==================== block 1
==> block_1/flops_by_reg.png <==
Bar = 50 um. Other sequential cells in the stronger grey, the rest of the logic in the fainter grey.
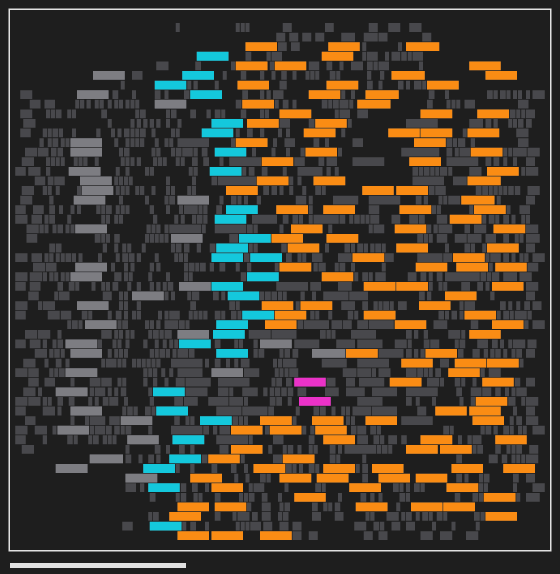

$ cat config.mk
export PLATFORM = sky130hd
export DESIGN_NAME = fetch_unit
export DESIGN_NICKNAME = d
export VERILOG_FILES = /design/src/rtl/fetch_unit_pkg.sv /design/src/rtl/fetch_buffer.sv /design/src/rtl/fetch_unit.sv
export SDC_FILE = /design/constraint.sdc
export NUM_CORES = 1
export LEC_CHECK = 0
export ABC_AREA = 1
export CORE_MARGIN = 1
export CORE_UTILIZATION = 40
export DETAILED_ROUTE_END_ITERATION = 10
export PLACE_DENSITY = 0.64
export SYNTH_ARGS = -nofsm -noshare
export SYNTH_HDL_FRONTEND = slang
export SYNTH_SLANG_ARGS = --single-unit
export TNS_END_PERCENT = 20
$ cat constraint.sdc
create_clock -name clock -period 1.85 [get_ports clock]
set_input_delay 0.37 -clock clock [delete_from_list [all_inputs] [get_ports clock]]
set_output_delay 0.37 -clock clock [all_outputs]
set_load 0.02 [all_outputs]
$ cat src/rtl/fetch_unit_pkg.sv
// Shared types and constants for the instruction fetch stage.
// Buffer entries carry the byte PC alongside the fetched word.
`ifndef FETCH_UNIT_PKG_SV
`define FETCH_UNIT_PKG_SV
package fetch_unit_pkg;

    localparam logic [31:0] INST_NOP   = 32'h0000_0013;
    localparam int          WORD_SHIFT = 2;

    typedef struct packed {
        logic [31:0] pc;
        logic [31:0] inst;
    } fetch_entry_t;

    localparam fetch_entry_t ENTRY_RESET = '{pc: 32'h0, inst: INST_NOP};

endpackage
`endif

$ cat src/rtl/fetch_buffer.sv
// Two-entry FIFO of {pc, inst} between the memory response and decode.
// Flush wins over push and pop; push and pop may coincide at any fill level.
`ifndef FETCH_BUFFER_SV
`define FETCH_BUFFER_SV
module fetch_buffer
    import fetch_unit_pkg::*;
(
    input  logic         clock,
    input  logic         reset_n,
    input  logic         push,
    input  fetch_entry_t data,
    input  logic         pop,
    input  logic         flush,
    output logic [1:0]   count,
    output fetch_entry_t head
);

    fetch_entry_t slot [2];
    logic         rd_ptr;
    logic         wr_ptr;

    always_ff @(posedge clock or negedge reset_n) begin
        if (!reset_n) begin
            slot[0] <= ENTRY_RESET;
            slot[1] <= ENTRY_RESET;
            rd_ptr  <= 1'b0;
            wr_ptr  <= 1'b0;
            count   <= 2'd0;
        end else if (flush) begin
            rd_ptr <= 1'b0;
            wr_ptr <= 1'b0;
            count  <= 2'd0;
        end else begin
            if (push) begin
                slot[wr_ptr] <= data;
                wr_ptr       <= ~wr_ptr;
            end
            if (pop) begin
                rd_ptr <= ~rd_ptr;
            end
            unique case ({push, pop})
                2'b10:   count <= count + 2'd1;
                2'b01:   count <= count - 2'd1;
                default: count <= count;
            endcase
        end
    end

    assign head = slot[rd_ptr];

endmodule
`endif

$ cat src/rtl/fetch_unit.sv
// Fetch stage: owns the PC, tags the one-cycle memory response and
// feeds decode through a 2-entry buffer with credit-based issue.
`ifndef FETCH_UNIT_SV
`define FETCH_UNIT_SV
module fetch_unit
    import fetch_unit_pkg::*;
#(
    parameter logic [31:0] RESET_PC = 32'h0000_0000
) (
    input  logic        clock,
    input  logic        reset_n,
    output logic [31:0] inst_ain,
    input  logic [31:0] inst_dout,
    input  logic        redirect_valid,
    input  logic [31:0] redirect_pc,
    output logic        out_valid,
    input  logic        out_ready,
    output logic [31:0] out_pc,
    output logic [31:0] out_inst
);

    logic [31:0]  pc;
    logic [31:0]  rsp_pc;
    logic         rsp_valid;
    logic [1:0]   count;
    logic         pop;
    logic         issue;
    logic [2:0]   credit_used;
    logic [2:0]   credit_limit;
    fetch_entry_t head;
    fetch_entry_t rsp_entry;

    assign out_valid = (count != 2'd0);
    assign pop       = out_valid && out_ready;

    // In-flight response counts against capacity; a pop frees a slot now.
    assign credit_used  = {1'b0, count} + {2'b00, rsp_valid};
    assign credit_limit = 3'd2 + {2'b00, pop};
    assign issue        = !redirect_valid && (credit_used < credit_limit);

    assign inst_ain = pc >> WORD_SHIFT;

    assign rsp_entry = '{pc: rsp_pc, inst: inst_dout};

    always_ff @(posedge clock or negedge reset_n) begin
        if (!reset_n) begin
            pc        <= RESET_PC;
            rsp_pc    <= 32'h0;
            rsp_valid <= 1'b0;
        end else if (redirect_valid) begin
            pc        <= redirect_pc & ~32'h3;
            rsp_valid <= 1'b0;
        end else begin
            rsp_valid <= issue;
            if (issue) begin
                rsp_pc <= pc;
                pc     <= pc + 32'd4;
            end
        end
    end

    fetch_buffer u_buffer (
        .clock   (clock),
        .reset_n (reset_n),
        .push    (rsp_valid),
        .data    (rsp_entry),
        .pop     (pop),
        .flush   (redirect_valid),
        .count   (count),
        .head    (head)
    );

    assign out_pc   = out_valid ? head.pc   : 32'h0;
    assign out_inst = out_valid ? head.inst : 32'h0;

endmodule
`endif

==================== block 2
[src/rtl/sram_oq_scheduler.sv]
// Output-queue SRAM command sequencer: owns per-queue circular pointers/counts and arbitrates writes vs round-robin reads.
// Command registered 1 cycle after issue; a held command (cmd_ready=0) blocks new issue, bad-qid writes are dropped regardless.
module sram_oq_scheduler #(
  parameter int NUM_QUEUES     = 5,
  parameter int QUEUE_ID_WIDTH = 3,
  parameter int MEM_ADDR_WIDTH = 19,
  parameter int QUEUE_SIZE     = 104857
) (
  input  logic                      clk,
  input  logic                      resetn,
  input  logic                      wr_valid,
  input  logic [QUEUE_ID_WIDTH-1:0] wr_qid,
  output logic                      wr_ready,
  input  logic [NUM_QUEUES-1:0]     rd_en,
  output logic [NUM_QUEUES-1:0]     rd_grant,
  output logic                      cmd_valid,
  output logic                      cmd_write,
  output logic [MEM_ADDR_WIDTH-1:0] cmd_addr,
  output logic [QUEUE_ID_WIDTH-1:0] cmd_qid,
  input  logic                      cmd_ready,
  output logic [NUM_QUEUES-1:0]     q_empty,
  output logic [NUM_QUEUES-1:0]     q_full,
  output logic                      err_bad_qid
);

  localparam int PTR_W = (QUEUE_SIZE > 1) ? $clog2(QUEUE_SIZE) : 1;
  localparam int CNT_W = $clog2(QUEUE_SIZE + 1);
  localparam logic [PTR_W-1:0]          PTR_LAST = PTR_W'(QUEUE_SIZE - 1);
  localparam logic [CNT_W-1:0]          CNT_FULL = CNT_W'(QUEUE_SIZE);
  localparam logic [QUEUE_ID_WIDTH:0]   NQ       = (QUEUE_ID_WIDTH + 1)'(NUM_QUEUES);
  localparam logic [QUEUE_ID_WIDTH-1:0] QID_LAST = QUEUE_ID_WIDTH'(NUM_QUEUES - 1);

  if (longint'(NUM_QUEUES) * longint'(QUEUE_SIZE) > (longint'(1) << MEM_ADDR_WIDTH)) begin : g_bad_cfg
    $error("sram_oq_scheduler: NUM_QUEUES*QUEUE_SIZE exceeds SRAM address space");
  end

  logic [PTR_W-1:0] wr_ptr_q [NUM_QUEUES];
  logic [PTR_W-1:0] wr_ptr_d [NUM_QUEUES];
  logic [PTR_W-1:0] rd_ptr_q [NUM_QUEUES];
  logic [PTR_W-1:0] rd_ptr_d [NUM_QUEUES];
  logic [CNT_W-1:0] cnt_q    [NUM_QUEUES];
  logic [CNT_W-1:0] cnt_d    [NUM_QUEUES];

  logic [QUEUE_ID_WIDTH-1:0] rr_last_q, rr_last_d;
  logic                      last_was_write_q, last_was_write_d;
  logic                      cmd_valid_q, cmd_valid_d;
  logic                      cmd_write_q, cmd_write_d;
  logic [MEM_ADDR_WIDTH-1:0] cmd_addr_q, cmd_addr_d;
  logic [QUEUE_ID_WIDTH-1:0] cmd_qid_q, cmd_qid_d;
  logic [NUM_QUEUES-1:0]     q_empty_q, q_empty_d;
  logic [NUM_QUEUES-1:0]     q_full_q, q_full_d;
  logic                      err_bad_qid_q, err_bad_qid_d;

  logic                      load, bad_qid, wr_full, wr_elig, rd_found, do_wr, do_rd;
  logic [NUM_QUEUES-1:0]     rd_elig;
  logic [QUEUE_ID_WIDTH-1:0] cand, rd_sel;

  always_comb begin
    load     = ~cmd_valid_q | cmd_ready;
    bad_qid  = wr_valid & ({1'b0, wr_qid} >= NQ);
    wr_full  = 1'b0;
    rd_elig  = '0;
    for (int i = 0; i < NUM_QUEUES; i++) begin
      if (wr_qid == QUEUE_ID_WIDTH'(i)) wr_full = (cnt_q[i] == CNT_FULL);
      rd_elig[i] = rd_en[i] & (cnt_q[i] != '0);
    end
    wr_elig = wr_valid & ~bad_qid & ~wr_full;

    // Round-robin scan starts one past the last granted queue.
    cand     = rr_last_q;
    rd_found = 1'b0;
    rd_sel   = '0;
    for (int k = 0; k < NUM_QUEUES; k++) begin
      cand = (cand == QID_LAST) ? '0 : cand + 1'b1;
      for (int i = 0; i < NUM_QUEUES; i++) begin
        if (!rd_found && (cand == QUEUE_ID_WIDTH'(i)) && rd_elig[i]) begin
          rd_found = 1'b1;
          rd_sel   = cand;
        end
      end
    end

    do_wr    = load & wr_elig & (~rd_found | ~last_was_write_q);
    do_rd    = load & rd_found & ~do_wr;
    wr_ready = do_wr | bad_qid;

    rd_grant         = '0;
    wr_ptr_d         = wr_ptr_q;
    rd_ptr_d         = rd_ptr_q;
    cnt_d            = cnt_q;
    rr_last_d        = do_rd ? rd_sel : rr_last_q;
    last_was_write_d = do_wr ? 1'b1 : (do_rd ? 1'b0 : last_was_write_q);
    cmd_valid_d      = load ? (do_wr | do_rd) : cmd_valid_q;
    cmd_write_d      = cmd_write_q;
    cmd_addr_d       = cmd_addr_q;
    cmd_qid_d        = cmd_qid_q;
    err_bad_qid_d    = bad_qid;

    for (int i = 0; i < NUM_QUEUES; i++) begin
      if (do_wr && (wr_qid == QUEUE_ID_WIDTH'(i))) begin
        wr_ptr_d[i] = (wr_ptr_q[i] == PTR_LAST) ? '0 : wr_ptr_q[i] + PTR_W'(1);
        cnt_d[i]    = cnt_q[i] + CNT_W'(1);
        cmd_write_d = 1'b1;
        cmd_addr_d  = MEM_ADDR_WIDTH'(i * QUEUE_SIZE) + MEM_ADDR_WIDTH'(wr_ptr_q[i]);
        cmd_qid_d   = QUEUE_ID_WIDTH'(i);
      end
      if (do_rd && (rd_sel == QUEUE_ID_WIDTH'(i))) begin
        rd_grant[i] = 1'b1;
        rd_ptr_d[i] = (rd_ptr_q[i] == PTR_LAST) ? '0 : rd_ptr_q[i] + PTR_W'(1);
        cnt_d[i]    = cnt_q[i] - CNT_W'(1);
        cmd_write_d = 1'b0;
        cmd_addr_d  = MEM_ADDR_WIDTH'(i * QUEUE_SIZE) + MEM_ADDR_WIDTH'(rd_ptr_q[i]);
        cmd_qid_d   = QUEUE_ID_WIDTH'(i);
      end
    end

    for (int i = 0; i < NUM_QUEUES; i++) begin
      q_empty_d[i] = (cnt_d[i] == '0);
      q_full_d[i]  = (cnt_d[i] == CNT_FULL);
    end
  end

  always_ff @(posedge clk or negedge resetn) begin
    if (!resetn) begin
      for (int i = 0; i < NUM_QUEUES; i++) begin
        wr_ptr_q[i] <= '0;
        rd_ptr_q[i] <= '0;
        cnt_q[i]    <= '0;
      end
      rr_last_q        <= QID_LAST;
      last_was_write_q <= 1'b0;
      cmd_valid_q      <= 1'b0;
      cmd_write_q      <= 1'b0;
      cmd_addr_q       <= '0;
      cmd_qid_q        <= '0;
      q_empty_q        <= '1;
      q_full_q         <= '0;
      err_bad_qid_q    <= 1'b0;
    end else begin
      wr_ptr_q         <= wr_ptr_d;
      rd_ptr_q         <= rd_ptr_d;
      cnt_q            <= cnt_d;
      rr_last_q        <= rr_last_d;
      last_was_write_q <= last_was_write_d;
      cmd_valid_q      <= cmd_valid_d;
      cmd_write_q      <= cmd_write_d;
      cmd_addr_q       <= cmd_addr_d;
      cmd_qid_q        <= cmd_qid_d;
      q_empty_q        <= q_empty_d;
      q_full_q         <= q_full_d;
      err_bad_qid_q    <= err_bad_qid_d;
    end
  end

  assign cmd_valid   = cmd_valid_q;
  assign cmd_write   = cmd_write_q;
  assign cmd_addr    = cmd_addr_q;
  assign cmd_qid     = cmd_qid_q;
  assign q_empty     = q_empty_q;
  assign q_full      = q_full_q;
  assign err_bad_qid = err_bad_qid_q;

endmodule

[config.mk]
export PLATFORM = sky130hd
export DESIGN_NAME = sram_oq_scheduler
export DESIGN_NICKNAME = d
export VERILOG_FILES = /design/src/rtl/sram_oq_scheduler.sv
export SDC_FILE = /design/constraint.sdc
export NUM_CORES = 1
export LEC_CHECK = 0
export CORE_MARGIN = 2
export CORE_UTILIZATION = 30
export DETAILED_ROUTE_END_ITERATION = 10
export SETUP_SLACK_MARGIN = 0.02
export SLEW_MARGIN = 15
export SYNTH_ARGS = -nofsm -noshare
export SYNTH_HDL_FRONTEND = slang
export SYNTH_SLANG_ARGS = --single-unit
[constraint.sdc]
create_clock -name clk -period 6.1 [get_ports clk]
set_input_delay 0.61 -clock clk [delete_from_list [all_inputs] [get_ports clk]]
set_output_delay 0.61 -clock clk [all_outputs]
set_load 0.01 [all_outputs]
==> block_1/placement.png <==
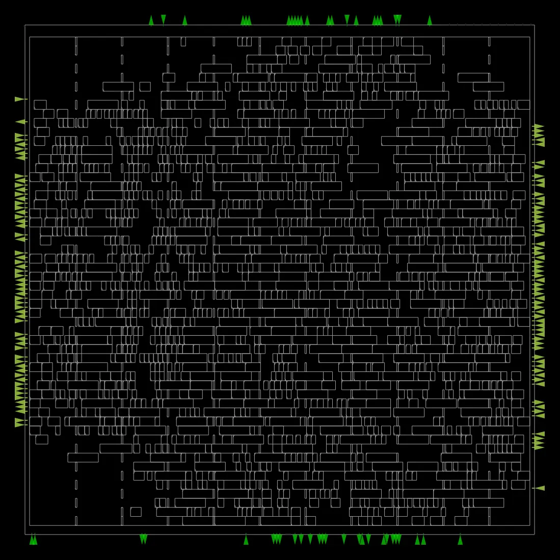
final core area utilization: 54.9%
flop count: 189

About block_1/flops_by_reg.png:
| signal | colour | flops |
|---|---|---|
| `rsp_pc` | cyan | 30 |
| `u_buffer.slot` | orange | 124 |
| `u_buffer.count` | magenta | 2 |
not coloured: 33
Seq area share: 39.1%
register area: 0.00474 mm^2

==> notes.md, block 1 <==
fresh numbers from the pnr run: Layout Area Growth over Synthesis 32.7%, Worst R2R End pc[8], Avg Synthesized Cell Area ~7.5 um^2, gr ovfl total 0, core footprint about 0.022 mm^2, Finish-stage setup viols ~62, failing checks negative setup slack, Avg Vias per Cell ~5, Non-clock buffers slightly above 200, overall routing resource usage around a fifth, r2r worst-path depth 9, TritonCTS clock tree built, inverters ~120, outcome finished with violations, final setup margin -0.0862 ns, WL/cell ~14 um
==> block 1: cells in the final DEF, fill, tap and decap left out, drive strengths merged <==
cell type      synthesis  final
dfstp                  6      6
inv                  123    130
nand2                489    489
dlygate4sd2            0     30
dlygate4sd3            0      1
dfrtp                183    183
a21oi                 64     64
clkdlybuf4s50          0     64
nand4                  1      1
clkbuf                37     19
bufinv                 0      2
nand3                 55     55
clkinv                 0      4
o21ai                168    168
buf                   29    108
conb                   1      4
clkinvlp               0      2
xor2                   9      9
ha                     3      3
nor2                  54     54
==> block 1: cell families after synthesis <==
group                    after synthesis
AND/OR/NAND/NOR                      599
flip-flops                           189
other                                  1
AND-OR/OR-AND                        232
adder cells (fa/ha/maj)                3
buffers and inverters                189
XOR/XNOR                               9
==> block_2/placement.png <==
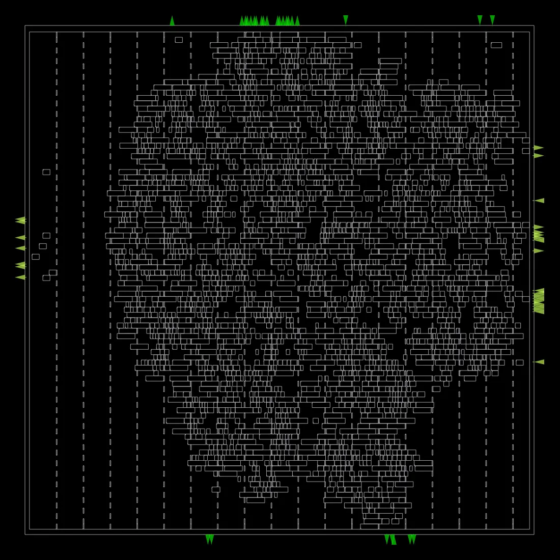
flop count: 294
final core area utilization: 36.9%
Seq area share: 30.3%
# fillers: 6599
Tap Count: 864

==> block_2/sizes.png <==
Bar = 100 um.
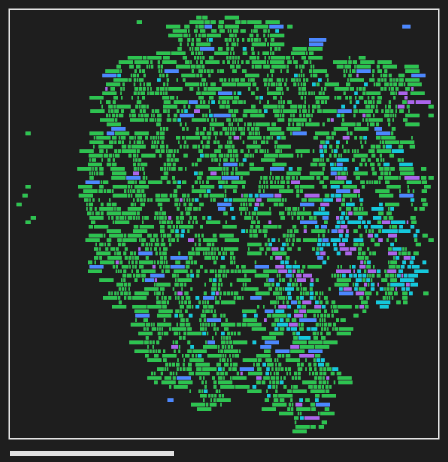
| size | colour | cells | share | most used |
|---|---|---|---|---|
| _0 and _1 cells | green | 2142 | 85% | dfrtp_1 |
| _3 and _4 cells | cyan | 212 | 8.4% | buf_4 |
| _6 and larger | blue | 65 | 2.6% | clkbuf_16 |
| _2 cells | purple | 94 | 3.7% | or2_2 |

==> notes.md, block 2 <==
fresh numbers from the pnr run: drt initial violations ~1600, CP Data Required Time 6.59 ns, crit-path cells ha_2, or3b_4, nand2_2, inv_2, ha_4, a21oi_4, inv_2, ha_4, nand2b_4, ha_4, o311a_1, a32o_1, o31ai_4, and2_4, a31oi_2, or3_4, nor4_4, a31oi_4, xnor2_2, or4_4, or4_4, nor4b_4, IO Count ~53, CP Launch Type flip-flop, outcome complete, no violations, fraction of registers with async set/reset 100%, cts bufs inserted 36, largest net degree at the start of global routing ~150, met2 wire length slightly below 30000 um, GP Congestion 0.913, Avg Synthesized Cell Area 8.37 um^2, number of synthesized flops with an enable pin 0, logic share of the area between 50% and 60%, clk slew on worst S/H paths ~0.050 ns, WL final approximately 66000 um, reg2reg start rr_last_q[1], fraction of layout cells with a size suffix above 1 approximately 15%, critical path startpoint rr_last_q[1], Inst Count DP 3284, Distinct cells, synth roughly 84, Arrival @ worst endpoint approximately 6.4 ns, Max-area cell share a little over a third, Worst R2R End q_full[3], biggest area consumer among synthesized cells dfrtp_1, met1 wire length approximately 30000 um, worst-path maximum fanout 4, core footprint between 0.06 and 0.07 mm^2, Non-clock buffers about 230, Final Hold Fails 0, Tmin final between 5 and 6 ns, DRC violation count after routing 0, Layout Nets roughly 2600, CP Capture Point q_full[3], RSZ-0062 raised after global routing false
[block 2: cell families (layout without fill, tap and decap cells)]
kind of cell,after synthesis,in the layout,share of synthesized area (%)
flops,294,294,37.0
fa+ha+maj,60,60,3.77
mux,12,12,0.628
simple gates,995,995,25.5
buf+inv,245,378,4.74
compound gates,491,491,15.9
xor+xnor,283,283,12.4
[block 2: cell usage in the layout (no fill, tap or decap), types with 51 or more instances in the layout]
| master | instances |
|---|---|
| ha_1 | 52 |
| dfrtp_1 | 288 |
| a21oi_1 | 94 |
| nand3_1 | 126 |
| buf_4 | 164 |
| nand4_1 | 64 |
| inv_1 | 77 |
| o21ai_0 | 138 |
| nand2_1 | 201 |
| xnor2_1 | 131 |
| and3_1 | 64 |
| xor2_1 | 149 |
| nor3_1 | 51 |
| nor2_1 | 221 |
[block 2: what timing repair did]
| item | CTS | global route |
|---|---|---|
| pin swaps | 8 | 38 |
| setup buffers | 13 | 18 |
| resized | 45 | 103 |
| setup endpoints to repair | 18 | 61 |

==================== block 3
==> block_3/placement.png <==
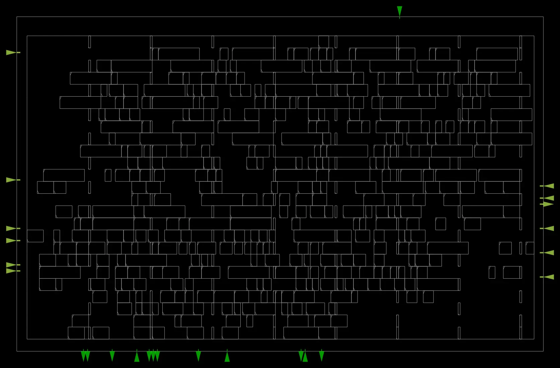

## src/rtl/led_pattern_engine.sv

```systemverilog
// LED pattern generator: prescaled stepping through Johnson, ring, bounce or
// binary-count patterns, with preload, direction control and step/wrap pulses.
module led_pattern_engine #(
    parameter int unsigned WIDTH = 8,
    parameter int unsigned DIV   = 25000000,
    parameter int unsigned CW    = $clog2(DIV) + 1
) (
    input  logic             clk,
    input  logic             reset,
    input  logic             en,
    input  logic [1:0]       mode,
    input  logic             dir,
    input  logic             load,
    input  logic [WIDTH-1:0] load_val,
    output logic [WIDTH-1:0] q,
    output logic             tick,
    output logic             wrap
);

    localparam int unsigned CNTW = WIDTH + 1;

    localparam logic [CW-1:0]    PRESC_LAST = CW'(DIV - 1);
    localparam logic [WIDTH-1:0] MSB_ONE    = {1'b1, {(WIDTH-1){1'b0}}};
    localparam logic [WIDTH-1:0] LSB_ONE    = WIDTH'(1);

    localparam logic [CNTW-1:0] LAST_JOHNSON = CNTW'(2 * WIDTH - 1);
    localparam logic [CNTW-1:0] LAST_RING    = CNTW'(WIDTH - 1);
    localparam logic [CNTW-1:0] LAST_BOUNCE  = CNTW'(2 * WIDTH - 3);
    localparam logic [CNTW-1:0] LAST_COUNT   = {1'b0, {WIDTH{1'b1}}};

    typedef enum logic [1:0] {
        MODE_JOHNSON = 2'b00,
        MODE_RING    = 2'b01,
        MODE_BOUNCE  = 2'b10,
        MODE_COUNT   = 2'b11
    } mode_e;

    logic [CW-1:0]    presc_r,  presc_nxt;
    logic [CNTW-1:0]  cnt_r,    cnt_nxt;
    logic             flag_r,   flag_nxt;
    mode_e            mode_r,   mode_nxt;
    logic [WIDTH-1:0] q_nxt;
    logic             tick_nxt, wrap_nxt;

    logic             step_due_c;
    logic             mode_chg_c;
    logic             one_hot_c;
    logic [WIDTH-1:0] seed_c;
    logic [WIDTH-1:0] pat_c;
    logic             seeded_c;
    logic             flag_step_c;
    logic [CNTW-1:0]  last_idx_c;

    // State register
    always_ff @(posedge clk or negedge reset) begin
        if (!reset) begin
            presc_r <= '0;
            cnt_r   <= '0;
            flag_r  <= 1'b0;
            mode_r  <= MODE_JOHNSON;
            q       <= '0;
            tick    <= 1'b0;
            wrap    <= 1'b0;
        end else begin
            presc_r <= presc_nxt;
            cnt_r   <= cnt_nxt;
            flag_r  <= flag_nxt;
            mode_r  <= mode_nxt;
            q       <= q_nxt;
            tick    <= tick_nxt;
            wrap    <= wrap_nxt;
        end
    end

    // Step qualifiers
    always_comb begin
        step_due_c = en && (presc_r == PRESC_LAST);
        mode_chg_c = (mode_e'(mode) != mode_r);
        one_hot_c  = (q != '0) && ((q & (q - WIDTH'(1))) == '0);
        seed_c     = dir ? LSB_ONE : MSB_ONE;
    end

    // Candidate pattern for a step in the registered mode
    always_comb begin
        pat_c       = q;
        seeded_c    = 1'b0;
        flag_step_c = flag_r;
        last_idx_c  = LAST_JOHNSON;
        case (mode_r)
            MODE_JOHNSON: begin
                pat_c      = dir ? {q[WIDTH-2:0], ~q[WIDTH-1]} : {~q[0], q[WIDTH-1:1]};
                last_idx_c = LAST_JOHNSON;
            end
            MODE_RING: begin
                last_idx_c = LAST_RING;
                if (q == '0) begin
                    pat_c    = seed_c;
                    seeded_c = 1'b1;
                end else begin
                    pat_c = dir ? {q[WIDTH-2:0], q[WIDTH-1]} : {q[0], q[WIDTH-1:1]};
                end
            end
            MODE_BOUNCE: begin
                last_idx_c = LAST_BOUNCE;
                if (!one_hot_c) begin
                    pat_c       = seed_c;
                    seeded_c    = 1'b1;
                    flag_step_c = 1'b0;
                end else begin
                    pat_c = (dir ^ flag_r) ? (q << 1) : (q >> 1);
                    // Reaching either end flips travel for the following step
                    if (pat_c[0] || pat_c[WIDTH-1]) begin
                        flag_step_c = ~flag_r;
                    end
                end
            end
            MODE_COUNT: begin
                pat_c      = dir ? (q - WIDTH'(1)) : (q + WIDTH'(1));
                last_idx_c = LAST_COUNT;
            end
        endcase
    end

    // Next state: load > mode change > step > idle
    always_comb begin
        presc_nxt = presc_r;
        cnt_nxt   = cnt_r;
        flag_nxt  = flag_r;
        mode_nxt  = mode_r;
        q_nxt     = q;
        tick_nxt  = 1'b0;
        wrap_nxt  = 1'b0;
        if (load) begin
            q_nxt     = load_val;
            presc_nxt = '0;
            cnt_nxt   = '0;
        end else if (mode_chg_c) begin
            mode_nxt  = mode_e'(mode);
            presc_nxt = '0;
            cnt_nxt   = '0;
        end else if (en) begin
            if (step_due_c) begin
                presc_nxt = '0;
                q_nxt     = pat_c;
                flag_nxt  = flag_step_c;
                tick_nxt  = 1'b1;
                if (seeded_c) begin
                    cnt_nxt = '0;
                end else if (cnt_r == last_idx_c) begin
                    cnt_nxt  = '0;
                    wrap_nxt = 1'b1;
                end else begin
                    cnt_nxt = cnt_r + CNTW'(1);
                end
            end else begin
                presc_nxt = presc_r + CW'(1);
            end
        end
    end

endmodule

```

## config.mk

```make
export PLATFORM = sky130hd
export DESIGN_NAME = led_pattern_engine
export DESIGN_NICKNAME = d
export VERILOG_FILES = /design/src/rtl/led_pattern_engine.sv
export SDC_FILE = /design/constraint.sdc
export NUM_CORES = 1
export LEC_CHECK = 0
export CAP_MARGIN = 20
export CORE_AREA = 2 2 116 73
export DETAILED_ROUTE_END_ITERATION = 7
export DIE_AREA = 0 0 118 75
export GPL_ROUTABILITY_DRIVEN = 0
export REMOVE_ABC_BUFFERS = 1
export SYNTH_ARGS = -nofsm -noshare
export SYNTH_HDL_FRONTEND = slang
export SYNTH_SLANG_ARGS = --single-unit
```

## constraint.sdc

```tcl
create_clock -name clk -period 5.48 [get_ports clk]
set_input_delay 0.548 -clock clk [delete_from_list [all_inputs] [get_ports clk]]
set_output_delay 0.548 -clock clk [all_outputs]
set_load 0.05 [all_outputs]
```

==================== block 4
<file path="src/rtl/uart_rx_fifo.sv">
// uart_rx_fifo: oversampled UART receiver with 3-sample majority vote, parity/frame flags, FWFT receive FIFO and sticky overrun; define UART_RX_BREAK_EN to suppress break frames and pulse break_det
module uart_rx_fifo #(
  parameter int CLK_FREQ   = 100000000,
  parameter int BAUD_RATE  = 115200,
  parameter int OVERSAMPLE = 16,
  parameter int DATA_BITS  = 8,
  parameter int PARITY     = 0,
  parameter int STOP_BITS  = 1,
  parameter int FIFO_DEPTH = 16
) (
  input  logic                          clk,
  input  logic                          rst,
  input  logic                          rx,
  output logic [DATA_BITS-1:0]          data,
  output logic                          parity_err,
  output logic                          frame_err,
  output logic                          data_valid,
  input  logic                          data_ready,
  output logic [$clog2(FIFO_DEPTH):0]   level,
  output logic                          overrun,
  input  logic                          overrun_clr,
  output logic                          break_det
);
  localparam int DIV = CLK_FREQ / (BAUD_RATE * OVERSAMPLE);
  localparam int DW = DIV > 1 ? $clog2(DIV) : 1;
  localparam int OW = $clog2(OVERSAMPLE);
  localparam int AW = $clog2(FIFO_DEPTH);
  localparam int CW = AW + 1;
  localparam int W = DATA_BITS + 2;
  localparam logic [2:0] IDLE = 3'd0, START = 3'd1, DATA = 3'd2, PAR = 3'd3, STOP = 3'd4, PUSH = 3'd5;
  logic rx_s1, rx_s2, rx_q;
  logic [2:0] state;
  logic [DW-1:0] div_cnt;
  logic [OW-1:0] os_cnt;
  logic [3:0] bit_cnt;
  logic [1:0] samp;
  logic [DATA_BITS-1:0] shift;
  logic par_err_r, frm_err_r;
  logic tick, bit_end, vote, maj, last_stop;
  logic [W-1:0] mem [FIFO_DEPTH];
  logic [W-1:0] head;
  logic [AW-1:0] wr_ptr, rd_ptr;
  logic [CW-1:0] count;
  logic push, pop, full, wr_en;
`ifdef UART_RX_BREAK_EN
  localparam logic [2:0] WAIT_IDLE = 3'd6;
  logic all_zero, brk;
  assign brk = all_zero & ~maj;
`else
  assign break_det = 1'b0;
`endif
  assign tick = div_cnt == DW'(DIV - 1);
  assign bit_end = tick && os_cnt == OW'(OVERSAMPLE - 1);
  assign vote = tick && os_cnt == OW'(OVERSAMPLE / 2 + 1);
  assign maj = (samp[0] & samp[1]) | (samp[0] & rx_s2) | (samp[1] & rx_s2);
  assign last_stop = bit_cnt == 4'(STOP_BITS - 1);
  always_ff @(posedge clk) begin
    if (!rst) begin
      rx_s1 <= 1'b1;
      rx_s2 <= 1'b1;
      rx_q <= 1'b1;
      state <= IDLE;
      div_cnt <= '0;
      os_cnt <= '0;
      bit_cnt <= '0;
      samp <= '0;
      shift <= '0;
      par_err_r <= 1'b0;
      frm_err_r <= 1'b0;
`ifdef UART_RX_BREAK_EN
      all_zero <= 1'b1;
      break_det <= 1'b0;
`endif
    end else begin
      rx_s1 <= rx;
      rx_s2 <= rx_s1;
      rx_q <= rx_s2;
      div_cnt <= tick ? '0 : div_cnt + 1'b1;
      if (tick) os_cnt <= bit_end ? '0 : os_cnt + 1'b1;
      if (tick && os_cnt == OW'(OVERSAMPLE / 2 - 1)) samp[0] <= rx_s2;
      if (tick && os_cnt == OW'(OVERSAMPLE / 2)) samp[1] <= rx_s2;
`ifdef UART_RX_BREAK_EN
      break_det <= 1'b0;
      all_zero <= state == IDLE ? 1'b1 : vote ? brk : all_zero;
`endif
      case (state)
        IDLE: if (rx_q && !rx_s2) begin
          state <= START;
          div_cnt <= '0;
          os_cnt <= '0;
          bit_cnt <= '0;
          par_err_r <= 1'b0;
          frm_err_r <= 1'b0;
        end
        START: state <= vote && maj ? IDLE : bit_end ? DATA : START;
        DATA: begin
          if (vote) shift <= {maj, shift[DATA_BITS-1:1]};
          if (bit_end) bit_cnt <= bit_cnt == 4'(DATA_BITS - 1) ? '0 : bit_cnt + 1'b1;
          if (bit_end && bit_cnt == 4'(DATA_BITS - 1)) state <= PARITY != 0 ? PAR : STOP;
        end
        PAR: begin
          if (vote) par_err_r <= maj != ((^shift) ^ (PARITY == 2));
          if (bit_end) state <= STOP;
        end
        STOP: begin
          if (vote) frm_err_r <= frm_err_r | ~maj;
          if (bit_end) bit_cnt <= bit_cnt + 1'b1;
          if (vote && last_stop) begin
`ifdef UART_RX_BREAK_EN
            state <= brk ? WAIT_IDLE : PUSH;
            break_det <= brk;
`else
            state <= PUSH;
`endif
          end
        end
`ifdef UART_RX_BREAK_EN
        WAIT_IDLE: begin
          if (!rx_s2) div_cnt <= '0;
          if (!rx_s2) os_cnt <= '0;
          if (rx_s2 && bit_end) state <= IDLE;
        end
`endif
        default: state <= IDLE;
      endcase
    end
  end
  assign push = state == PUSH;
  assign pop = data_valid & data_ready;
  assign full = count == CW'(FIFO_DEPTH);
  assign wr_en = push & (~full | pop);
  always_ff @(posedge clk) begin
    if (!rst) begin
      wr_ptr <= '0;
      rd_ptr <= '0;
      count <= '0;
      overrun <= 1'b0;
    end else begin
      if (wr_en) wr_ptr <= wr_ptr + 1'b1;
      if (pop) rd_ptr <= rd_ptr + 1'b1;
      count <= count + CW'(wr_en) - CW'(pop);
      overrun <= (push & ~wr_en) | (overrun & ~overrun_clr);
    end
  end
  always_ff @(posedge clk) begin
    if (rst && wr_en) mem[wr_ptr] <= {frm_err_r, par_err_r, shift};
  end
  assign data_valid = count != '0;
  assign level = count;
  assign head = data_valid ? mem[rd_ptr] : '0;
  assign {frame_err, parity_err, data} = head;
endmodule
</file>
<file path="config.mk">
export PLATFORM = sky130hd
export DESIGN_NAME = uart_rx_fifo
export DESIGN_NICKNAME = d
export VERILOG_FILES = /design/src/rtl/uart_rx_fifo.sv
export SDC_FILE = /design/constraint.sdc
export NUM_CORES = 1
export LEC_CHECK = 0
export ABC_AREA = 0
export ABC_CLOCK_PERIOD_IN_PS = 4400
export CAP_MARGIN = 20
export CORE_ASPECT_RATIO = 1.25
export CORE_UTILIZATION = 65
export DETAILED_ROUTE_END_ITERATION = 16
export HOLD_SLACK_MARGIN = 0.06
export PLACE_DENSITY = 0.81
export SLEW_MARGIN = 20
export SYNTH_ARGS = -nofsm -noshare
export SYNTH_HDL_FRONTEND = slang
export SYNTH_SLANG_ARGS = --single-unit
</file>
<file path="constraint.sdc">
create_clock -name clk -period 4.4 [get_ports clk]
set_input_delay 0.66 -clock clk [delete_from_list [all_inputs] [get_ports clk]]
set_output_delay 0.66 -clock clk [all_outputs]
set_load 0.005 [all_outputs]
</file>
==> block_4/placement.png <==
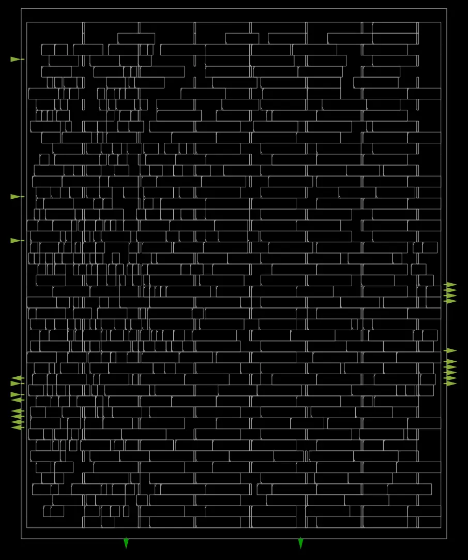
# fillers: 675
flop count: 210
final core area utilization: 76.8%
Seq area share: 58.9%
core footprint: 0.0128 mm^2

==> block_4/clk_routes.png <==
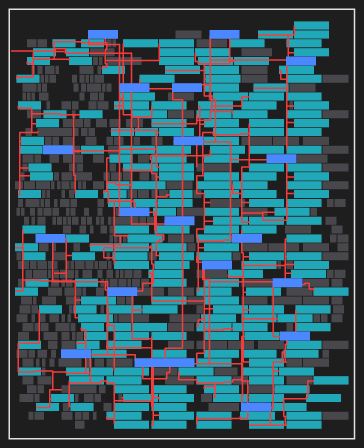
[flip-flops] cyan | count: 210
[clock wires] red | length: 2180 um
[clock drivers] blue | count: 20
routed clock nets: 21

==> notes.md, block 4 <==
fresh numbers from the pnr run: slew of the pin with the lowest slew margin roughly 1.1 ns, post-place setup slack 1.07 ns, Critical path buffers and inverters 2, Worst path max stage delay between 0.6 and 0.7 ns, worst rel slew slack 25.9%, power density over the cells approximately 500 mW/mm^2, Critical Path Slowest Stage Cell mux4_1, Port Buffer Count 21, clk slew on worst S/H paths ~0.06 ns, reg2reg start level[3], clk latency of the worst-skew pair ~0.50 ns, # diodes 0, worst-path maximum fanout 30, Distinct cells, synth about 52, Post-synth regs 210, RSZ-0062 raised after global routing false, Adders+Majority by Area approximately 2.8%, gr ovfl total 0, CP top delay family multiplexers, CP Launch Type flip-flop, DRC violation count after routing 0, Flop pwr share between 40% and 50%, CP Data Required Time about 3.7 ns, xor+xnor area frac 2.38%, Layout Area Growth over Synthesis 13.5%, Inst Count DP between 700 and 800, CTS Sinks approximately 210, hold path depth 1, Clock Power Share 37.9%, setup TNS 0 ns, CP Depth 5, YS chip area between 0.008 and 0.009 mm^2, initial antenna violation count 0, most numerous cell in the Yosys netlist edfxtp_1, TritonCTS clock tree built, CP Capture Point data[6], final setup margin around 0.56 ns, drt initial violations 347, outcome complete, no violations, Avg Vias per Cell ~6.3, Finished Layout Cells 741, Power Total about 5100 uW
block 4: layout make-up:
| type | instances | area [um^2] |
|---|---|---|
| sequential | 210 | 5810 |
| tap | 168 | 210 |
| clock inverter | 8 | 164 |
| timing repair buffer | 37 | 343 |
| fill | 675 | 2970 |
| inverter | 17 | 63.8 |
| clock buffer | 28 | 582 |
| multi-input combinational | 273 | 2690 |
block 4: state kept, by name, summed over array words and instances (netlist names), 2 cells and up, named ones only:
| name | flops |
|---|---|
| mem | 160 |
| shift | 8 |
| div_cnt | 6 |
| level | 5 |
| bit_cnt | 4 |
| os_cnt | 4 |
| rd_ptr | 4 |
| wr_ptr | 4 |
| state | 3 |
| samp | 2 |
block 4: power groups by stage:
stage	Clock, uW	Combinational, uW	Sequential (uW)
floorplan	0	667	2220
global placement	0	884	2260
detailed placement	0	923	2260
CTS	1940	946	2220
global route	2010	1010	2230
finish	1920	930	2220
block 4: per-layer routing:
metal	wire, um	global-route usage, %	vias up
met1	6610	34.8	2338
li1	-	-	2073
met2	9670	48.1	219
met3	1150	3.87	51
met4	657	12.1	0
met5	0	0	-
==> block_3/sizes.png <==
Bar = 20 um.
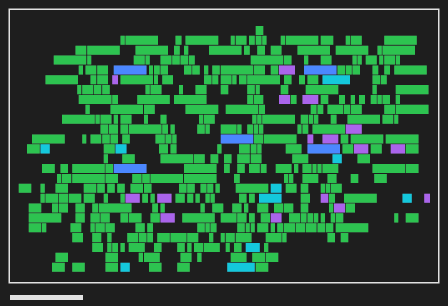
| size | colour | cells | share | most used |
|---|---|---|---|---|
| _3 and _4 cells | cyan | 10 | 2.5% | buf_4 |
| _0 and _1 cells | green | 375 | 92% | dfrtp_1 |
| _6 and larger | blue | 5 | 1.2% | clkbuf_16 |
| _2 cells | purple | 16 | 3.9% | mux2_2 |

About block_3/placement.png:
# fillers: 729
final core area utilization: 50.0%
Seq area share: 31.1%
flop count: 48
Finished Layout Cells: 514

==> notes.md, block 3 <==
fresh numbers from the pnr run: gr ovfl total 0, drt initial violations approximately 320, setup TNS 0 ns, power density over the cells between 200 and 250 mW/mm^2, Pre-Place Util between 40 and 50%, crit-path cells inv_1, ha_1, nor2b_1, nand2b_1, ha_1, or4_4, a211o_4, or2_4, or3_1, o2111ai_1, a21bo_1, outcome complete, no violations, Critical Path Slowest Stage Cell dfrtp_1, first-pass GRT wire length approximately 14000 um, static leakage about 0.0016 uW, Arrival @ worst endpoint about 3.5 ns, Post-synth regs 48, critical setup path kind flip-flop to flip-flop, Log Warnings 30, Synth Cell Area roughly 0.0034 mm^2, CP Data Required Time 5.71 ns, RSZ-0062 raised after global routing false, register share after synthesis about a third, Critical path buffers and inverters 1, Distinct cells, synth 53, clk latency of the worst-skew pair 0.29 ns, max frequency 0.309 GHz, most numerous cell in the Yosys netlist dfrtp_1, Max Cap Viol 0, clock skew 0.00709 ns, Max-area cell share a little over a third, Max clock buf depth 2, CTS Hold Bufs 0
==> block 3: per-stage QoR <==
step,instances,cell area [um^2],setup WS [ns]
detailed placement,506,3720,2.31
finish,514,3860,2.24
CTS,514,3860,2.28
global route,514,3860,2.09
floorplan,370,3320,2.34
global placement,506,3720,2.41
==> block 3: layout make-up <==
type / count / area [um^2]
clock inverter: 3 / 18.8
timing repair buffer: 28 / 265
sequential: 48 / 1200
tap: 108 / 135
fill: 729 / 3860
multi-input combinational: 310 / 2070
inverter: 12 / 45.0
clock buffer: 5 / 125
==> block 3: sequential cells by signal (all words and copies together) (netlist names) <==
register,cells
tick,1
presc_r,26
cnt_r,9
flag_r,1
mode_r,2
q,8
wrap,1
==> block 3: power by group through the flow <==
stage | clock network (uW) | logic (uW) | registers, uW
2_1_floorplan | 0 | 92.1 | 405
3_3_place_gp | 0 | 173 | 394
3_5_place_dp | 0 | 172 | 394
4_1_cts | 314 | 173 | 387
5_1_grt | 328 | 190 | 390
6_report | 305 | 174 | 388
==> block 3: routing by layer <==
metal  GRT usage (%)  vias up
met5               0        -
met4            4.69        0
met3            4.39       10
met2            27.0      111
met1            33.5     1440
li1                -     1424

==================== block 5
<file path="config.mk">
export PLATFORM = sky130hd
export DESIGN_NAME = mul_seq_ctrl_flat
export DESIGN_NICKNAME = d
export VERILOG_FILES = /design/src/rtl/mul_seq_pkg.sv /design/src/rtl/mul_seq_ctrl_if.sv /design/src/rtl/mul_seq_step.sv /design/src/rtl/mul_seq_ctrl.sv /design/src/flat_wrapper.sv
export SDC_FILE = /design/constraint.sdc
export NUM_CORES = 1
export LEC_CHECK = 0
export CELL_PAD_IN_SITES_DETAIL_PLACEMENT = 1
export CELL_PAD_IN_SITES_GLOBAL_PLACEMENT = 1
export CORE_UTILIZATION = 32
export CTS_CLUSTER_DIAMETER = 60
export DETAILED_ROUTE_END_ITERATION = 6
export HOLD_SLACK_MARGIN = 0.12
export PLACE_DENSITY_LB_ADDON = 0.1
export SYNTH_ARGS = -nofsm -noshare
export SYNTH_HDL_FRONTEND = slang
export SYNTH_SLANG_ARGS = --single-unit
</file>
<file path="constraint.sdc">
create_clock -name clk -period 1.6 [get_ports clk]
set_input_delay 0.32 -clock clk [delete_from_list [all_inputs] [get_ports clk]]
set_output_delay 0.32 -clock clk [all_outputs]
set_load 0.02 [all_outputs]
</file>
<file path="src/rtl/mul_seq_pkg.sv">
// mul_seq_pkg: shared types and constants for the sequential shift-and-add
// multiplier (mul_seq_ctrl and its combinational step, mul_seq_step).
//   state_t    : controller states IDLE / BUSY / DONE (2-bit encoding)
//   MUL_SEQ_W  : default operand width
//   cnt_w()    : width of the step counter, wide enough to hold 0..W
package mul_seq_pkg;

    typedef enum logic [1:0] {
        IDLE = 2'd0,
        BUSY = 2'd1,
        DONE = 2'd2
    } state_t;

    localparam int MUL_SEQ_W = 4;

    function automatic int cnt_w(input int w);
        return $clog2(w + 1);
    endfunction

endpackage

</file>
<file path="src/rtl/mul_seq_ctrl_if.sv">
// mul_seq_ctrl_if: operand/result handshake bundle for mul_seq_ctrl.
//   in_valid/in_ready/a/b        : operand pair from the producer
//   out_valid/out_ready/product  : 2W-bit result to the consumer
//   busy                         : controller is stepping the multiply
// Modports: master = producer/consumer side, slave = the controller.
interface mul_seq_ctrl_if
    import mul_seq_pkg::*;
#(
    parameter int W = MUL_SEQ_W
) ();

    logic             in_valid;
    logic             in_ready;
    logic [W-1:0]     a;
    logic [W-1:0]     b;
    logic             out_valid;
    logic             out_ready;
    logic [2*W-1:0]   product;
    logic             busy;

    modport master (
        output in_valid, a, b, out_ready,
        input  in_ready, out_valid, product, busy
    );

    modport slave (
        input  in_valid, a, b, out_ready,
        output in_ready, out_valid, product, busy
    );

endinterface

</file>
<file path="src/rtl/mul_seq_step.sv">
// mul_seq_step: one shift-and-add iteration, purely combinational.
//   mcand    : multiplicand (W bits)
//   prod_in  : current {accumulator, remaining multiplier bits} (2W bits)
//   prod_out : value after adding the partial-product row and shifting right
// The partial-product row is mcand gated by the current multiplier LSB
// (prod_in[0]). The adder is W+1 bits wide so its carry lands in the MSB of
// prod_out instead of being lost.
module mul_seq_step
    import mul_seq_pkg::*;
#(
    parameter int W = MUL_SEQ_W
) (
    input  logic [W-1:0]   mcand,
    input  logic [2*W-1:0] prod_in,
    output logic [2*W-1:0] prod_out
);

    logic [W-1:0] pp_row;
    logic [W:0]   sum;

    genvar gi;
    generate
        for (gi = 0; gi < W; gi++) begin : g_pp
            assign pp_row[gi] = mcand[gi] & prod_in[0];
        end
    endgenerate

    assign sum      = {1'b0, prod_in[2*W-1:W]} + {1'b0, pp_row};
    // {carry, sum} becomes the new upper half; the consumed multiplier bit
    // falls off the bottom.
    assign prod_out = {sum, prod_in[W-1:1]};

endmodule

</file>
<file path="src/rtl/mul_seq_ctrl.sv">
// mul_seq_ctrl: iterative shift-and-add multiplier controller.
// Accepts an unsigned W x W operand pair over a valid/ready handshake, runs
// one adder step per cycle for W cycles, then presents the 2W-bit product
// until the consumer takes it.
//   clk    : clock, rising edge
//   rst    : synchronous reset, active-high
//   bus    : mul_seq_ctrl_if.slave (in_valid/in_ready/a/b,
//            out_valid/out_ready/product, busy)
// Optional build macro MUL_SEQ_ZERO_BYPASS_EN: a zero operand skips the
// BUSY phase and goes directly to DONE with product 0.
module mul_seq_ctrl
    import mul_seq_pkg::*;
#(
    parameter int W = MUL_SEQ_W
) (
    input  logic          clk,
    input  logic          rst,
    mul_seq_ctrl_if.slave bus
);

    localparam int            CW       = cnt_w(W);
    localparam logic [CW-1:0] CNT_LAST = CW'(W - 1);

    state_t           state_q, state_d;
    logic [W-1:0]     mcand_q, mcand_d;
    logic [2*W-1:0]   prod_q, prod_d;
    logic [2*W-1:0]   step_prod;
    logic [CW-1:0]    cnt_q, cnt_d;
    logic             in_ready_q, busy_q, out_valid_q;

    mul_seq_step #(
        .W (W)
    ) u_step (
        .mcand    (mcand_q),
        .prod_in  (prod_q),
        .prod_out (step_prod)
    );

    always_comb begin
        state_d = state_q;
        mcand_d = mcand_q;
        prod_d  = prod_q;
        cnt_d   = cnt_q;
        case (state_q)
            IDLE: begin
                if (bus.in_valid) begin
                    mcand_d = bus.a;
                    prod_d  = {{W{1'b0}}, bus.b};
                    cnt_d   = '0;
                    state_d = BUSY;
`ifdef MUL_SEQ_ZERO_BYPASS_EN
                    if (bus.a == '0 || bus.b == '0) begin
                        prod_d  = '0;
                        state_d = DONE;
                    end
`endif
                end
            end
            BUSY: begin
                prod_d = step_prod;
                cnt_d  = cnt_q + CW'(1);
                if (cnt_q == CNT_LAST) begin
                    state_d = DONE;
                end
            end
            DONE: begin
                // prod is left untouched so product shows the last result
                // until the next acceptance.
                if (bus.out_ready) begin
                    state_d = IDLE;
                end
            end
            default: begin
                state_d = IDLE;
            end
        endcase
    end

    always_ff @(posedge clk) begin
        if (rst) begin
            state_q     <= IDLE;
            mcand_q     <= '0;
            prod_q      <= '0;
            cnt_q       <= '0;
            in_ready_q  <= 1'b1;
            busy_q      <= 1'b0;
            out_valid_q <= 1'b0;
        end else begin
            state_q     <= state_d;
            mcand_q     <= mcand_d;
            prod_q      <= prod_d;
            cnt_q       <= cnt_d;
            // Handshake outputs are registered copies of the next-state
            // decode, so they always equal a decode of state_q.
            in_ready_q  <= (state_d == IDLE);
            busy_q      <= (state_d == BUSY);
            out_valid_q <= (state_d == DONE);

            if (state_q == BUSY) begin
                assert (cnt_q <= CNT_LAST);
            end
`ifndef MUL_SEQ_ZERO_BYPASS_EN
            // Without the bypass, DONE is only reachable from the last BUSY step.
            if (state_q == IDLE) begin
                assert (state_d != DONE);
            end
`endif
            if (state_q == BUSY && state_d == DONE) begin
                assert (cnt_q == CNT_LAST);
            end
        end
    end

    assign bus.in_ready  = in_ready_q;
    assign bus.busy      = busy_q;
    assign bus.out_valid = out_valid_q;
    assign bus.product   = prod_q;

endmodule
</file>
<file path="src/flat_wrapper.sv">
// flat-port wrapper written by rule: the top's interface ports become plain ports
module mul_seq_ctrl_flat import mul_seq_pkg::*;
#(
    parameter int W = MUL_SEQ_W
)
  (clk, rst, bus_in_valid, bus_a, bus_b, bus_out_ready, bus_in_ready, bus_out_valid, bus_product, bus_busy);
  mul_seq_ctrl_if #(.W(W)) bus_i ();
  input  logic clk;
  input  logic rst;
  input wire logic [$bits(bus_i.in_valid)-1:0] bus_in_valid;
  input wire logic [$bits(bus_i.a)-1:0] bus_a;
  input wire logic [$bits(bus_i.b)-1:0] bus_b;
  input wire logic [$bits(bus_i.out_ready)-1:0] bus_out_ready;
  output wire logic [$bits(bus_i.in_ready)-1:0] bus_in_ready;
  output wire logic [$bits(bus_i.out_valid)-1:0] bus_out_valid;
  output wire logic [$bits(bus_i.product)-1:0] bus_product;
  output wire logic [$bits(bus_i.busy)-1:0] bus_busy;
  assign bus_i.in_valid = bus_in_valid;
  assign bus_i.a = bus_a;
  assign bus_i.b = bus_b;
  assign bus_i.out_ready = bus_out_ready;
  assign bus_in_ready = bus_i.in_ready;
  assign bus_out_valid = bus_i.out_valid;
  assign bus_product = bus_i.product;
  assign bus_busy = bus_i.busy;
  mul_seq_ctrl #(.W(W)) u_core (.clk(clk), .rst(rst), .bus(bus_i));
endmodule
</file>
==================== block 6
==> config.mk <==
export PLATFORM = sky130hd
export DESIGN_NAME = fetch_unit
export DESIGN_NICKNAME = d
export VERILOG_FILES = /design/src/rtl/fetch_pkg.sv /design/src/rtl/fetch_unit_pc_counter.sv /design/src/rtl/fetch_unit.sv
export SDC_FILE = /design/constraint.sdc
export NUM_CORES = 1
export LEC_CHECK = 0
export ABC_CLOCK_PERIOD_IN_PS = 2400
export CAP_MARGIN = 40
export CORE_ASPECT_RATIO = 0.6
export CORE_MARGIN = 2
export CORE_UTILIZATION = 23
export CTS_CLUSTER_SIZE = 12
export DETAILED_ROUTE_END_ITERATION = 16
export SYNTH_ARGS = -nofsm -noshare
export SYNTH_HDL_FRONTEND = slang
export SYNTH_SLANG_ARGS = --single-unit
==> constraint.sdc <==
create_clock -name clk -period 2.4 [get_ports clk]
set_clock_uncertainty 0.15 [all_clocks]
set_input_delay 0.48 -clock clk [delete_from_list [all_inputs] [get_ports clk]]
set_output_delay 0.48 -clock clk [all_outputs]
set_load 0.03 [all_outputs]
==> src/rtl/fetch_pkg.sv <==
// Shared types and sizing for the instruction fetch stage.
// Optional feature macro used by fetch_unit: FETCH_SHORT_INSTR_EN.
package fetch_pkg;

  localparam int ADDR_W  = 13;
  localparam int DATA_W  = 8;
  localparam int INSTR_W = 2 * DATA_W;

  // Top two opcode bits that mark a single-byte instruction.
  localparam logic [1:0] SHORT_OPC_PREFIX = 2'b11;

  typedef enum logic [1:0] {
    IDLE,
    FETCH_HI,
    FETCH_LO,
    DONE
  } fetch_state_e;

endpackage

==> src/rtl/fetch_unit_pc_counter.sv <==
// Program counter: synchronous active-low reset, load over increment, wraps modulo 2^ADDR_W.
module pc_counter
  import fetch_pkg::*;
(
  input  logic              clk,
  input  logic              rst,
  input  logic              load,
  input  logic              inc,
  input  logic [ADDR_W-1:0] load_val,
  output logic [ADDR_W-1:0] count
);

  logic [ADDR_W-1:0] count_d;
  logic [ADDR_W-1:0] count_q;

  always_comb begin
    // NOTE: default first so every path assigns count_d; otherwise a latch is inferred.
    count_d = count_q;
    if (load) begin
      count_d = load_val;
    end else if (inc) begin
      count_d = count_q + 1'b1;
    end
  end

  // NOTE: the reset lives inside the clocked block, so it is synchronous to clk.
  always_ff @(posedge clk) begin
    if (!rst) begin
      count_q <= '0;
    end else begin
      count_q <= count_d;
    end
  end

  assign count = count_q;

endmodule

==> src/rtl/fetch_unit.sv <==
// Two-byte instruction fetch FSM in front of the byte-wide main memory.
// Define FETCH_SHORT_INSTR_EN to end a fetch after one byte when the opcode is short.
module fetch_unit
  import fetch_pkg::*;
(
  input  logic               clk,
  input  logic               rst,
  input  logic               fetch_req,
  input  logic               pc_load,
  input  logic [ADDR_W-1:0]  pc_load_val,
  input  logic [ADDR_W-1:0]  dp_addr,
  input  logic [DATA_W-1:0]  mem_rdata,
  output logic [ADDR_W-1:0]  mem_addr,
  output logic [ADDR_W-1:0]  pc,
  output logic [INSTR_W-1:0] instr,
  output logic               instr_valid,
  output logic               busy
);

  fetch_state_e       state_d, state_q;
  logic [INSTR_W-1:0] instr_d, instr_q;
  logic               valid_d, valid_q;
  logic               busy_d, busy_q;
  logic               pc_load_en;
  logic               pc_inc;

  pc_counter u_pc (
    .clk      (clk),
    .rst      (rst),
    .load     (pc_load_en),
    .inc      (pc_inc),
    .load_val (pc_load_val),
    .count    (pc)
  );

  always_comb begin
    state_d    = state_q;
    instr_d    = instr_q;
    pc_load_en = 1'b0;
    pc_inc     = 1'b0;
    unique case (state_q)
      IDLE: begin
        if (pc_load) begin
          pc_load_en = 1'b1;
        end else if (fetch_req) begin
          state_d = FETCH_HI;
        end
      end
      FETCH_HI: begin
        instr_d[INSTR_W-1:DATA_W] = mem_rdata;
        pc_inc                    = 1'b1;
        state_d                   = FETCH_LO;
`ifdef FETCH_SHORT_INSTR_EN
        if (mem_rdata[DATA_W-1 -: 2] == SHORT_OPC_PREFIX) begin
          instr_d = {mem_rdata, {DATA_W{1'b0}}};
          state_d = DONE;
        end
`endif
      end
      FETCH_LO: begin
        instr_d[DATA_W-1:0] = mem_rdata;
        pc_inc              = 1'b1;
        state_d             = DONE;
      end
      DONE:    state_d = IDLE;
      default: state_d = IDLE;
    endcase
    // Valid and busy are registered from the next state so both are clean flop outputs.
    valid_d = (state_d == DONE);
    busy_d  = (state_d != IDLE);
  end

  always_ff @(posedge clk) begin
    if (!rst) begin
      state_q <= IDLE;
      instr_q <= '0;
      valid_q <= 1'b0;
      busy_q  <= 1'b0;
    end else begin
      // NOTE: non-blocking so every flop samples the pre-edge values of the others.
      state_q <= state_d;
      instr_q <= instr_d;
      valid_q <= valid_d;
      busy_q  <= busy_d;
    end
  end

  assign mem_addr    = busy_q ? pc : dp_addr;
  assign instr       = instr_q;
  assign instr_valid = valid_q;
  assign busy        = busy_q;

endmodule
==================== block 7
<file path="config.mk">
export PLATFORM = sky130hd
export DESIGN_NAME = if_id_buffer_flat
export DESIGN_NICKNAME = d
export VERILOG_FILES = /design/src/rtl/if_id_buffer_pkg.sv /design/src/rtl/if_id_buffer_if.sv /design/src/rtl/if_id_buffer.sv /design/src/flat_wrapper.sv
export SDC_FILE = /design/constraint.sdc
export NUM_CORES = 1
export LEC_CHECK = 0
export CORE_MARGIN = 3
export CORE_UTILIZATION = 30
export DETAILED_ROUTE_END_ITERATION = 6
export MAX_ROUTING_LAYER = met4
export PLACE_DENSITY = 0.65
export SYNTH_ARGS = -nofsm -noshare
export SYNTH_HDL_FRONTEND = slang
export SYNTH_SLANG_ARGS = --single-unit
</file>
<file path="constraint.sdc">
create_clock -name clk -period 1.4 [get_ports clk]
set_input_delay 0.28 -clock clk [delete_from_list [all_inputs] [get_ports clk]]
set_output_delay 0.28 -clock clk [all_outputs]
set_load 0.05 [all_outputs]
</file>
<file path="src/rtl/if_id_buffer_pkg.sv">
// Shared IF/ID definitions: assembly states, opcode-class field position and reset constants.
// Decode imports the same class field so both stages agree on what marks a two-word instruction.
package if_id_buffer_pkg;

    typedef enum logic {
        S_W0 = 1'b0,
        S_W1 = 1'b1
    } state_t;

    localparam int IF_ADDR_W  = 32;
    localparam int IF_INSTR_W = 16;
    localparam int CLS_HI     = 15;
    localparam int CLS_LO     = 13;

    localparam logic [IF_ADDR_W-1:0]  IF_RESET_PC     = 32'h0000_0020;
    localparam logic [2:0]            IF_TWO_WORD_CLS = 3'b011;
    localparam logic [IF_INSTR_W-1:0] IF_NOP_WORD     = 16'h0000;

    function automatic logic [2:0] opcode_class(input logic [IF_INSTR_W-1:0] word);
        return word[CLS_HI:CLS_LO];
    endfunction

endpackage

</file>
<file path="src/rtl/if_id_buffer_if.sv">
// Fetch/hazard/decode signals around the IF/ID buffer.
// The slave modport is the buffer itself; master is whatever surrounds it.
interface if_id_buffer_if #(
    parameter int ADDR_W  = 32,
    parameter int INSTR_W = 16
);
    logic [INSTR_W-1:0] instr_in;
    logic [ADDR_W-1:0]  pc_in;
    logic               in_valid;
    logic               stall;
    logic               flush;
    logic               fetch_en;
    logic [INSTR_W-1:0] instr_out;
    logic [INSTR_W-1:0] imm_out;
    logic [ADDR_W-1:0]  pc_out;
    logic               has_imm;
    logic               out_valid;

    modport master (
        output instr_in, pc_in, in_valid, stall, flush,
        input  fetch_en, instr_out, imm_out, pc_out, has_imm, out_valid
    );

    modport slave (
        input  instr_in, pc_in, in_valid, stall, flush,
        output fetch_en, instr_out, imm_out, pc_out, has_imm, out_valid
    );
endinterface

</file>
<file path="src/rtl/if_id_buffer.sv">
// IF/ID pipeline register: captures fetched words and assembles opcode+immediate pairs
// into one decode bundle, honouring stall and flush from the hazard unit.
//
// state | meaning
// S_W0  | expecting an opcode word
// S_W1  | opcode of a two-word instruction held, expecting its immediate
module if_id_buffer
    import if_id_buffer_pkg::*;
#(
    parameter int                  ADDR_W       = IF_ADDR_W,
    parameter int                  INSTR_W      = IF_INSTR_W,
    parameter logic [ADDR_W-1:0]   RESET_PC     = IF_RESET_PC,
    parameter logic [2:0]          TWO_WORD_CLS = IF_TWO_WORD_CLS,
    parameter logic [INSTR_W-1:0]  NOP_WORD     = IF_NOP_WORD
) (
    input  logic         clk,
    input  logic         rst,
    if_id_buffer_if.slave bus
);

    state_t state;

    assign bus.fetch_en = ~bus.stall & ~rst;

    always_ff @(posedge clk) begin
        if (rst) begin
            state         <= S_W0;
            bus.instr_out <= NOP_WORD;
            bus.imm_out   <= '0;
            bus.pc_out    <= RESET_PC;
            bus.has_imm   <= 1'b0;
            bus.out_valid <= 1'b0;
        end else if (bus.flush) begin
            // pc_out deliberately held; a half-built two-word instruction is dropped
            state         <= S_W0;
            bus.instr_out <= NOP_WORD;
            bus.imm_out   <= '0;
            bus.has_imm   <= 1'b0;
            bus.out_valid <= 1'b0;
        end else if (!bus.stall) begin
            if (bus.in_valid) begin
                case (state)
                    S_W0: begin
                        bus.instr_out <= bus.instr_in;
                        bus.pc_out    <= bus.pc_in;
                        bus.imm_out   <= '0;
                        bus.has_imm   <= 1'b0;
                        if (opcode_class(bus.instr_in) == TWO_WORD_CLS) begin
                            state         <= S_W1;
                            bus.out_valid <= 1'b0;
                        end else begin
                            state         <= S_W0;
                            bus.out_valid <= 1'b1;
                        end
                    end
                    S_W1: begin
                        // immediate word is never classified; its pc is not the bundle pc
                        state         <= S_W0;
                        bus.imm_out   <= bus.instr_in;
                        bus.has_imm   <= 1'b1;
                        bus.out_valid <= 1'b1;
                    end
                    default: begin
                        state         <= S_W0;
                        bus.out_valid <= 1'b0;
                    end
                endcase
            end else begin
                bus.out_valid <= 1'b0;
            end
        end
    end

endmodule

</file>
<file path="src/flat_wrapper.sv">
// flat-port wrapper written by rule: the top's interface ports become plain ports
module if_id_buffer_flat import if_id_buffer_pkg::*;
#(
    parameter int                  ADDR_W       = IF_ADDR_W,
    parameter int                  INSTR_W      = IF_INSTR_W,
    parameter logic [ADDR_W-1:0]   RESET_PC     = IF_RESET_PC,
    parameter logic [2:0]          TWO_WORD_CLS = IF_TWO_WORD_CLS,
    parameter logic [INSTR_W-1:0]  NOP_WORD     = IF_NOP_WORD
)
  (clk, rst, bus_instr_in, bus_pc_in, bus_in_valid, bus_stall, bus_flush, bus_fetch_en, bus_instr_out, bus_imm_out, bus_pc_out, bus_has_imm, bus_out_valid);
  if_id_buffer_if #(.ADDR_W(ADDR_W), .INSTR_W(INSTR_W)) bus_i ();
  input  logic clk;
  input  logic rst;
  input wire logic [$bits(bus_i.instr_in)-1:0] bus_instr_in;
  input wire logic [$bits(bus_i.pc_in)-1:0] bus_pc_in;
  input wire logic [$bits(bus_i.in_valid)-1:0] bus_in_valid;
  input wire logic [$bits(bus_i.stall)-1:0] bus_stall;
  input wire logic [$bits(bus_i.flush)-1:0] bus_flush;
  output wire logic [$bits(bus_i.fetch_en)-1:0] bus_fetch_en;
  output wire logic [$bits(bus_i.instr_out)-1:0] bus_instr_out;
  output wire logic [$bits(bus_i.imm_out)-1:0] bus_imm_out;
  output wire logic [$bits(bus_i.pc_out)-1:0] bus_pc_out;
  output wire logic [$bits(bus_i.has_imm)-1:0] bus_has_imm;
  output wire logic [$bits(bus_i.out_valid)-1:0] bus_out_valid;
  assign bus_i.instr_in = bus_instr_in;
  assign bus_i.pc_in = bus_pc_in;
  assign bus_i.in_valid = bus_in_valid;
  assign bus_i.stall = bus_stall;
  assign bus_i.flush = bus_flush;
  assign bus_fetch_en = bus_i.fetch_en;
  assign bus_instr_out = bus_i.instr_out;
  assign bus_imm_out = bus_i.imm_out;
  assign bus_pc_out = bus_i.pc_out;
  assign bus_has_imm = bus_i.has_imm;
  assign bus_out_valid = bus_i.out_valid;
  if_id_buffer #(.ADDR_W(ADDR_W), .INSTR_W(INSTR_W), .RESET_PC(RESET_PC), .TWO_WORD_CLS(TWO_WORD_CLS), .NOP_WORD(NOP_WORD)) u_core (.clk(clk), .rst(rst), .bus(bus_i));
endmodule
</file>
==> block_7/metal_density.png <==
The die is cut into 19 by 19 equal tiles; dark blue is low, red is high, scaled to the fullest tile. Values are wire area over tile area, all layers added.
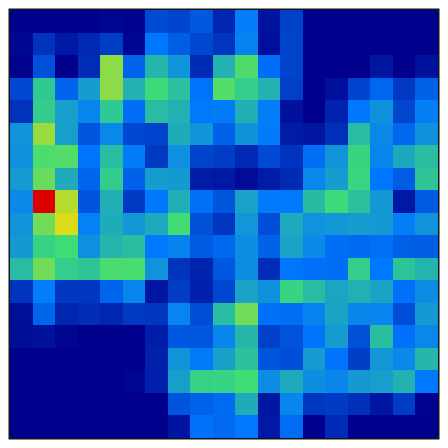
nearly empty tiles: 18%
emptiest ninth of the die: bottom left
densest ninth of the die: left middle
mean over tiles: 0.14
WL/cell: 14.5 um
routed vias: 2496

==> notes.md, block 7 <==
fresh numbers from the pnr run: r2r worst-path depth 6, Avg Vias per Cell between 4 and 5, CP Data Required Time around 1.6 ns, combinational power ~700 uW, Post-DRT Antenna Nets 0, R2R setup slack 0.07 ns, register share after synthesis 55.2%, Clk. pwr around 1600 uW, CP Launch Type flip-flop, clk latency of the worst-skew pair between 0.3 and 0.4 ns, CTS resizes 2, H-tree depth 3, Die Size a little over 0.009 mm^2, Tap Count approximately 100, CP Capture Point u_core.bus.pc_out[28], postcts setup bufs 0, final hold slack between 0.4 and 0.5 ns, overall routing resource usage approximately 17%, Finish-stage setup viols 0, first-pass GRT wire length ~12000 um, Avg Synthesized Cell Area around 8 um^2, Critical path buffers and inverters 3, CTS Sinks 67, Worst path max stage delay approximately 0.34 ns, clock skew 0.00649 ns, Synth Warn # 0, number of global-route vias before repair approximately 2600, Sw Pwr 1060 uW, logic share of the area 20.6%, Commonest Layout Cell nand2_1, CLK BUF 13, flop count 67, Tmin final between 1 and 1.5 ns, Power Total around 4300 uW, outcome complete, no violations, drt initial violations approximately 77, mi-comb count around 210
-- block 7: sequential cells by signal, summed over array words and instances, names as in the netlist --
signal and cells:
u_core.bus.pc_out 32, u_core.bus.imm_out 16, u_core.bus.has_imm 1, u_core.bus.out_valid 1, u_core.state 1, u_core.bus.instr_out 16
-- block 7: routing by layer --
layer  part of all wire, %  vias to the layer above  global-route usage [%]
met5                     0                        -                       -
met4                   1.4                        0                    6.40
met2                    49                      103                    28.9
met3                   8.9                       15                    5.94
met1                    41                     1137                    19.5
li1                      -                     1241                       -
-- block 7: synthesized netlist by cell type --
cell	number	area, um^2
buf_6	5	56.3
nor2_1	3	11.3
nor4b_2	1	15.0
nor2b_1	2	12.5
buf_2	10	50.1
nand2_1	113	424
nor3_1	1	5.00
buf_1	1	3.75
nor3_2	1	10.0
a21oi_1	64	320
or4b_4	1	13.8
nand3_1	16	80.1
or2_2	1	6.26
clkbuf_1	9	33.8
or3b_2	1	8.76
dfxtp_1	67	1340
nand2b_1	1	6.26
o21ai_0	2	10.0
nor3b_2	1	12.5
nor4bb_1	1	10.0
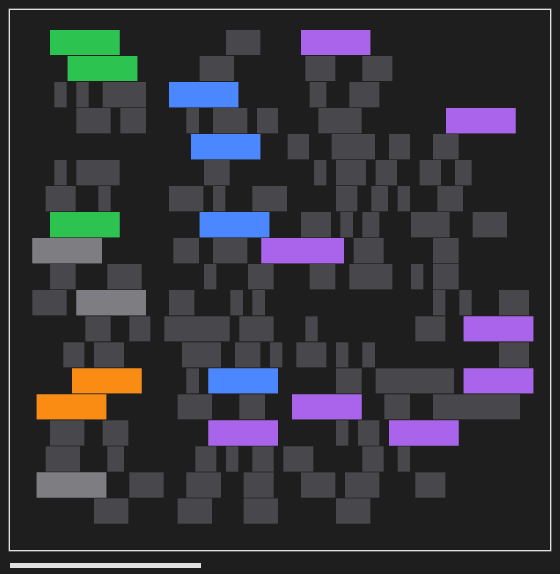
(block_5/flops_by_reg.png)
Bar = 20 um. Other sequential cells in the stronger grey, the rest of the logic in the fainter grey.
| signal | colour | flops |
|---|---|---|
| `u_core.mcand_q` | blue | 4 |
| `u_core.state_q` | orange | 2 |
| `u_core.bus.product` | purple | 8 |
| `u_core.cnt_q` | green | 3 |
not coloured: 3
Seq power: 543 uW
Seq area share: 32.1%
final core area utilization: 45.3%
register area: 404 um^2

==> notes.md, block 5 <==
fresh numbers from the pnr run: CP Data Required Time roughly 1.8 ns, outcome complete, no violations, Top Metal Used met4, IO Count 23, Combinational Area approximately 520 um^2, WL/cell 14.9 um, Synth Warn # 0, H-tree depth 1, CP Depth 6, Commonest Layout Cell dfxtp_1, Largest cell class multi-input combinational cells, core footprint 0.00278 mm^2, Final Hold Fails 0, die height around 56 um, met1 wire length between 1000 and 1500 um, xor+xnor area frac less than 1%, met1 GRT Util between 10% and 20%, Critical Path Slowest Stage Cell fa_2, number of synthesized flops with an enable pin 0, Die X 56.4 um, CP Launch Type flip-flop, Tmin final 1.57 ns, Finished Layout Cells between 150 and 200, RSZ-0062 raised after global routing true, worst rel slew slack 73.6%, area fraction in compound gates between 10% and 20%, Worst R2R End u_core.bus.product[4], static leakage between 0.0005 and 0.0006 uW, Max Cap Viol 0, Layout Area Growth over Synthesis 32.8%, CTS Hold Bufs 0, Pre-Place Util between 30% and 40%, DRT Pass-1 Iters 3, grt met3 use between 2 and 2.5%, Top Layout Cells dfxtp_1, clkdlybuf4s50_1, nor2_1, dlygate4sd2_1, final hold slack 0.488 ns, critical setup path kind flip-flop to flip-flop, number of global-route vias before repair about 850, Layout Nets roughly 150, Clock Tree Root clkbuf_4, clk slew on worst S/H paths about 0.11 ns, VDD IR max around 400 uV, R2R setup slack just over 0.03 ns, Tap Count 31, reg2reg start u_core.bus.product[0]
-- block 5: power by group through the flow --
| stage | registers (uW) | logic, uW | clock network, uW |
|---|---|---|---|
| floorplan | 564 | 78.2 | 0 |
| global placement | 555 | 166 | 0 |
| detailed placement | 556 | 170 | 0 |
| CTS | 544 | 165 | 249 |
| global route | 548 | 181 | 265 |
| finish | 543 | 167 | 231 |
-- block 5: registers in the layout, indices dropped and copies added (netlist names) --
| signal | count |
|---|---|
| u_core.bus.product | 8 |
| u_core.bus.busy | 1 |
| u_core.cnt_q | 3 |
| u_core.mcand_q | 4 |
| u_core.bus.out_valid | 1 |
| u_core.state_q | 2 |
| u_core.bus.in_ready | 1 |
-- block 5: worst max path at each step --
stage | slack (ns) | startpoint | endpoint
final | 0.03 | u_core.bus.product[0] | u_core.bus.product[4]
after global routing | -0.04 | u_core.bus.product[0] | u_core.bus.product[7]
after CTS | 0.02 | u_core.bus.product[0] | u_core.bus.product[4]
after detailed placement | -0.05 | bus_in_valid | u_core.mcand_q[3]
after global placement | 0.02 | u_core.bus.product[0] | u_core.bus.product[7]
after floorplan | 0.04 | u_core.bus.product[0] | u_core.bus.product[5]
==> block_6/sizes.png <==
Bar = 20 um.
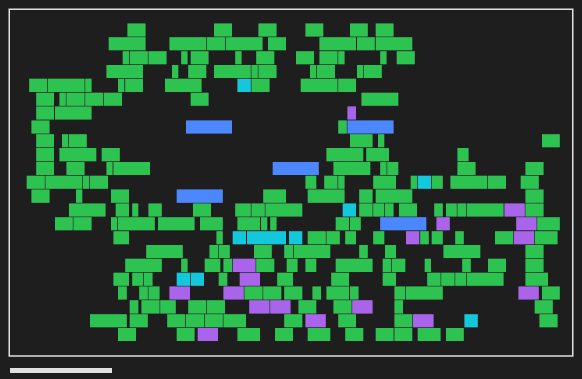
| size | colour | cells | share | most used |
|---|---|---|---|---|
| _3 and _4 cells | cyan | 9 | 3.7% | buf_4 |
| _2 cells | purple | 17 | 6.9% | mux2_2 |
| _0 and _1 cells | green | 215 | 87% | clkdlybuf4s50_1 |
| _6 and larger | blue | 5 | 2.0% | clkbuf_16 |

==> notes.md, block 6 <==
fresh numbers from the pnr run: num rows 23, Hold Startpoint instr[6], Tmin final approximately 2.2 ns, DRC violation count after routing 0, TritonCTS clock tree built, CP Launch Type flip-flop, r2r worst-path depth 5, Port Buffer Count a little over 80, area fraction in mux cells approximately a fifth, clk latency of the worst-skew pair between 0.2 and 0.3 ns, Top Layout Cells clkdlybuf4s50_1, dfxtp_1, nor2_1, mux2i_1, o21ai_0, Sw Pwr 1330 uW, global-route met2 utilization approximately 16%, Hold Path Sink instr[6], power density over the cells 1200 mW/mm^2, Worst setup EP type output port, Commonest cells post-synth dfxtp_1, nor2_1, mux2i_1, max frequency approximately 0.46 GHz, CP Data Required Time roughly 1.8 ns, H-tree depth 2, xor+xnor area frac about 2.2%, Tightest Hold Check Type flip-flop to flip-flop, Avg Synthesized Cell Area about 9.6 um^2, critical path startpoint busy, CTS resizes 2, WL final 4720 um, yosys cell count about 160, met1 wire length 2480 um, Synth Cell Area roughly 0.0016 mm^2, outcome complete, no violations, number of global-route vias before repair 1353, CP Depth 2, WL/cell between 10 and 15 um, HPWL after detailed placement roughly 3500 um, Critical Path Slowest Stage Cell clkdlybuf4s50_1, largest net degree at the start of global routing 27, Final Hold Fails 0, Floorplan Nets approximately 200, Worst R2R End u_pc.count[11], CTS Hold Bufs 0, CTS Sinks 33, core footprint roughly 0.0066 mm^2, Largest register FFs 16, Layout Nets around 290
## block 6: power groups by stage
stage / Clock, uW / Sequential, uW / Combinational [uW]
floorplan: 0 / 1130 / 806
global placement: 0 / 870 / 1740
detailed placement: 0 / 868 / 1750
CTS: 605 / 861 / 1750
global route: 630 / 887 / 1850
finish: 586 / 860 / 1720
## block 6: stage by stage
step / cells / hold slack (ns) / total power (uW)
3_3_place_gp: 327 / 0.328 / 2610
6_report: 333 / 0.340 / 3170
4_1_cts: 333 / 0.345 / 3220
2_1_floorplan: 162 / 0.466 / 1940
5_1_grt: 333 / 0.363 / 3370
3_5_place_dp: 327 / 0.334 / 2620
## block 6: final cells by class
| class | instances | area [um^2] | share of cell area, % |
|---|---|---|---|
| inverter | 3 | 11.3 | 0.427 |
| sequential | 33 | 661 | 25.0 |
| multi-input combinational | 116 | 843 | 32.0 |
| clock buffer | 5 | 125 | 4.74 |
| tap | 87 | 109 | 4.13 |
| timing repair buffer | 88 | 883 | 33.5 |
| clock inverter | 1 | 5.00 | 0.190 |
## block 6: worst min-delay path: stages (launching register included)
cell     delay, ns
dfxtp_1       0.32
mux2i_1       0.06
nor2_1        0.07

==================== block 8
==> block_8/sizes.png <==
Bar = 20 um.
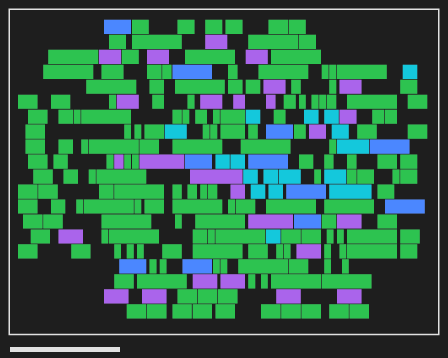

===== config.mk =====
export PLATFORM = sky130hd
export DESIGN_NAME = fa_serial_scheduler
export DESIGN_NICKNAME = d
export VERILOG_FILES = /design/src/rtl/fa_sched_pkg.sv /design/src/rtl/rr_arbiter.sv /design/src/rtl/fa_serial_scheduler.sv
export SDC_FILE = /design/constraint.sdc
export NUM_CORES = 1
export LEC_CHECK = 0
export CORE_ASPECT_RATIO = 0.75
export CORE_UTILIZATION = 40
export DETAILED_ROUTE_END_ITERATION = 6
export PLACE_DENSITY = 0.75
export SETUP_SLACK_MARGIN = 0.5
export SYNTH_ARGS = -nofsm -noshare
export SYNTH_HDL_FRONTEND = slang
export SYNTH_SLANG_ARGS = --single-unit

===== constraint.sdc =====
create_clock -name clk -period 2.4 [get_ports clk]
set_input_delay 0.48 -clock clk [delete_from_list [all_inputs] [get_ports clk]]
set_output_delay 0.48 -clock clk [all_outputs]
set_load 0.05 [all_outputs]

===== src/rtl/fa_sched_pkg.sv =====
// Shared types and sizing helpers for the bit-serial full-adder scheduler.
package fa_sched_pkg;

  localparam int DEF_WIDTH = 8;
  localparam int DEF_NREQ  = 2;

  typedef enum logic [1:0] {IDLE, RUN, DONE} state_e;

  // A single requester still needs a 1-bit ID field.
  function automatic int id_w(input int n);
    return (n > 1) ? $clog2(n) : 1;
  endfunction

endpackage


===== src/rtl/rr_arbiter.sv =====
// Combinational round-robin arbiter: first asserted request at or above rr_ptr_i, wrapping.
module rr_arbiter
  import fa_sched_pkg::*;
#(
  parameter int  NREQ = DEF_NREQ,
  localparam int ID_W = id_w(NREQ)
) (
  input  logic [NREQ-1:0] req_i,
  input  logic [ID_W-1:0] rr_ptr_i,
  output logic [NREQ-1:0] grant_o,
  output logic [ID_W-1:0] winner_o
);

  logic [ID_W:0]   cand_sum;
  logic [ID_W-1:0] cand;
  logic            found;

  always_comb begin
    grant_o  = '0;
    winner_o = '0;
    found    = 1'b0;
    cand_sum = '0;
    cand     = '0;
    for (int k = 0; k < NREQ; k++) begin
      cand_sum = {1'b0, rr_ptr_i} + (ID_W+1)'(k);
      if (cand_sum >= (ID_W+1)'(NREQ)) begin
        cand_sum = cand_sum - (ID_W+1)'(NREQ);
      end
      cand = cand_sum[ID_W-1:0];
      if (!found && req_i[cand]) begin
        found         = 1'b1;
        grant_o[cand] = 1'b1;
        winner_o      = cand;
      end
    end
  end

endmodule


===== src/rtl/fa_serial_scheduler.sv =====
// Shares one external 1-bit full adder between NREQ requesters, one bit per clock, LSB first.
// Result is held on the response port until rsp_ready; no new request is taken meanwhile.
module fa_serial_scheduler
  import fa_sched_pkg::*;
#(
  parameter int  WIDTH = DEF_WIDTH,
  parameter int  NREQ  = DEF_NREQ,
  localparam int ID_W  = id_w(NREQ)
) (
  input  logic                        clk,
  input  logic                        reset,
  input  logic [NREQ-1:0]             req_valid,
  output logic [NREQ-1:0]             req_ready,
  input  logic [NREQ-1:0][WIDTH-1:0]  req_a,
  input  logic [NREQ-1:0][WIDTH-1:0]  req_b,
  input  logic [NREQ-1:0]             req_cin,
  output logic                        rsp_valid,
  input  logic                        rsp_ready,
  output logic [ID_W-1:0]             rsp_id,
  output logic [WIDTH-1:0]            rsp_sum,
  output logic                        rsp_cout,
  output logic                        fa_a,
  output logic                        fa_b,
  output logic                        fa_cin,
  input  logic                        fa_sum,
  input  logic                        fa_cout
);

  localparam int IDX_W = $clog2(WIDTH);

  state_e            state_q;
  logic [WIDTH-1:0]  a_q, b_q, sum_q;
  logic              carry_q;
  logic              rsp_valid_q;
  logic [IDX_W-1:0]  idx_q;
  logic [ID_W-1:0]   id_q, rr_ptr_q, rr_ptr_d, winner;
  logic [NREQ-1:0]   grant;

  rr_arbiter #(.NREQ(NREQ)) u_arb (
    .req_i    (req_valid),
    .rr_ptr_i (rr_ptr_q),
    .grant_o  (grant),
    .winner_o (winner)
  );

  assign rr_ptr_d = (winner == ID_W'(NREQ-1)) ? '0 : winner + 1'b1;

  // Grant is only offered while idle and out of reset, so at most one bit is ever high.
  assign req_ready = (state_q == IDLE && !reset) ? grant : '0;

  assign fa_a   = (state_q == RUN) & a_q[idx_q];
  assign fa_b   = (state_q == RUN) & b_q[idx_q];
  assign fa_cin = (state_q == RUN) & carry_q;

  assign rsp_valid = rsp_valid_q;
  assign rsp_id    = id_q;
  assign rsp_sum   = sum_q;
  assign rsp_cout  = carry_q;

  always_ff @(posedge clk or posedge reset) begin
    if (reset) begin
      state_q     <= IDLE;
      rr_ptr_q    <= '0;
      idx_q       <= '0;
      carry_q     <= 1'b0;
      sum_q       <= '0;
      id_q        <= '0;
      a_q         <= '0;
      b_q         <= '0;
      rsp_valid_q <= 1'b0;
    end else begin
      unique case (state_q)
        IDLE: begin
          if (|req_valid) begin
            a_q      <= req_a[winner];
            b_q      <= req_b[winner];
            carry_q  <= req_cin[winner];
            id_q     <= winner;
            idx_q    <= '0;
            rr_ptr_q <= rr_ptr_d;
            state_q  <= RUN;
          end
        end
        RUN: begin
          sum_q[idx_q] <= fa_sum;
          carry_q      <= fa_cout;
          idx_q        <= idx_q + 1'b1;
          if (idx_q == IDX_W'(WIDTH-1)) begin
            state_q     <= DONE;
            rsp_valid_q <= 1'b1;
          end
        end
        DONE: begin
          if (rsp_ready) begin
            state_q     <= IDLE;
            rsp_valid_q <= 1'b0;
          end
        end
        default: state_q <= IDLE;
      endcase
    end
  end

endmodule


==================== block 9
File: config.mk
export PLATFORM = sky130hd
export DESIGN_NAME = uart_tx_rr_arbiter_flat
export DESIGN_NICKNAME = d
export VERILOG_FILES = /design/src/rtl/uart_arb_pkg.sv /design/src/rtl/uart_tx_rr_arbiter_if.sv /design/src/rtl/uart_tx_rr_arbiter_rr_pick.sv /design/src/rtl/uart_tx_rr_arbiter.sv /design/src/flat_wrapper.sv
export SDC_FILE = /design/constraint.sdc
export NUM_CORES = 1
export LEC_CHECK = 0
export ABC_AREA = 0
export CAP_MARGIN = 40
export CELL_PAD_IN_SITES_DETAIL_PLACEMENT = 1
export CELL_PAD_IN_SITES_GLOBAL_PLACEMENT = 1
export CORE_MARGIN = 5
export CORE_UTILIZATION = 32
export DETAILED_ROUTE_END_ITERATION = 8
export HOLD_SLACK_MARGIN = 0.05
export MAX_ROUTING_LAYER = met4
export PLACE_DENSITY_LB_ADDON = 0.15
export RECOVER_POWER = 25
export SYNTH_ARGS = -nofsm -noshare
export SYNTH_HDL_FRONTEND = slang
export SYNTH_SLANG_ARGS = --single-unit
File: constraint.sdc
create_clock -name clk -period 2.7 [get_ports clk]
set_clock_uncertainty 0.05 [all_clocks]
set_input_delay 0.54 -clock clk [delete_from_list [all_inputs] [get_ports clk]]
set_output_delay 0.54 -clock clk [all_outputs]
set_load 0.005 [all_outputs]
File: src/rtl/uart_arb_pkg.sv
// uart_arb_pkg
//   Shared definitions for the UART transmit round-robin arbiter:
//   - arb_state_t : arbiter FSM state encoding (IDLE, SEND, ACK, DRAIN)
//   - EOP_CHAR_DEFAULT : default end-of-packet byte (line feed)
//   - grant_id_w / burst_cnt_w : width helpers for the grant index and the
//     per-grant byte counter, so the interface, top and picker agree.
package uart_arb_pkg;

  typedef enum logic [1:0] {
    IDLE  = 2'd0,
    SEND  = 2'd1,
    ACK   = 2'd2,
    DRAIN = 2'd3
  } arb_state_t;

  localparam logic [7:0] EOP_CHAR_DEFAULT = 8'h0A;

  // Index width for NUM_SRC sources; never narrower than one bit.
  function automatic int grant_id_w(input int num_src);
    return (num_src > 1) ? $clog2(num_src) : 1;
  endfunction

  // Counter width able to hold 0..max_burst inclusive.
  function automatic int burst_cnt_w(input int max_burst);
    return $clog2(max_burst + 1);
  endfunction

endpackage

File: src/rtl/uart_tx_rr_arbiter_if.sv
// uart_tx_rr_arbiter_if
//   Bundles the source-FIFO side, the UART side and the grant status of the
//   round-robin UART arbiter.
//   Signals:
//     src_not_empty [NUM_SRC]       FWFT FIFO data valid, one per source
//     src_data      [NUM_SRC*bits]  FIFO data_out, source i at [i*bits +: bits]
//     src_shift_out [NUM_SRC]       one-hot pop strobe back to the FIFOs
//     tx_data       [bits]          byte to the UART serializer
//     tx_start                      one-cycle start pulse to the UART
//     tx_busy                       UART busy
//     grant_valid                   a source owns the UART
//     grant_id      [ID_W]          owning source index
//     burst_count   [BC_W]          bytes sent in the current grant
//   Modports:
//     master : the arbiter
//     slave  : the surrounding FIFOs / UART / status observer
interface uart_tx_rr_arbiter_if
  import uart_arb_pkg::*;
#(
  parameter int NUM_SRC   = 4,
  parameter int bits      = 8,
  parameter int MAX_BURST = 16
);

  localparam int ID_W = grant_id_w(NUM_SRC);
  localparam int BC_W = burst_cnt_w(MAX_BURST);

  logic [NUM_SRC-1:0]      src_not_empty;
  logic [NUM_SRC*bits-1:0] src_data;
  logic [NUM_SRC-1:0]      src_shift_out;
  logic [bits-1:0]         tx_data;
  logic                    tx_start;
  logic                    tx_busy;
  logic                    grant_valid;
  logic [ID_W-1:0]         grant_id;
  logic [BC_W-1:0]         burst_count;

  modport master (
    input  src_not_empty, src_data, tx_busy,
    output src_shift_out, tx_data, tx_start, grant_valid, grant_id, burst_count
  );

  modport slave (
    output src_not_empty, src_data, tx_busy,
    input  src_shift_out, tx_data, tx_start, grant_valid, grant_id, burst_count
  );

endinterface

File: src/rtl/uart_tx_rr_arbiter_rr_pick.sv
// rr_pick
//   Combinational round-robin picker. Returns the first asserted request at
//   or after ptr, wrapping modulo NUM_SRC.
//   Ports:
//     req   in  [NUM_SRC]  request vector
//     ptr   in  [ID_W]     index with highest priority this round
//     found out            at least one request is set
//     idx   out [ID_W]     chosen index (0 when nothing is found)
module rr_pick
  import uart_arb_pkg::*;
#(
  parameter int NUM_SRC = 4,
  parameter int ID_W    = grant_id_w(NUM_SRC)
) (
  input  logic [NUM_SRC-1:0] req,
  input  logic [ID_W-1:0]    ptr,
  output logic               found,
  output logic [ID_W-1:0]    idx
);

  int              cand_int;
  logic [ID_W-1:0] cand;

  // Walk offsets from farthest to nearest so the nearest requester after
  // ptr is the last one written and therefore wins.
  always_comb begin
    found    = 1'b0;
    idx      = '0;
    cand_int = 0;
    cand     = '0;
    for (int k = NUM_SRC - 1; k >= 0; k--) begin
      cand_int = int'(ptr) + k;
      if (cand_int >= NUM_SRC) begin
        cand_int = cand_int - NUM_SRC;
      end
      cand = ID_W'(cand_int);
      if (req[cand]) begin
        found = 1'b1;
        idx   = cand;
      end
    end
  end

endmodule

File: src/rtl/uart_tx_rr_arbiter.sv
// uart_tx_rr_arbiter
//   Shares one UART transmitter between NUM_SRC FWFT byte FIFOs. A source is
//   chosen round-robin and keeps the UART until it sends EOP_CHAR, sends
//   MAX_BURST bytes, or its FIFO runs empty. One byte is popped per
//   tx_start; the next byte is only offered after the UART has gone busy
//   and idle again.
//   Ports:
//     clk    in   system clock
//     reset  in   asynchronous, active-high reset
//     bus    master modport of uart_tx_rr_arbiter_if (FIFO, UART, status)
//   The interface instance must be built with the same NUM_SRC, bits and
//   MAX_BURST as this module.
module uart_tx_rr_arbiter
  import uart_arb_pkg::*;
#(
  parameter int              NUM_SRC   = 4,
  parameter int              bits      = 8,
  parameter int              MAX_BURST = 16,
  parameter logic [bits-1:0] EOP_CHAR  = bits'(EOP_CHAR_DEFAULT)
) (
  input  logic                 clk,
  input  logic                 reset,
  uart_tx_rr_arbiter_if.master bus
);

  localparam int ID_W = grant_id_w(NUM_SRC);
  localparam int BC_W = burst_cnt_w(MAX_BURST);

  localparam logic [ID_W-1:0] LAST_ID     = ID_W'(NUM_SRC - 1);
  localparam logic [BC_W-1:0] BURST_LIMIT = BC_W'(MAX_BURST);

  localparam logic [1:0] ST_IDLE  = IDLE;
  localparam logic [1:0] ST_SEND  = SEND;
  localparam logic [1:0] ST_ACK   = ACK;
  localparam logic [1:0] ST_DRAIN = DRAIN;

  logic [1:0]      state;
  logic            grant_valid_q;
  logic [ID_W-1:0] grant_id_q;
  logic [BC_W-1:0] burst_count_q;
  logic [bits-1:0] tx_data_q;
  logic            tx_start_q;
  logic [ID_W-1:0] rr_ptr_q;
  logic            last_eop_q;

  logic            pick_found;
  logic [ID_W-1:0] pick_idx;

  logic [bits-1:0]    src_word [NUM_SRC];
  logic               sel_ne;
  logic [bits-1:0]    sel_data;
  logic               fire;
  logic               grant_release;
  logic [ID_W-1:0]    next_ptr;
  logic [NUM_SRC-1:0] shift_out;

  rr_pick #(
    .NUM_SRC (NUM_SRC),
    .ID_W    (ID_W)
  ) u_pick (
    .req   (bus.src_not_empty),
    .ptr   (rr_ptr_q),
    .found (pick_found),
    .idx   (pick_idx)
  );

  always_comb begin
    for (int i = 0; i < NUM_SRC; i++) begin
      src_word[i] = bus.src_data[i*bits +: bits];
    end
  end

  // The pop strobe is combinational so the FIFO advances on the same edge
  // that captures its head into tx_data.
  always_comb begin
    sel_ne    = bus.src_not_empty[grant_id_q];
    sel_data  = src_word[grant_id_q];
    fire      = (state == ST_SEND) && sel_ne && !bus.tx_busy;
    shift_out = '0;
    if (fire) begin
      shift_out[grant_id_q] = 1'b1;
    end
  end

  // A grant ends when the owner runs dry while waiting to send, or once the
  // UART has finished a byte that closed the packet, hit the burst limit,
  // or left the FIFO empty.
  always_comb begin
    grant_release = 1'b0;
    if (state == ST_SEND && !sel_ne) begin
      grant_release = 1'b1;
    end
    if (state == ST_DRAIN && !bus.tx_busy &&
        (last_eop_q || burst_count_q == BURST_LIMIT || !sel_ne)) begin
      grant_release = 1'b1;
    end
    next_ptr = (grant_id_q == LAST_ID) ? '0 : grant_id_q + 1'b1;
  end

  always_ff @(posedge clk or posedge reset) begin
    if (reset) begin
      state         <= ST_IDLE;
      grant_valid_q <= 1'b0;
      grant_id_q    <= '0;
      burst_count_q <= '0;
      tx_data_q     <= '0;
      tx_start_q    <= 1'b0;
      rr_ptr_q      <= '0;
      last_eop_q    <= 1'b0;
    end else begin
      tx_start_q <= 1'b0;
      if (grant_release) begin
        // Releasing source drops to lowest priority for the next round.
        grant_valid_q <= 1'b0;
        rr_ptr_q      <= next_ptr;
        state         <= ST_IDLE;
      end else begin
        case (state)
          ST_IDLE: begin
            if (pick_found) begin
              grant_id_q    <= pick_idx;
              grant_valid_q <= 1'b1;
              burst_count_q <= '0;
              state         <= ST_SEND;
            end
          end
          ST_SEND: begin
            if (fire) begin
              tx_data_q     <= sel_data;
              tx_start_q    <= 1'b1;
              burst_count_q <= burst_count_q + 1'b1;
              last_eop_q    <= (sel_data == EOP_CHAR);
              state         <= ST_ACK;
            end
          end
          ST_ACK: begin
            if (bus.tx_busy) begin
              state <= ST_DRAIN;
            end
          end
          ST_DRAIN: begin
            if (!bus.tx_busy) begin
              state <= ST_SEND;
            end
          end
          default: state <= ST_IDLE;
        endcase
      end
    end
  end

  assign bus.src_shift_out = shift_out;
  assign bus.tx_data       = tx_data_q;
  assign bus.tx_start      = tx_start_q;
  assign bus.grant_valid   = grant_valid_q;
  assign bus.grant_id      = grant_id_q;
  assign bus.burst_count   = burst_count_q;

endmodule
File: src/flat_wrapper.sv
// flat-port wrapper written by rule: the top's interface ports become plain ports
module uart_tx_rr_arbiter_flat import uart_arb_pkg::*;
#(
  parameter int              NUM_SRC   = 4,
  parameter int              bits      = 8,
  parameter int              MAX_BURST = 16,
  parameter logic [bits-1:0] EOP_CHAR  = bits'(EOP_CHAR_DEFAULT)
)
  (clk, reset, bus_src_not_empty, bus_src_data, bus_tx_busy, bus_src_shift_out, bus_tx_data, bus_tx_start, bus_grant_valid, bus_grant_id, bus_burst_count);
  uart_tx_rr_arbiter_if #(.NUM_SRC(NUM_SRC), .bits(bits), .MAX_BURST(MAX_BURST)) bus_i ();
  input  logic clk;
  input  logic reset;
  input wire logic [$bits(bus_i.src_not_empty)-1:0] bus_src_not_empty;
  input wire logic [$bits(bus_i.src_data)-1:0] bus_src_data;
  input wire logic [$bits(bus_i.tx_busy)-1:0] bus_tx_busy;
  output wire logic [$bits(bus_i.src_shift_out)-1:0] bus_src_shift_out;
  output wire logic [$bits(bus_i.tx_data)-1:0] bus_tx_data;
  output wire logic [$bits(bus_i.tx_start)-1:0] bus_tx_start;
  output wire logic [$bits(bus_i.grant_valid)-1:0] bus_grant_valid;
  output wire logic [$bits(bus_i.grant_id)-1:0] bus_grant_id;
  output wire logic [$bits(bus_i.burst_count)-1:0] bus_burst_count;
  assign bus_i.src_not_empty = bus_src_not_empty;
  assign bus_i.src_data = bus_src_data;
  assign bus_i.tx_busy = bus_tx_busy;
  assign bus_src_shift_out = bus_i.src_shift_out;
  assign bus_tx_data = bus_i.tx_data;
  assign bus_tx_start = bus_i.tx_start;
  assign bus_grant_valid = bus_i.grant_valid;
  assign bus_grant_id = bus_i.grant_id;
  assign bus_burst_count = bus_i.burst_count;
  uart_tx_rr_arbiter #(.NUM_SRC(NUM_SRC), .bits(bits), .MAX_BURST(MAX_BURST), .EOP_CHAR(EOP_CHAR)) u_core (.clk(clk), .reset(reset), .bus(bus_i));
endmodule
==> block_8/placement.png <==
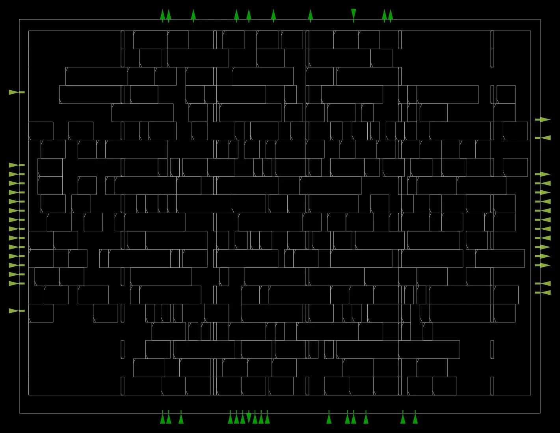
final core area utilization: 61.7%
num rows: 20

==> block_8/clk_routes.png <==
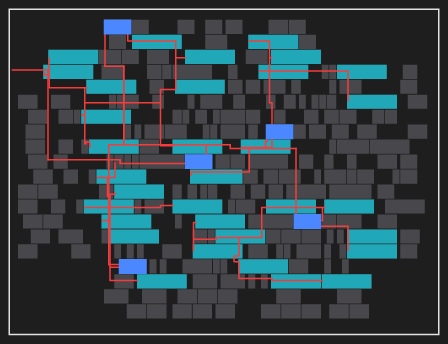
[clock wires] red | length: 428 um
[clock drivers] blue | count: 5
[flip-flops] cyan | count: 33
routed clock nets: 6
Clock Power Share: 11.7%
clk latency of the worst-skew pair: 0.28 ns

## Picture notes: block_8/sizes.png
| size | colour | cells | share |
|---|---|---|---|
| _2 cells | purple | 26 | 11% |
| _0 and _1 cells | green | 173 | 76% |
| _6 and larger | blue | 11 | 4.8% |
| _3 and _4 cells | cyan | 17 | 7.5% |
Non-clock buffers: 67
final setup margin: 0.188 ns
Layout Area Growth over Synthesis: 46.2%
final std cell area, no fill: 0.00252 mm^2

==> notes.md, block 8 <==
fresh numbers from the pnr run: clock skew roughly 0.0044 ns, crit-path cells buf_4, mux2i_1, mux4_2, nor2_4, buf_12, Commonest Layout Cell nand2_1, r2r worst-path depth 3, Layout Nets between 200 and 300, CTS Hold Bufs 0, Pre-Place Util a little over two fifths, Flop pwr share 29.1%, max frequency between 0.4 and 0.5 GHz, static leakage ~0.0011 uW, Tightest Hold Check Type flip-flop to flip-flop, cts bufs inserted 5, critical path startpoint idx_q[0], Seq area share about 33%, logic gate share of total power 59.2%, Floorplan Nets a little over 200, CTS Sinks 33, flop count 33, R2R setup slack around 0.8 ns, inverters 2, hold path depth 2, # diodes 0, Worst path max stage delay about 0.48 ns, Port Buffer Count between 50 and 60, final hold slack 0.466 ns, CP Data Required Time 1.92 ns, mi-comb count around 120, first-pass GRT wire length just over 6000 um, RSZ-0062 raised after global routing true, switch share between 40 and 50%, CLK BUF 6, outcome complete, no violations
-- block 8: logic make-up (layout without fill, tap and decap cells) --
kind of cell             after synthesis  after routing
adder cells (fa/ha/maj)                2              2
AND/OR/NAND/NOR                       71             71
AND-OR/OR-AND                         26             26
flip-flops                            33             33
buffers and inverters                 12             77
multiplexers                          18             18
-- block 8: state kept, by name, summed over array words and instances (netlist names) --
register	count
state_q	2
idx_q	3
b_q	8
rsp_sum	8
a_q	8
rsp_cout	1
rsp_id	1
rr_ptr_q	1
rsp_valid	1
-- block 8: per-layer routing --
layer / global-route usage [%] / wire length (um)
met3: 5.74 / 219
met4: 9.70 / 74
met5: 0 / 0
met2: 28.6 / 1620
met1: 23.2 / 1760
-- block 8: stage by stage --
stage	worst slack, ns	utilization, %	std cells	area, um^2	power [uW]
2_1_floorplan	0.398	-	162	1760	2390
3_3_place_gp	0.194	58.0	268	2370	2920
3_5_place_dp	0.128	58.0	268	2370	2970
4_1_cts	0.174	61.2	281	2490	3390
5_1_grt	0.124	61.7	282	2520	3610
6_report	0.188	61.7	282	2520	3380
==> block_9/placement.png <==
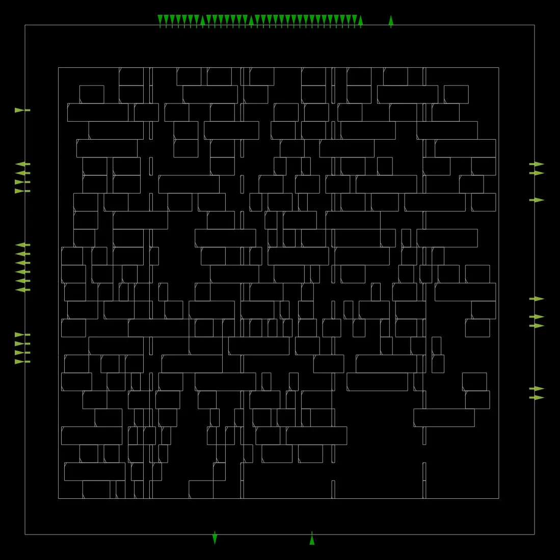
core footprint: 0.00435 mm^2
num rows: 24
flop count: 22
final core area utilization: 50.9%
# fillers: 484

==> notes.md, block 9 <==
fresh numbers from the pnr run: worst-path maximum fanout 6, CP Launch Type primary input, # diodes 0, first-pass GRT wire length roughly 7200 um, most numerous cell in the Yosys netlist dfrtp_1, IO Count about 60, CTS Sinks 22, Die Size between 0.005 and 0.006 mm^2, max-slew violations 0, final setup margin between 0.07 and 0.08 ns, final std cell area, no fill between 0.002 and 0.0025 mm^2, number of synthesized flops with an enable pin 0, critical path startpoint bus_src_not_empty[2], Critical path buffers and inverters 2, fraction of registers with async set/reset 100%, GP Congestion between 0.8 and 0.9, fraction of layout cells with a size suffix above 1 between 10% and 20%, WL/cell 17.1 um, hold path depth 1, largest net degree at the start of global routing 23, slew of the pin with the lowest slew margin 1.27 ns, outcome complete, no violations, Tmin final roughly 2.6 ns, clk latency of the worst-skew pair 0.26 ns, die height about 77 um
## block 9: power breakdown
group          leakage, uW  internal (uW)  switching (uW)
sequential        0.000273            480             128
clock            0.0000288            130             109
combinational     0.000666            677             500
## block 9: sequential cells by signal (all words and copies together) (netlist names)
name / flops
u_core.rr_ptr_q: 2
u_core.bus.grant_id: 2
u_core.bus.tx_start: 1
u_core.state: 2
u_core.bus.burst_count: 5
u_core.last_eop_q: 1
u_core.bus.grant_valid: 1
u_core.bus.tx_data: 8
## block 9: cell type report
type                    count  area, um^2
clock buffers               4        55.1
fillers                   484        2140
inverters                  13        48.8
multi-input cells          91         810
flip-flops and latches     22         551
well taps                  52        65.1
repair buffers             71         687
## block 9: cell families (layout without fill, tap and decap cells)
kind of cell	count (synthesis)	after routing	synth area share (%)
AOI/OAI and AO/OA	21	21	8.67
and+or+nand+nor	36	36	13.3
DFF	22	22	38.1
buffers and inverters	17	88	5.81
adders and majority gates	11	11	9.53
muxes	23	23	24.6
## block 9: layer usage
layer | wire length [um] | part of all wire [%] | vias to the layer above
met5 | 0 | 0 | -
met4 | 40 | 0.93 | 0
met3 | 100 | 2.3 | 4
met2 | 2390 | 55 | 27
met1 | 1790 | 41 | 637
li1 | - | - | 612

==> gallery <==
Register map, names as in the netlist.
Bar = 20 um. Other sequential cells in the stronger grey, the rest of the logic in the fainter grey.
panel A
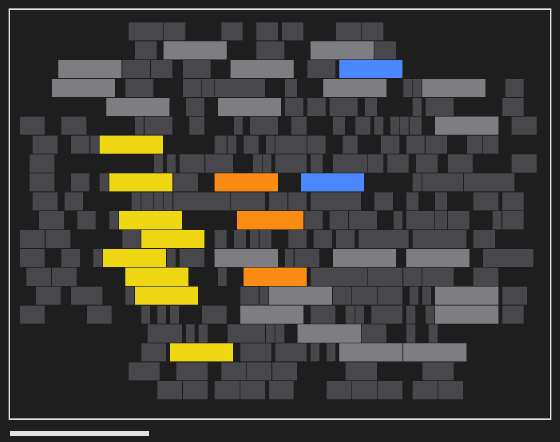
panel B
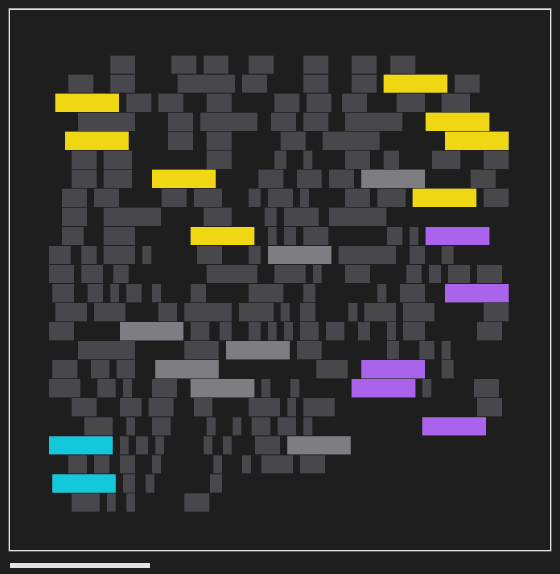
For block 8, see panel A.
For block 9, see panel B.
Of these, largest die: panel B
Of these, most sequential cells: panel A



## Gallery

Cell sizes after repair.
shot_01.png
Bar = 20 um.
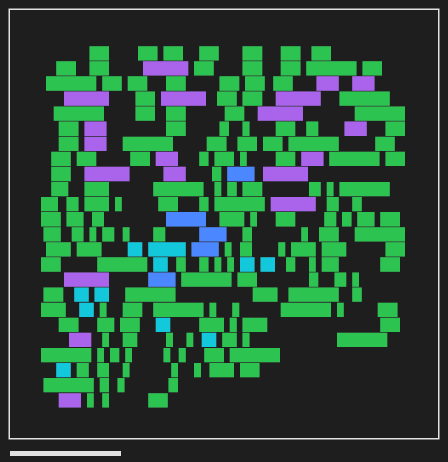
shot_02.png
Bar = 20 um.
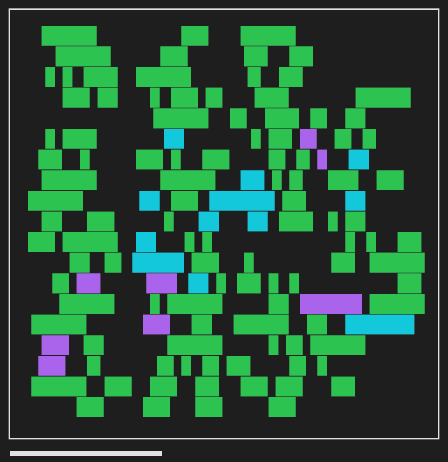
shot_03.png
Bar = 20 um.
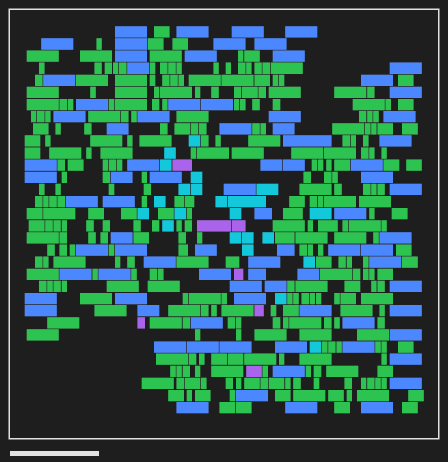
shot_04.png
Bar = 50 um.
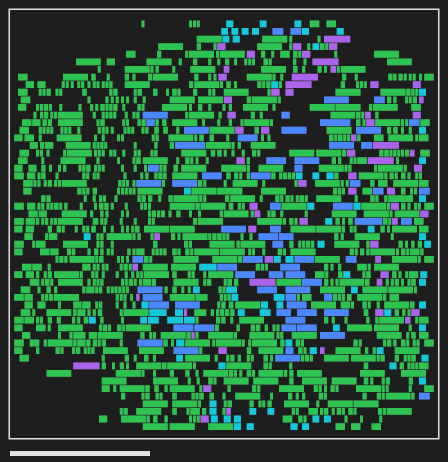
shot_05.png
Bar = 20 um.
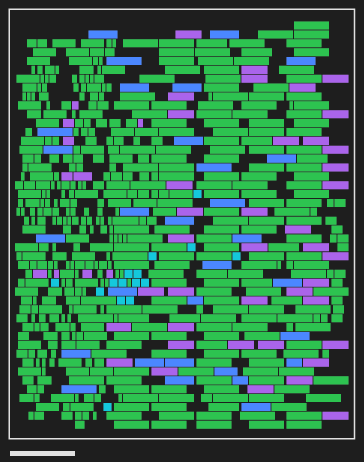
| from | picture |
|---|---|
| block 1 | shot_04.png |
| block 4 | shot_05.png |
| block 5 | shot_02.png |
| block 9 | shot_01.png |
| block 7 | shot_03.png |
- largest die: shot_04.png
- most cells: shot_04.png

Key to shot_01.png:
| size | colour | cells | share | most used |
|---|---|---|---|---|
| _6 and larger | blue | 5 | 2.5% | clkbuf_8 |
| _3 and _4 cells | cyan | 11 | 5.5% | buf_4 |
| _2 cells | purple | 19 | 9.5% | mux2_2 |
| _0 and _1 cells | green | 166 | 83% | clkdlybuf4s50_1 |


==> layout pictures side by side <==
Clock wires, drivers and flops.
(a)
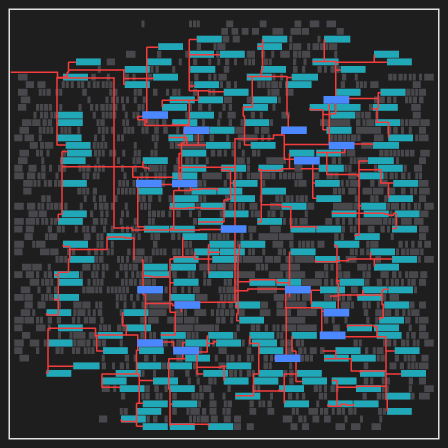
(b)
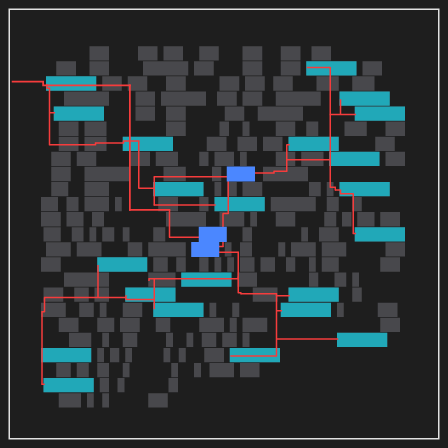
(c)
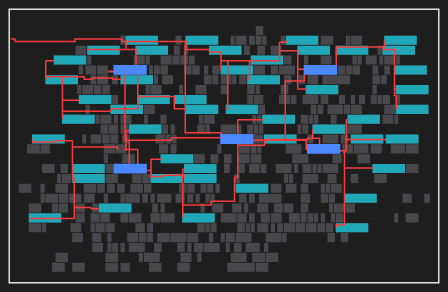
(d)
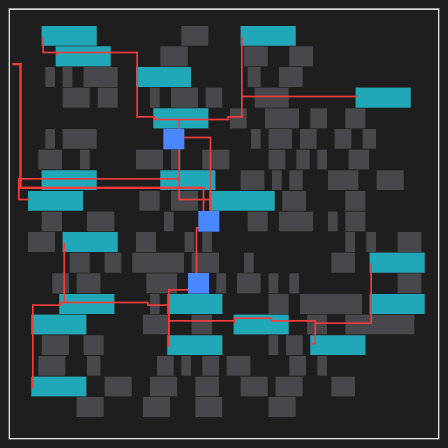
(e)
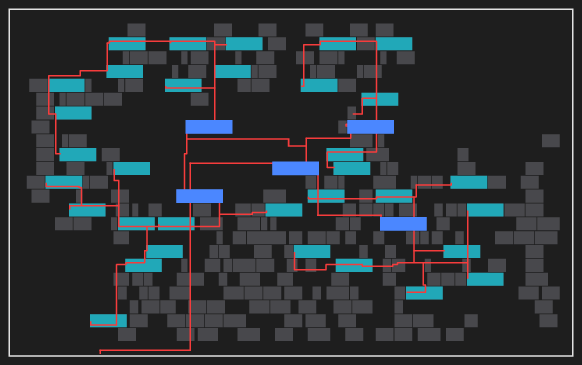
(f)
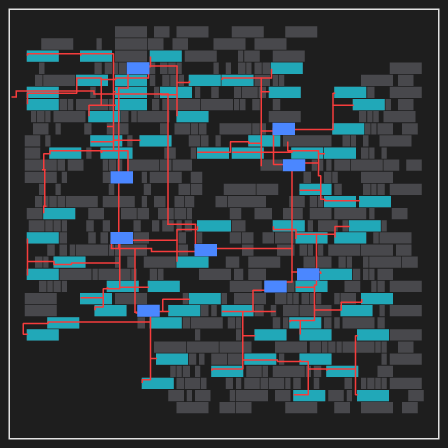
- block 3 = (c)
- block 6 = (e)
- block 9 = (b)
- block 7 = (f)
- block 5 = (d)
- block 1 = (a)

Key to (f):
[clock drivers] blue | count: 9
[clock wires] red | length: 854 um
[flip-flops] cyan | count: 67
routed clock nets: 10

Power figures rest on the tool's default switching activity, not on a simulated workload.
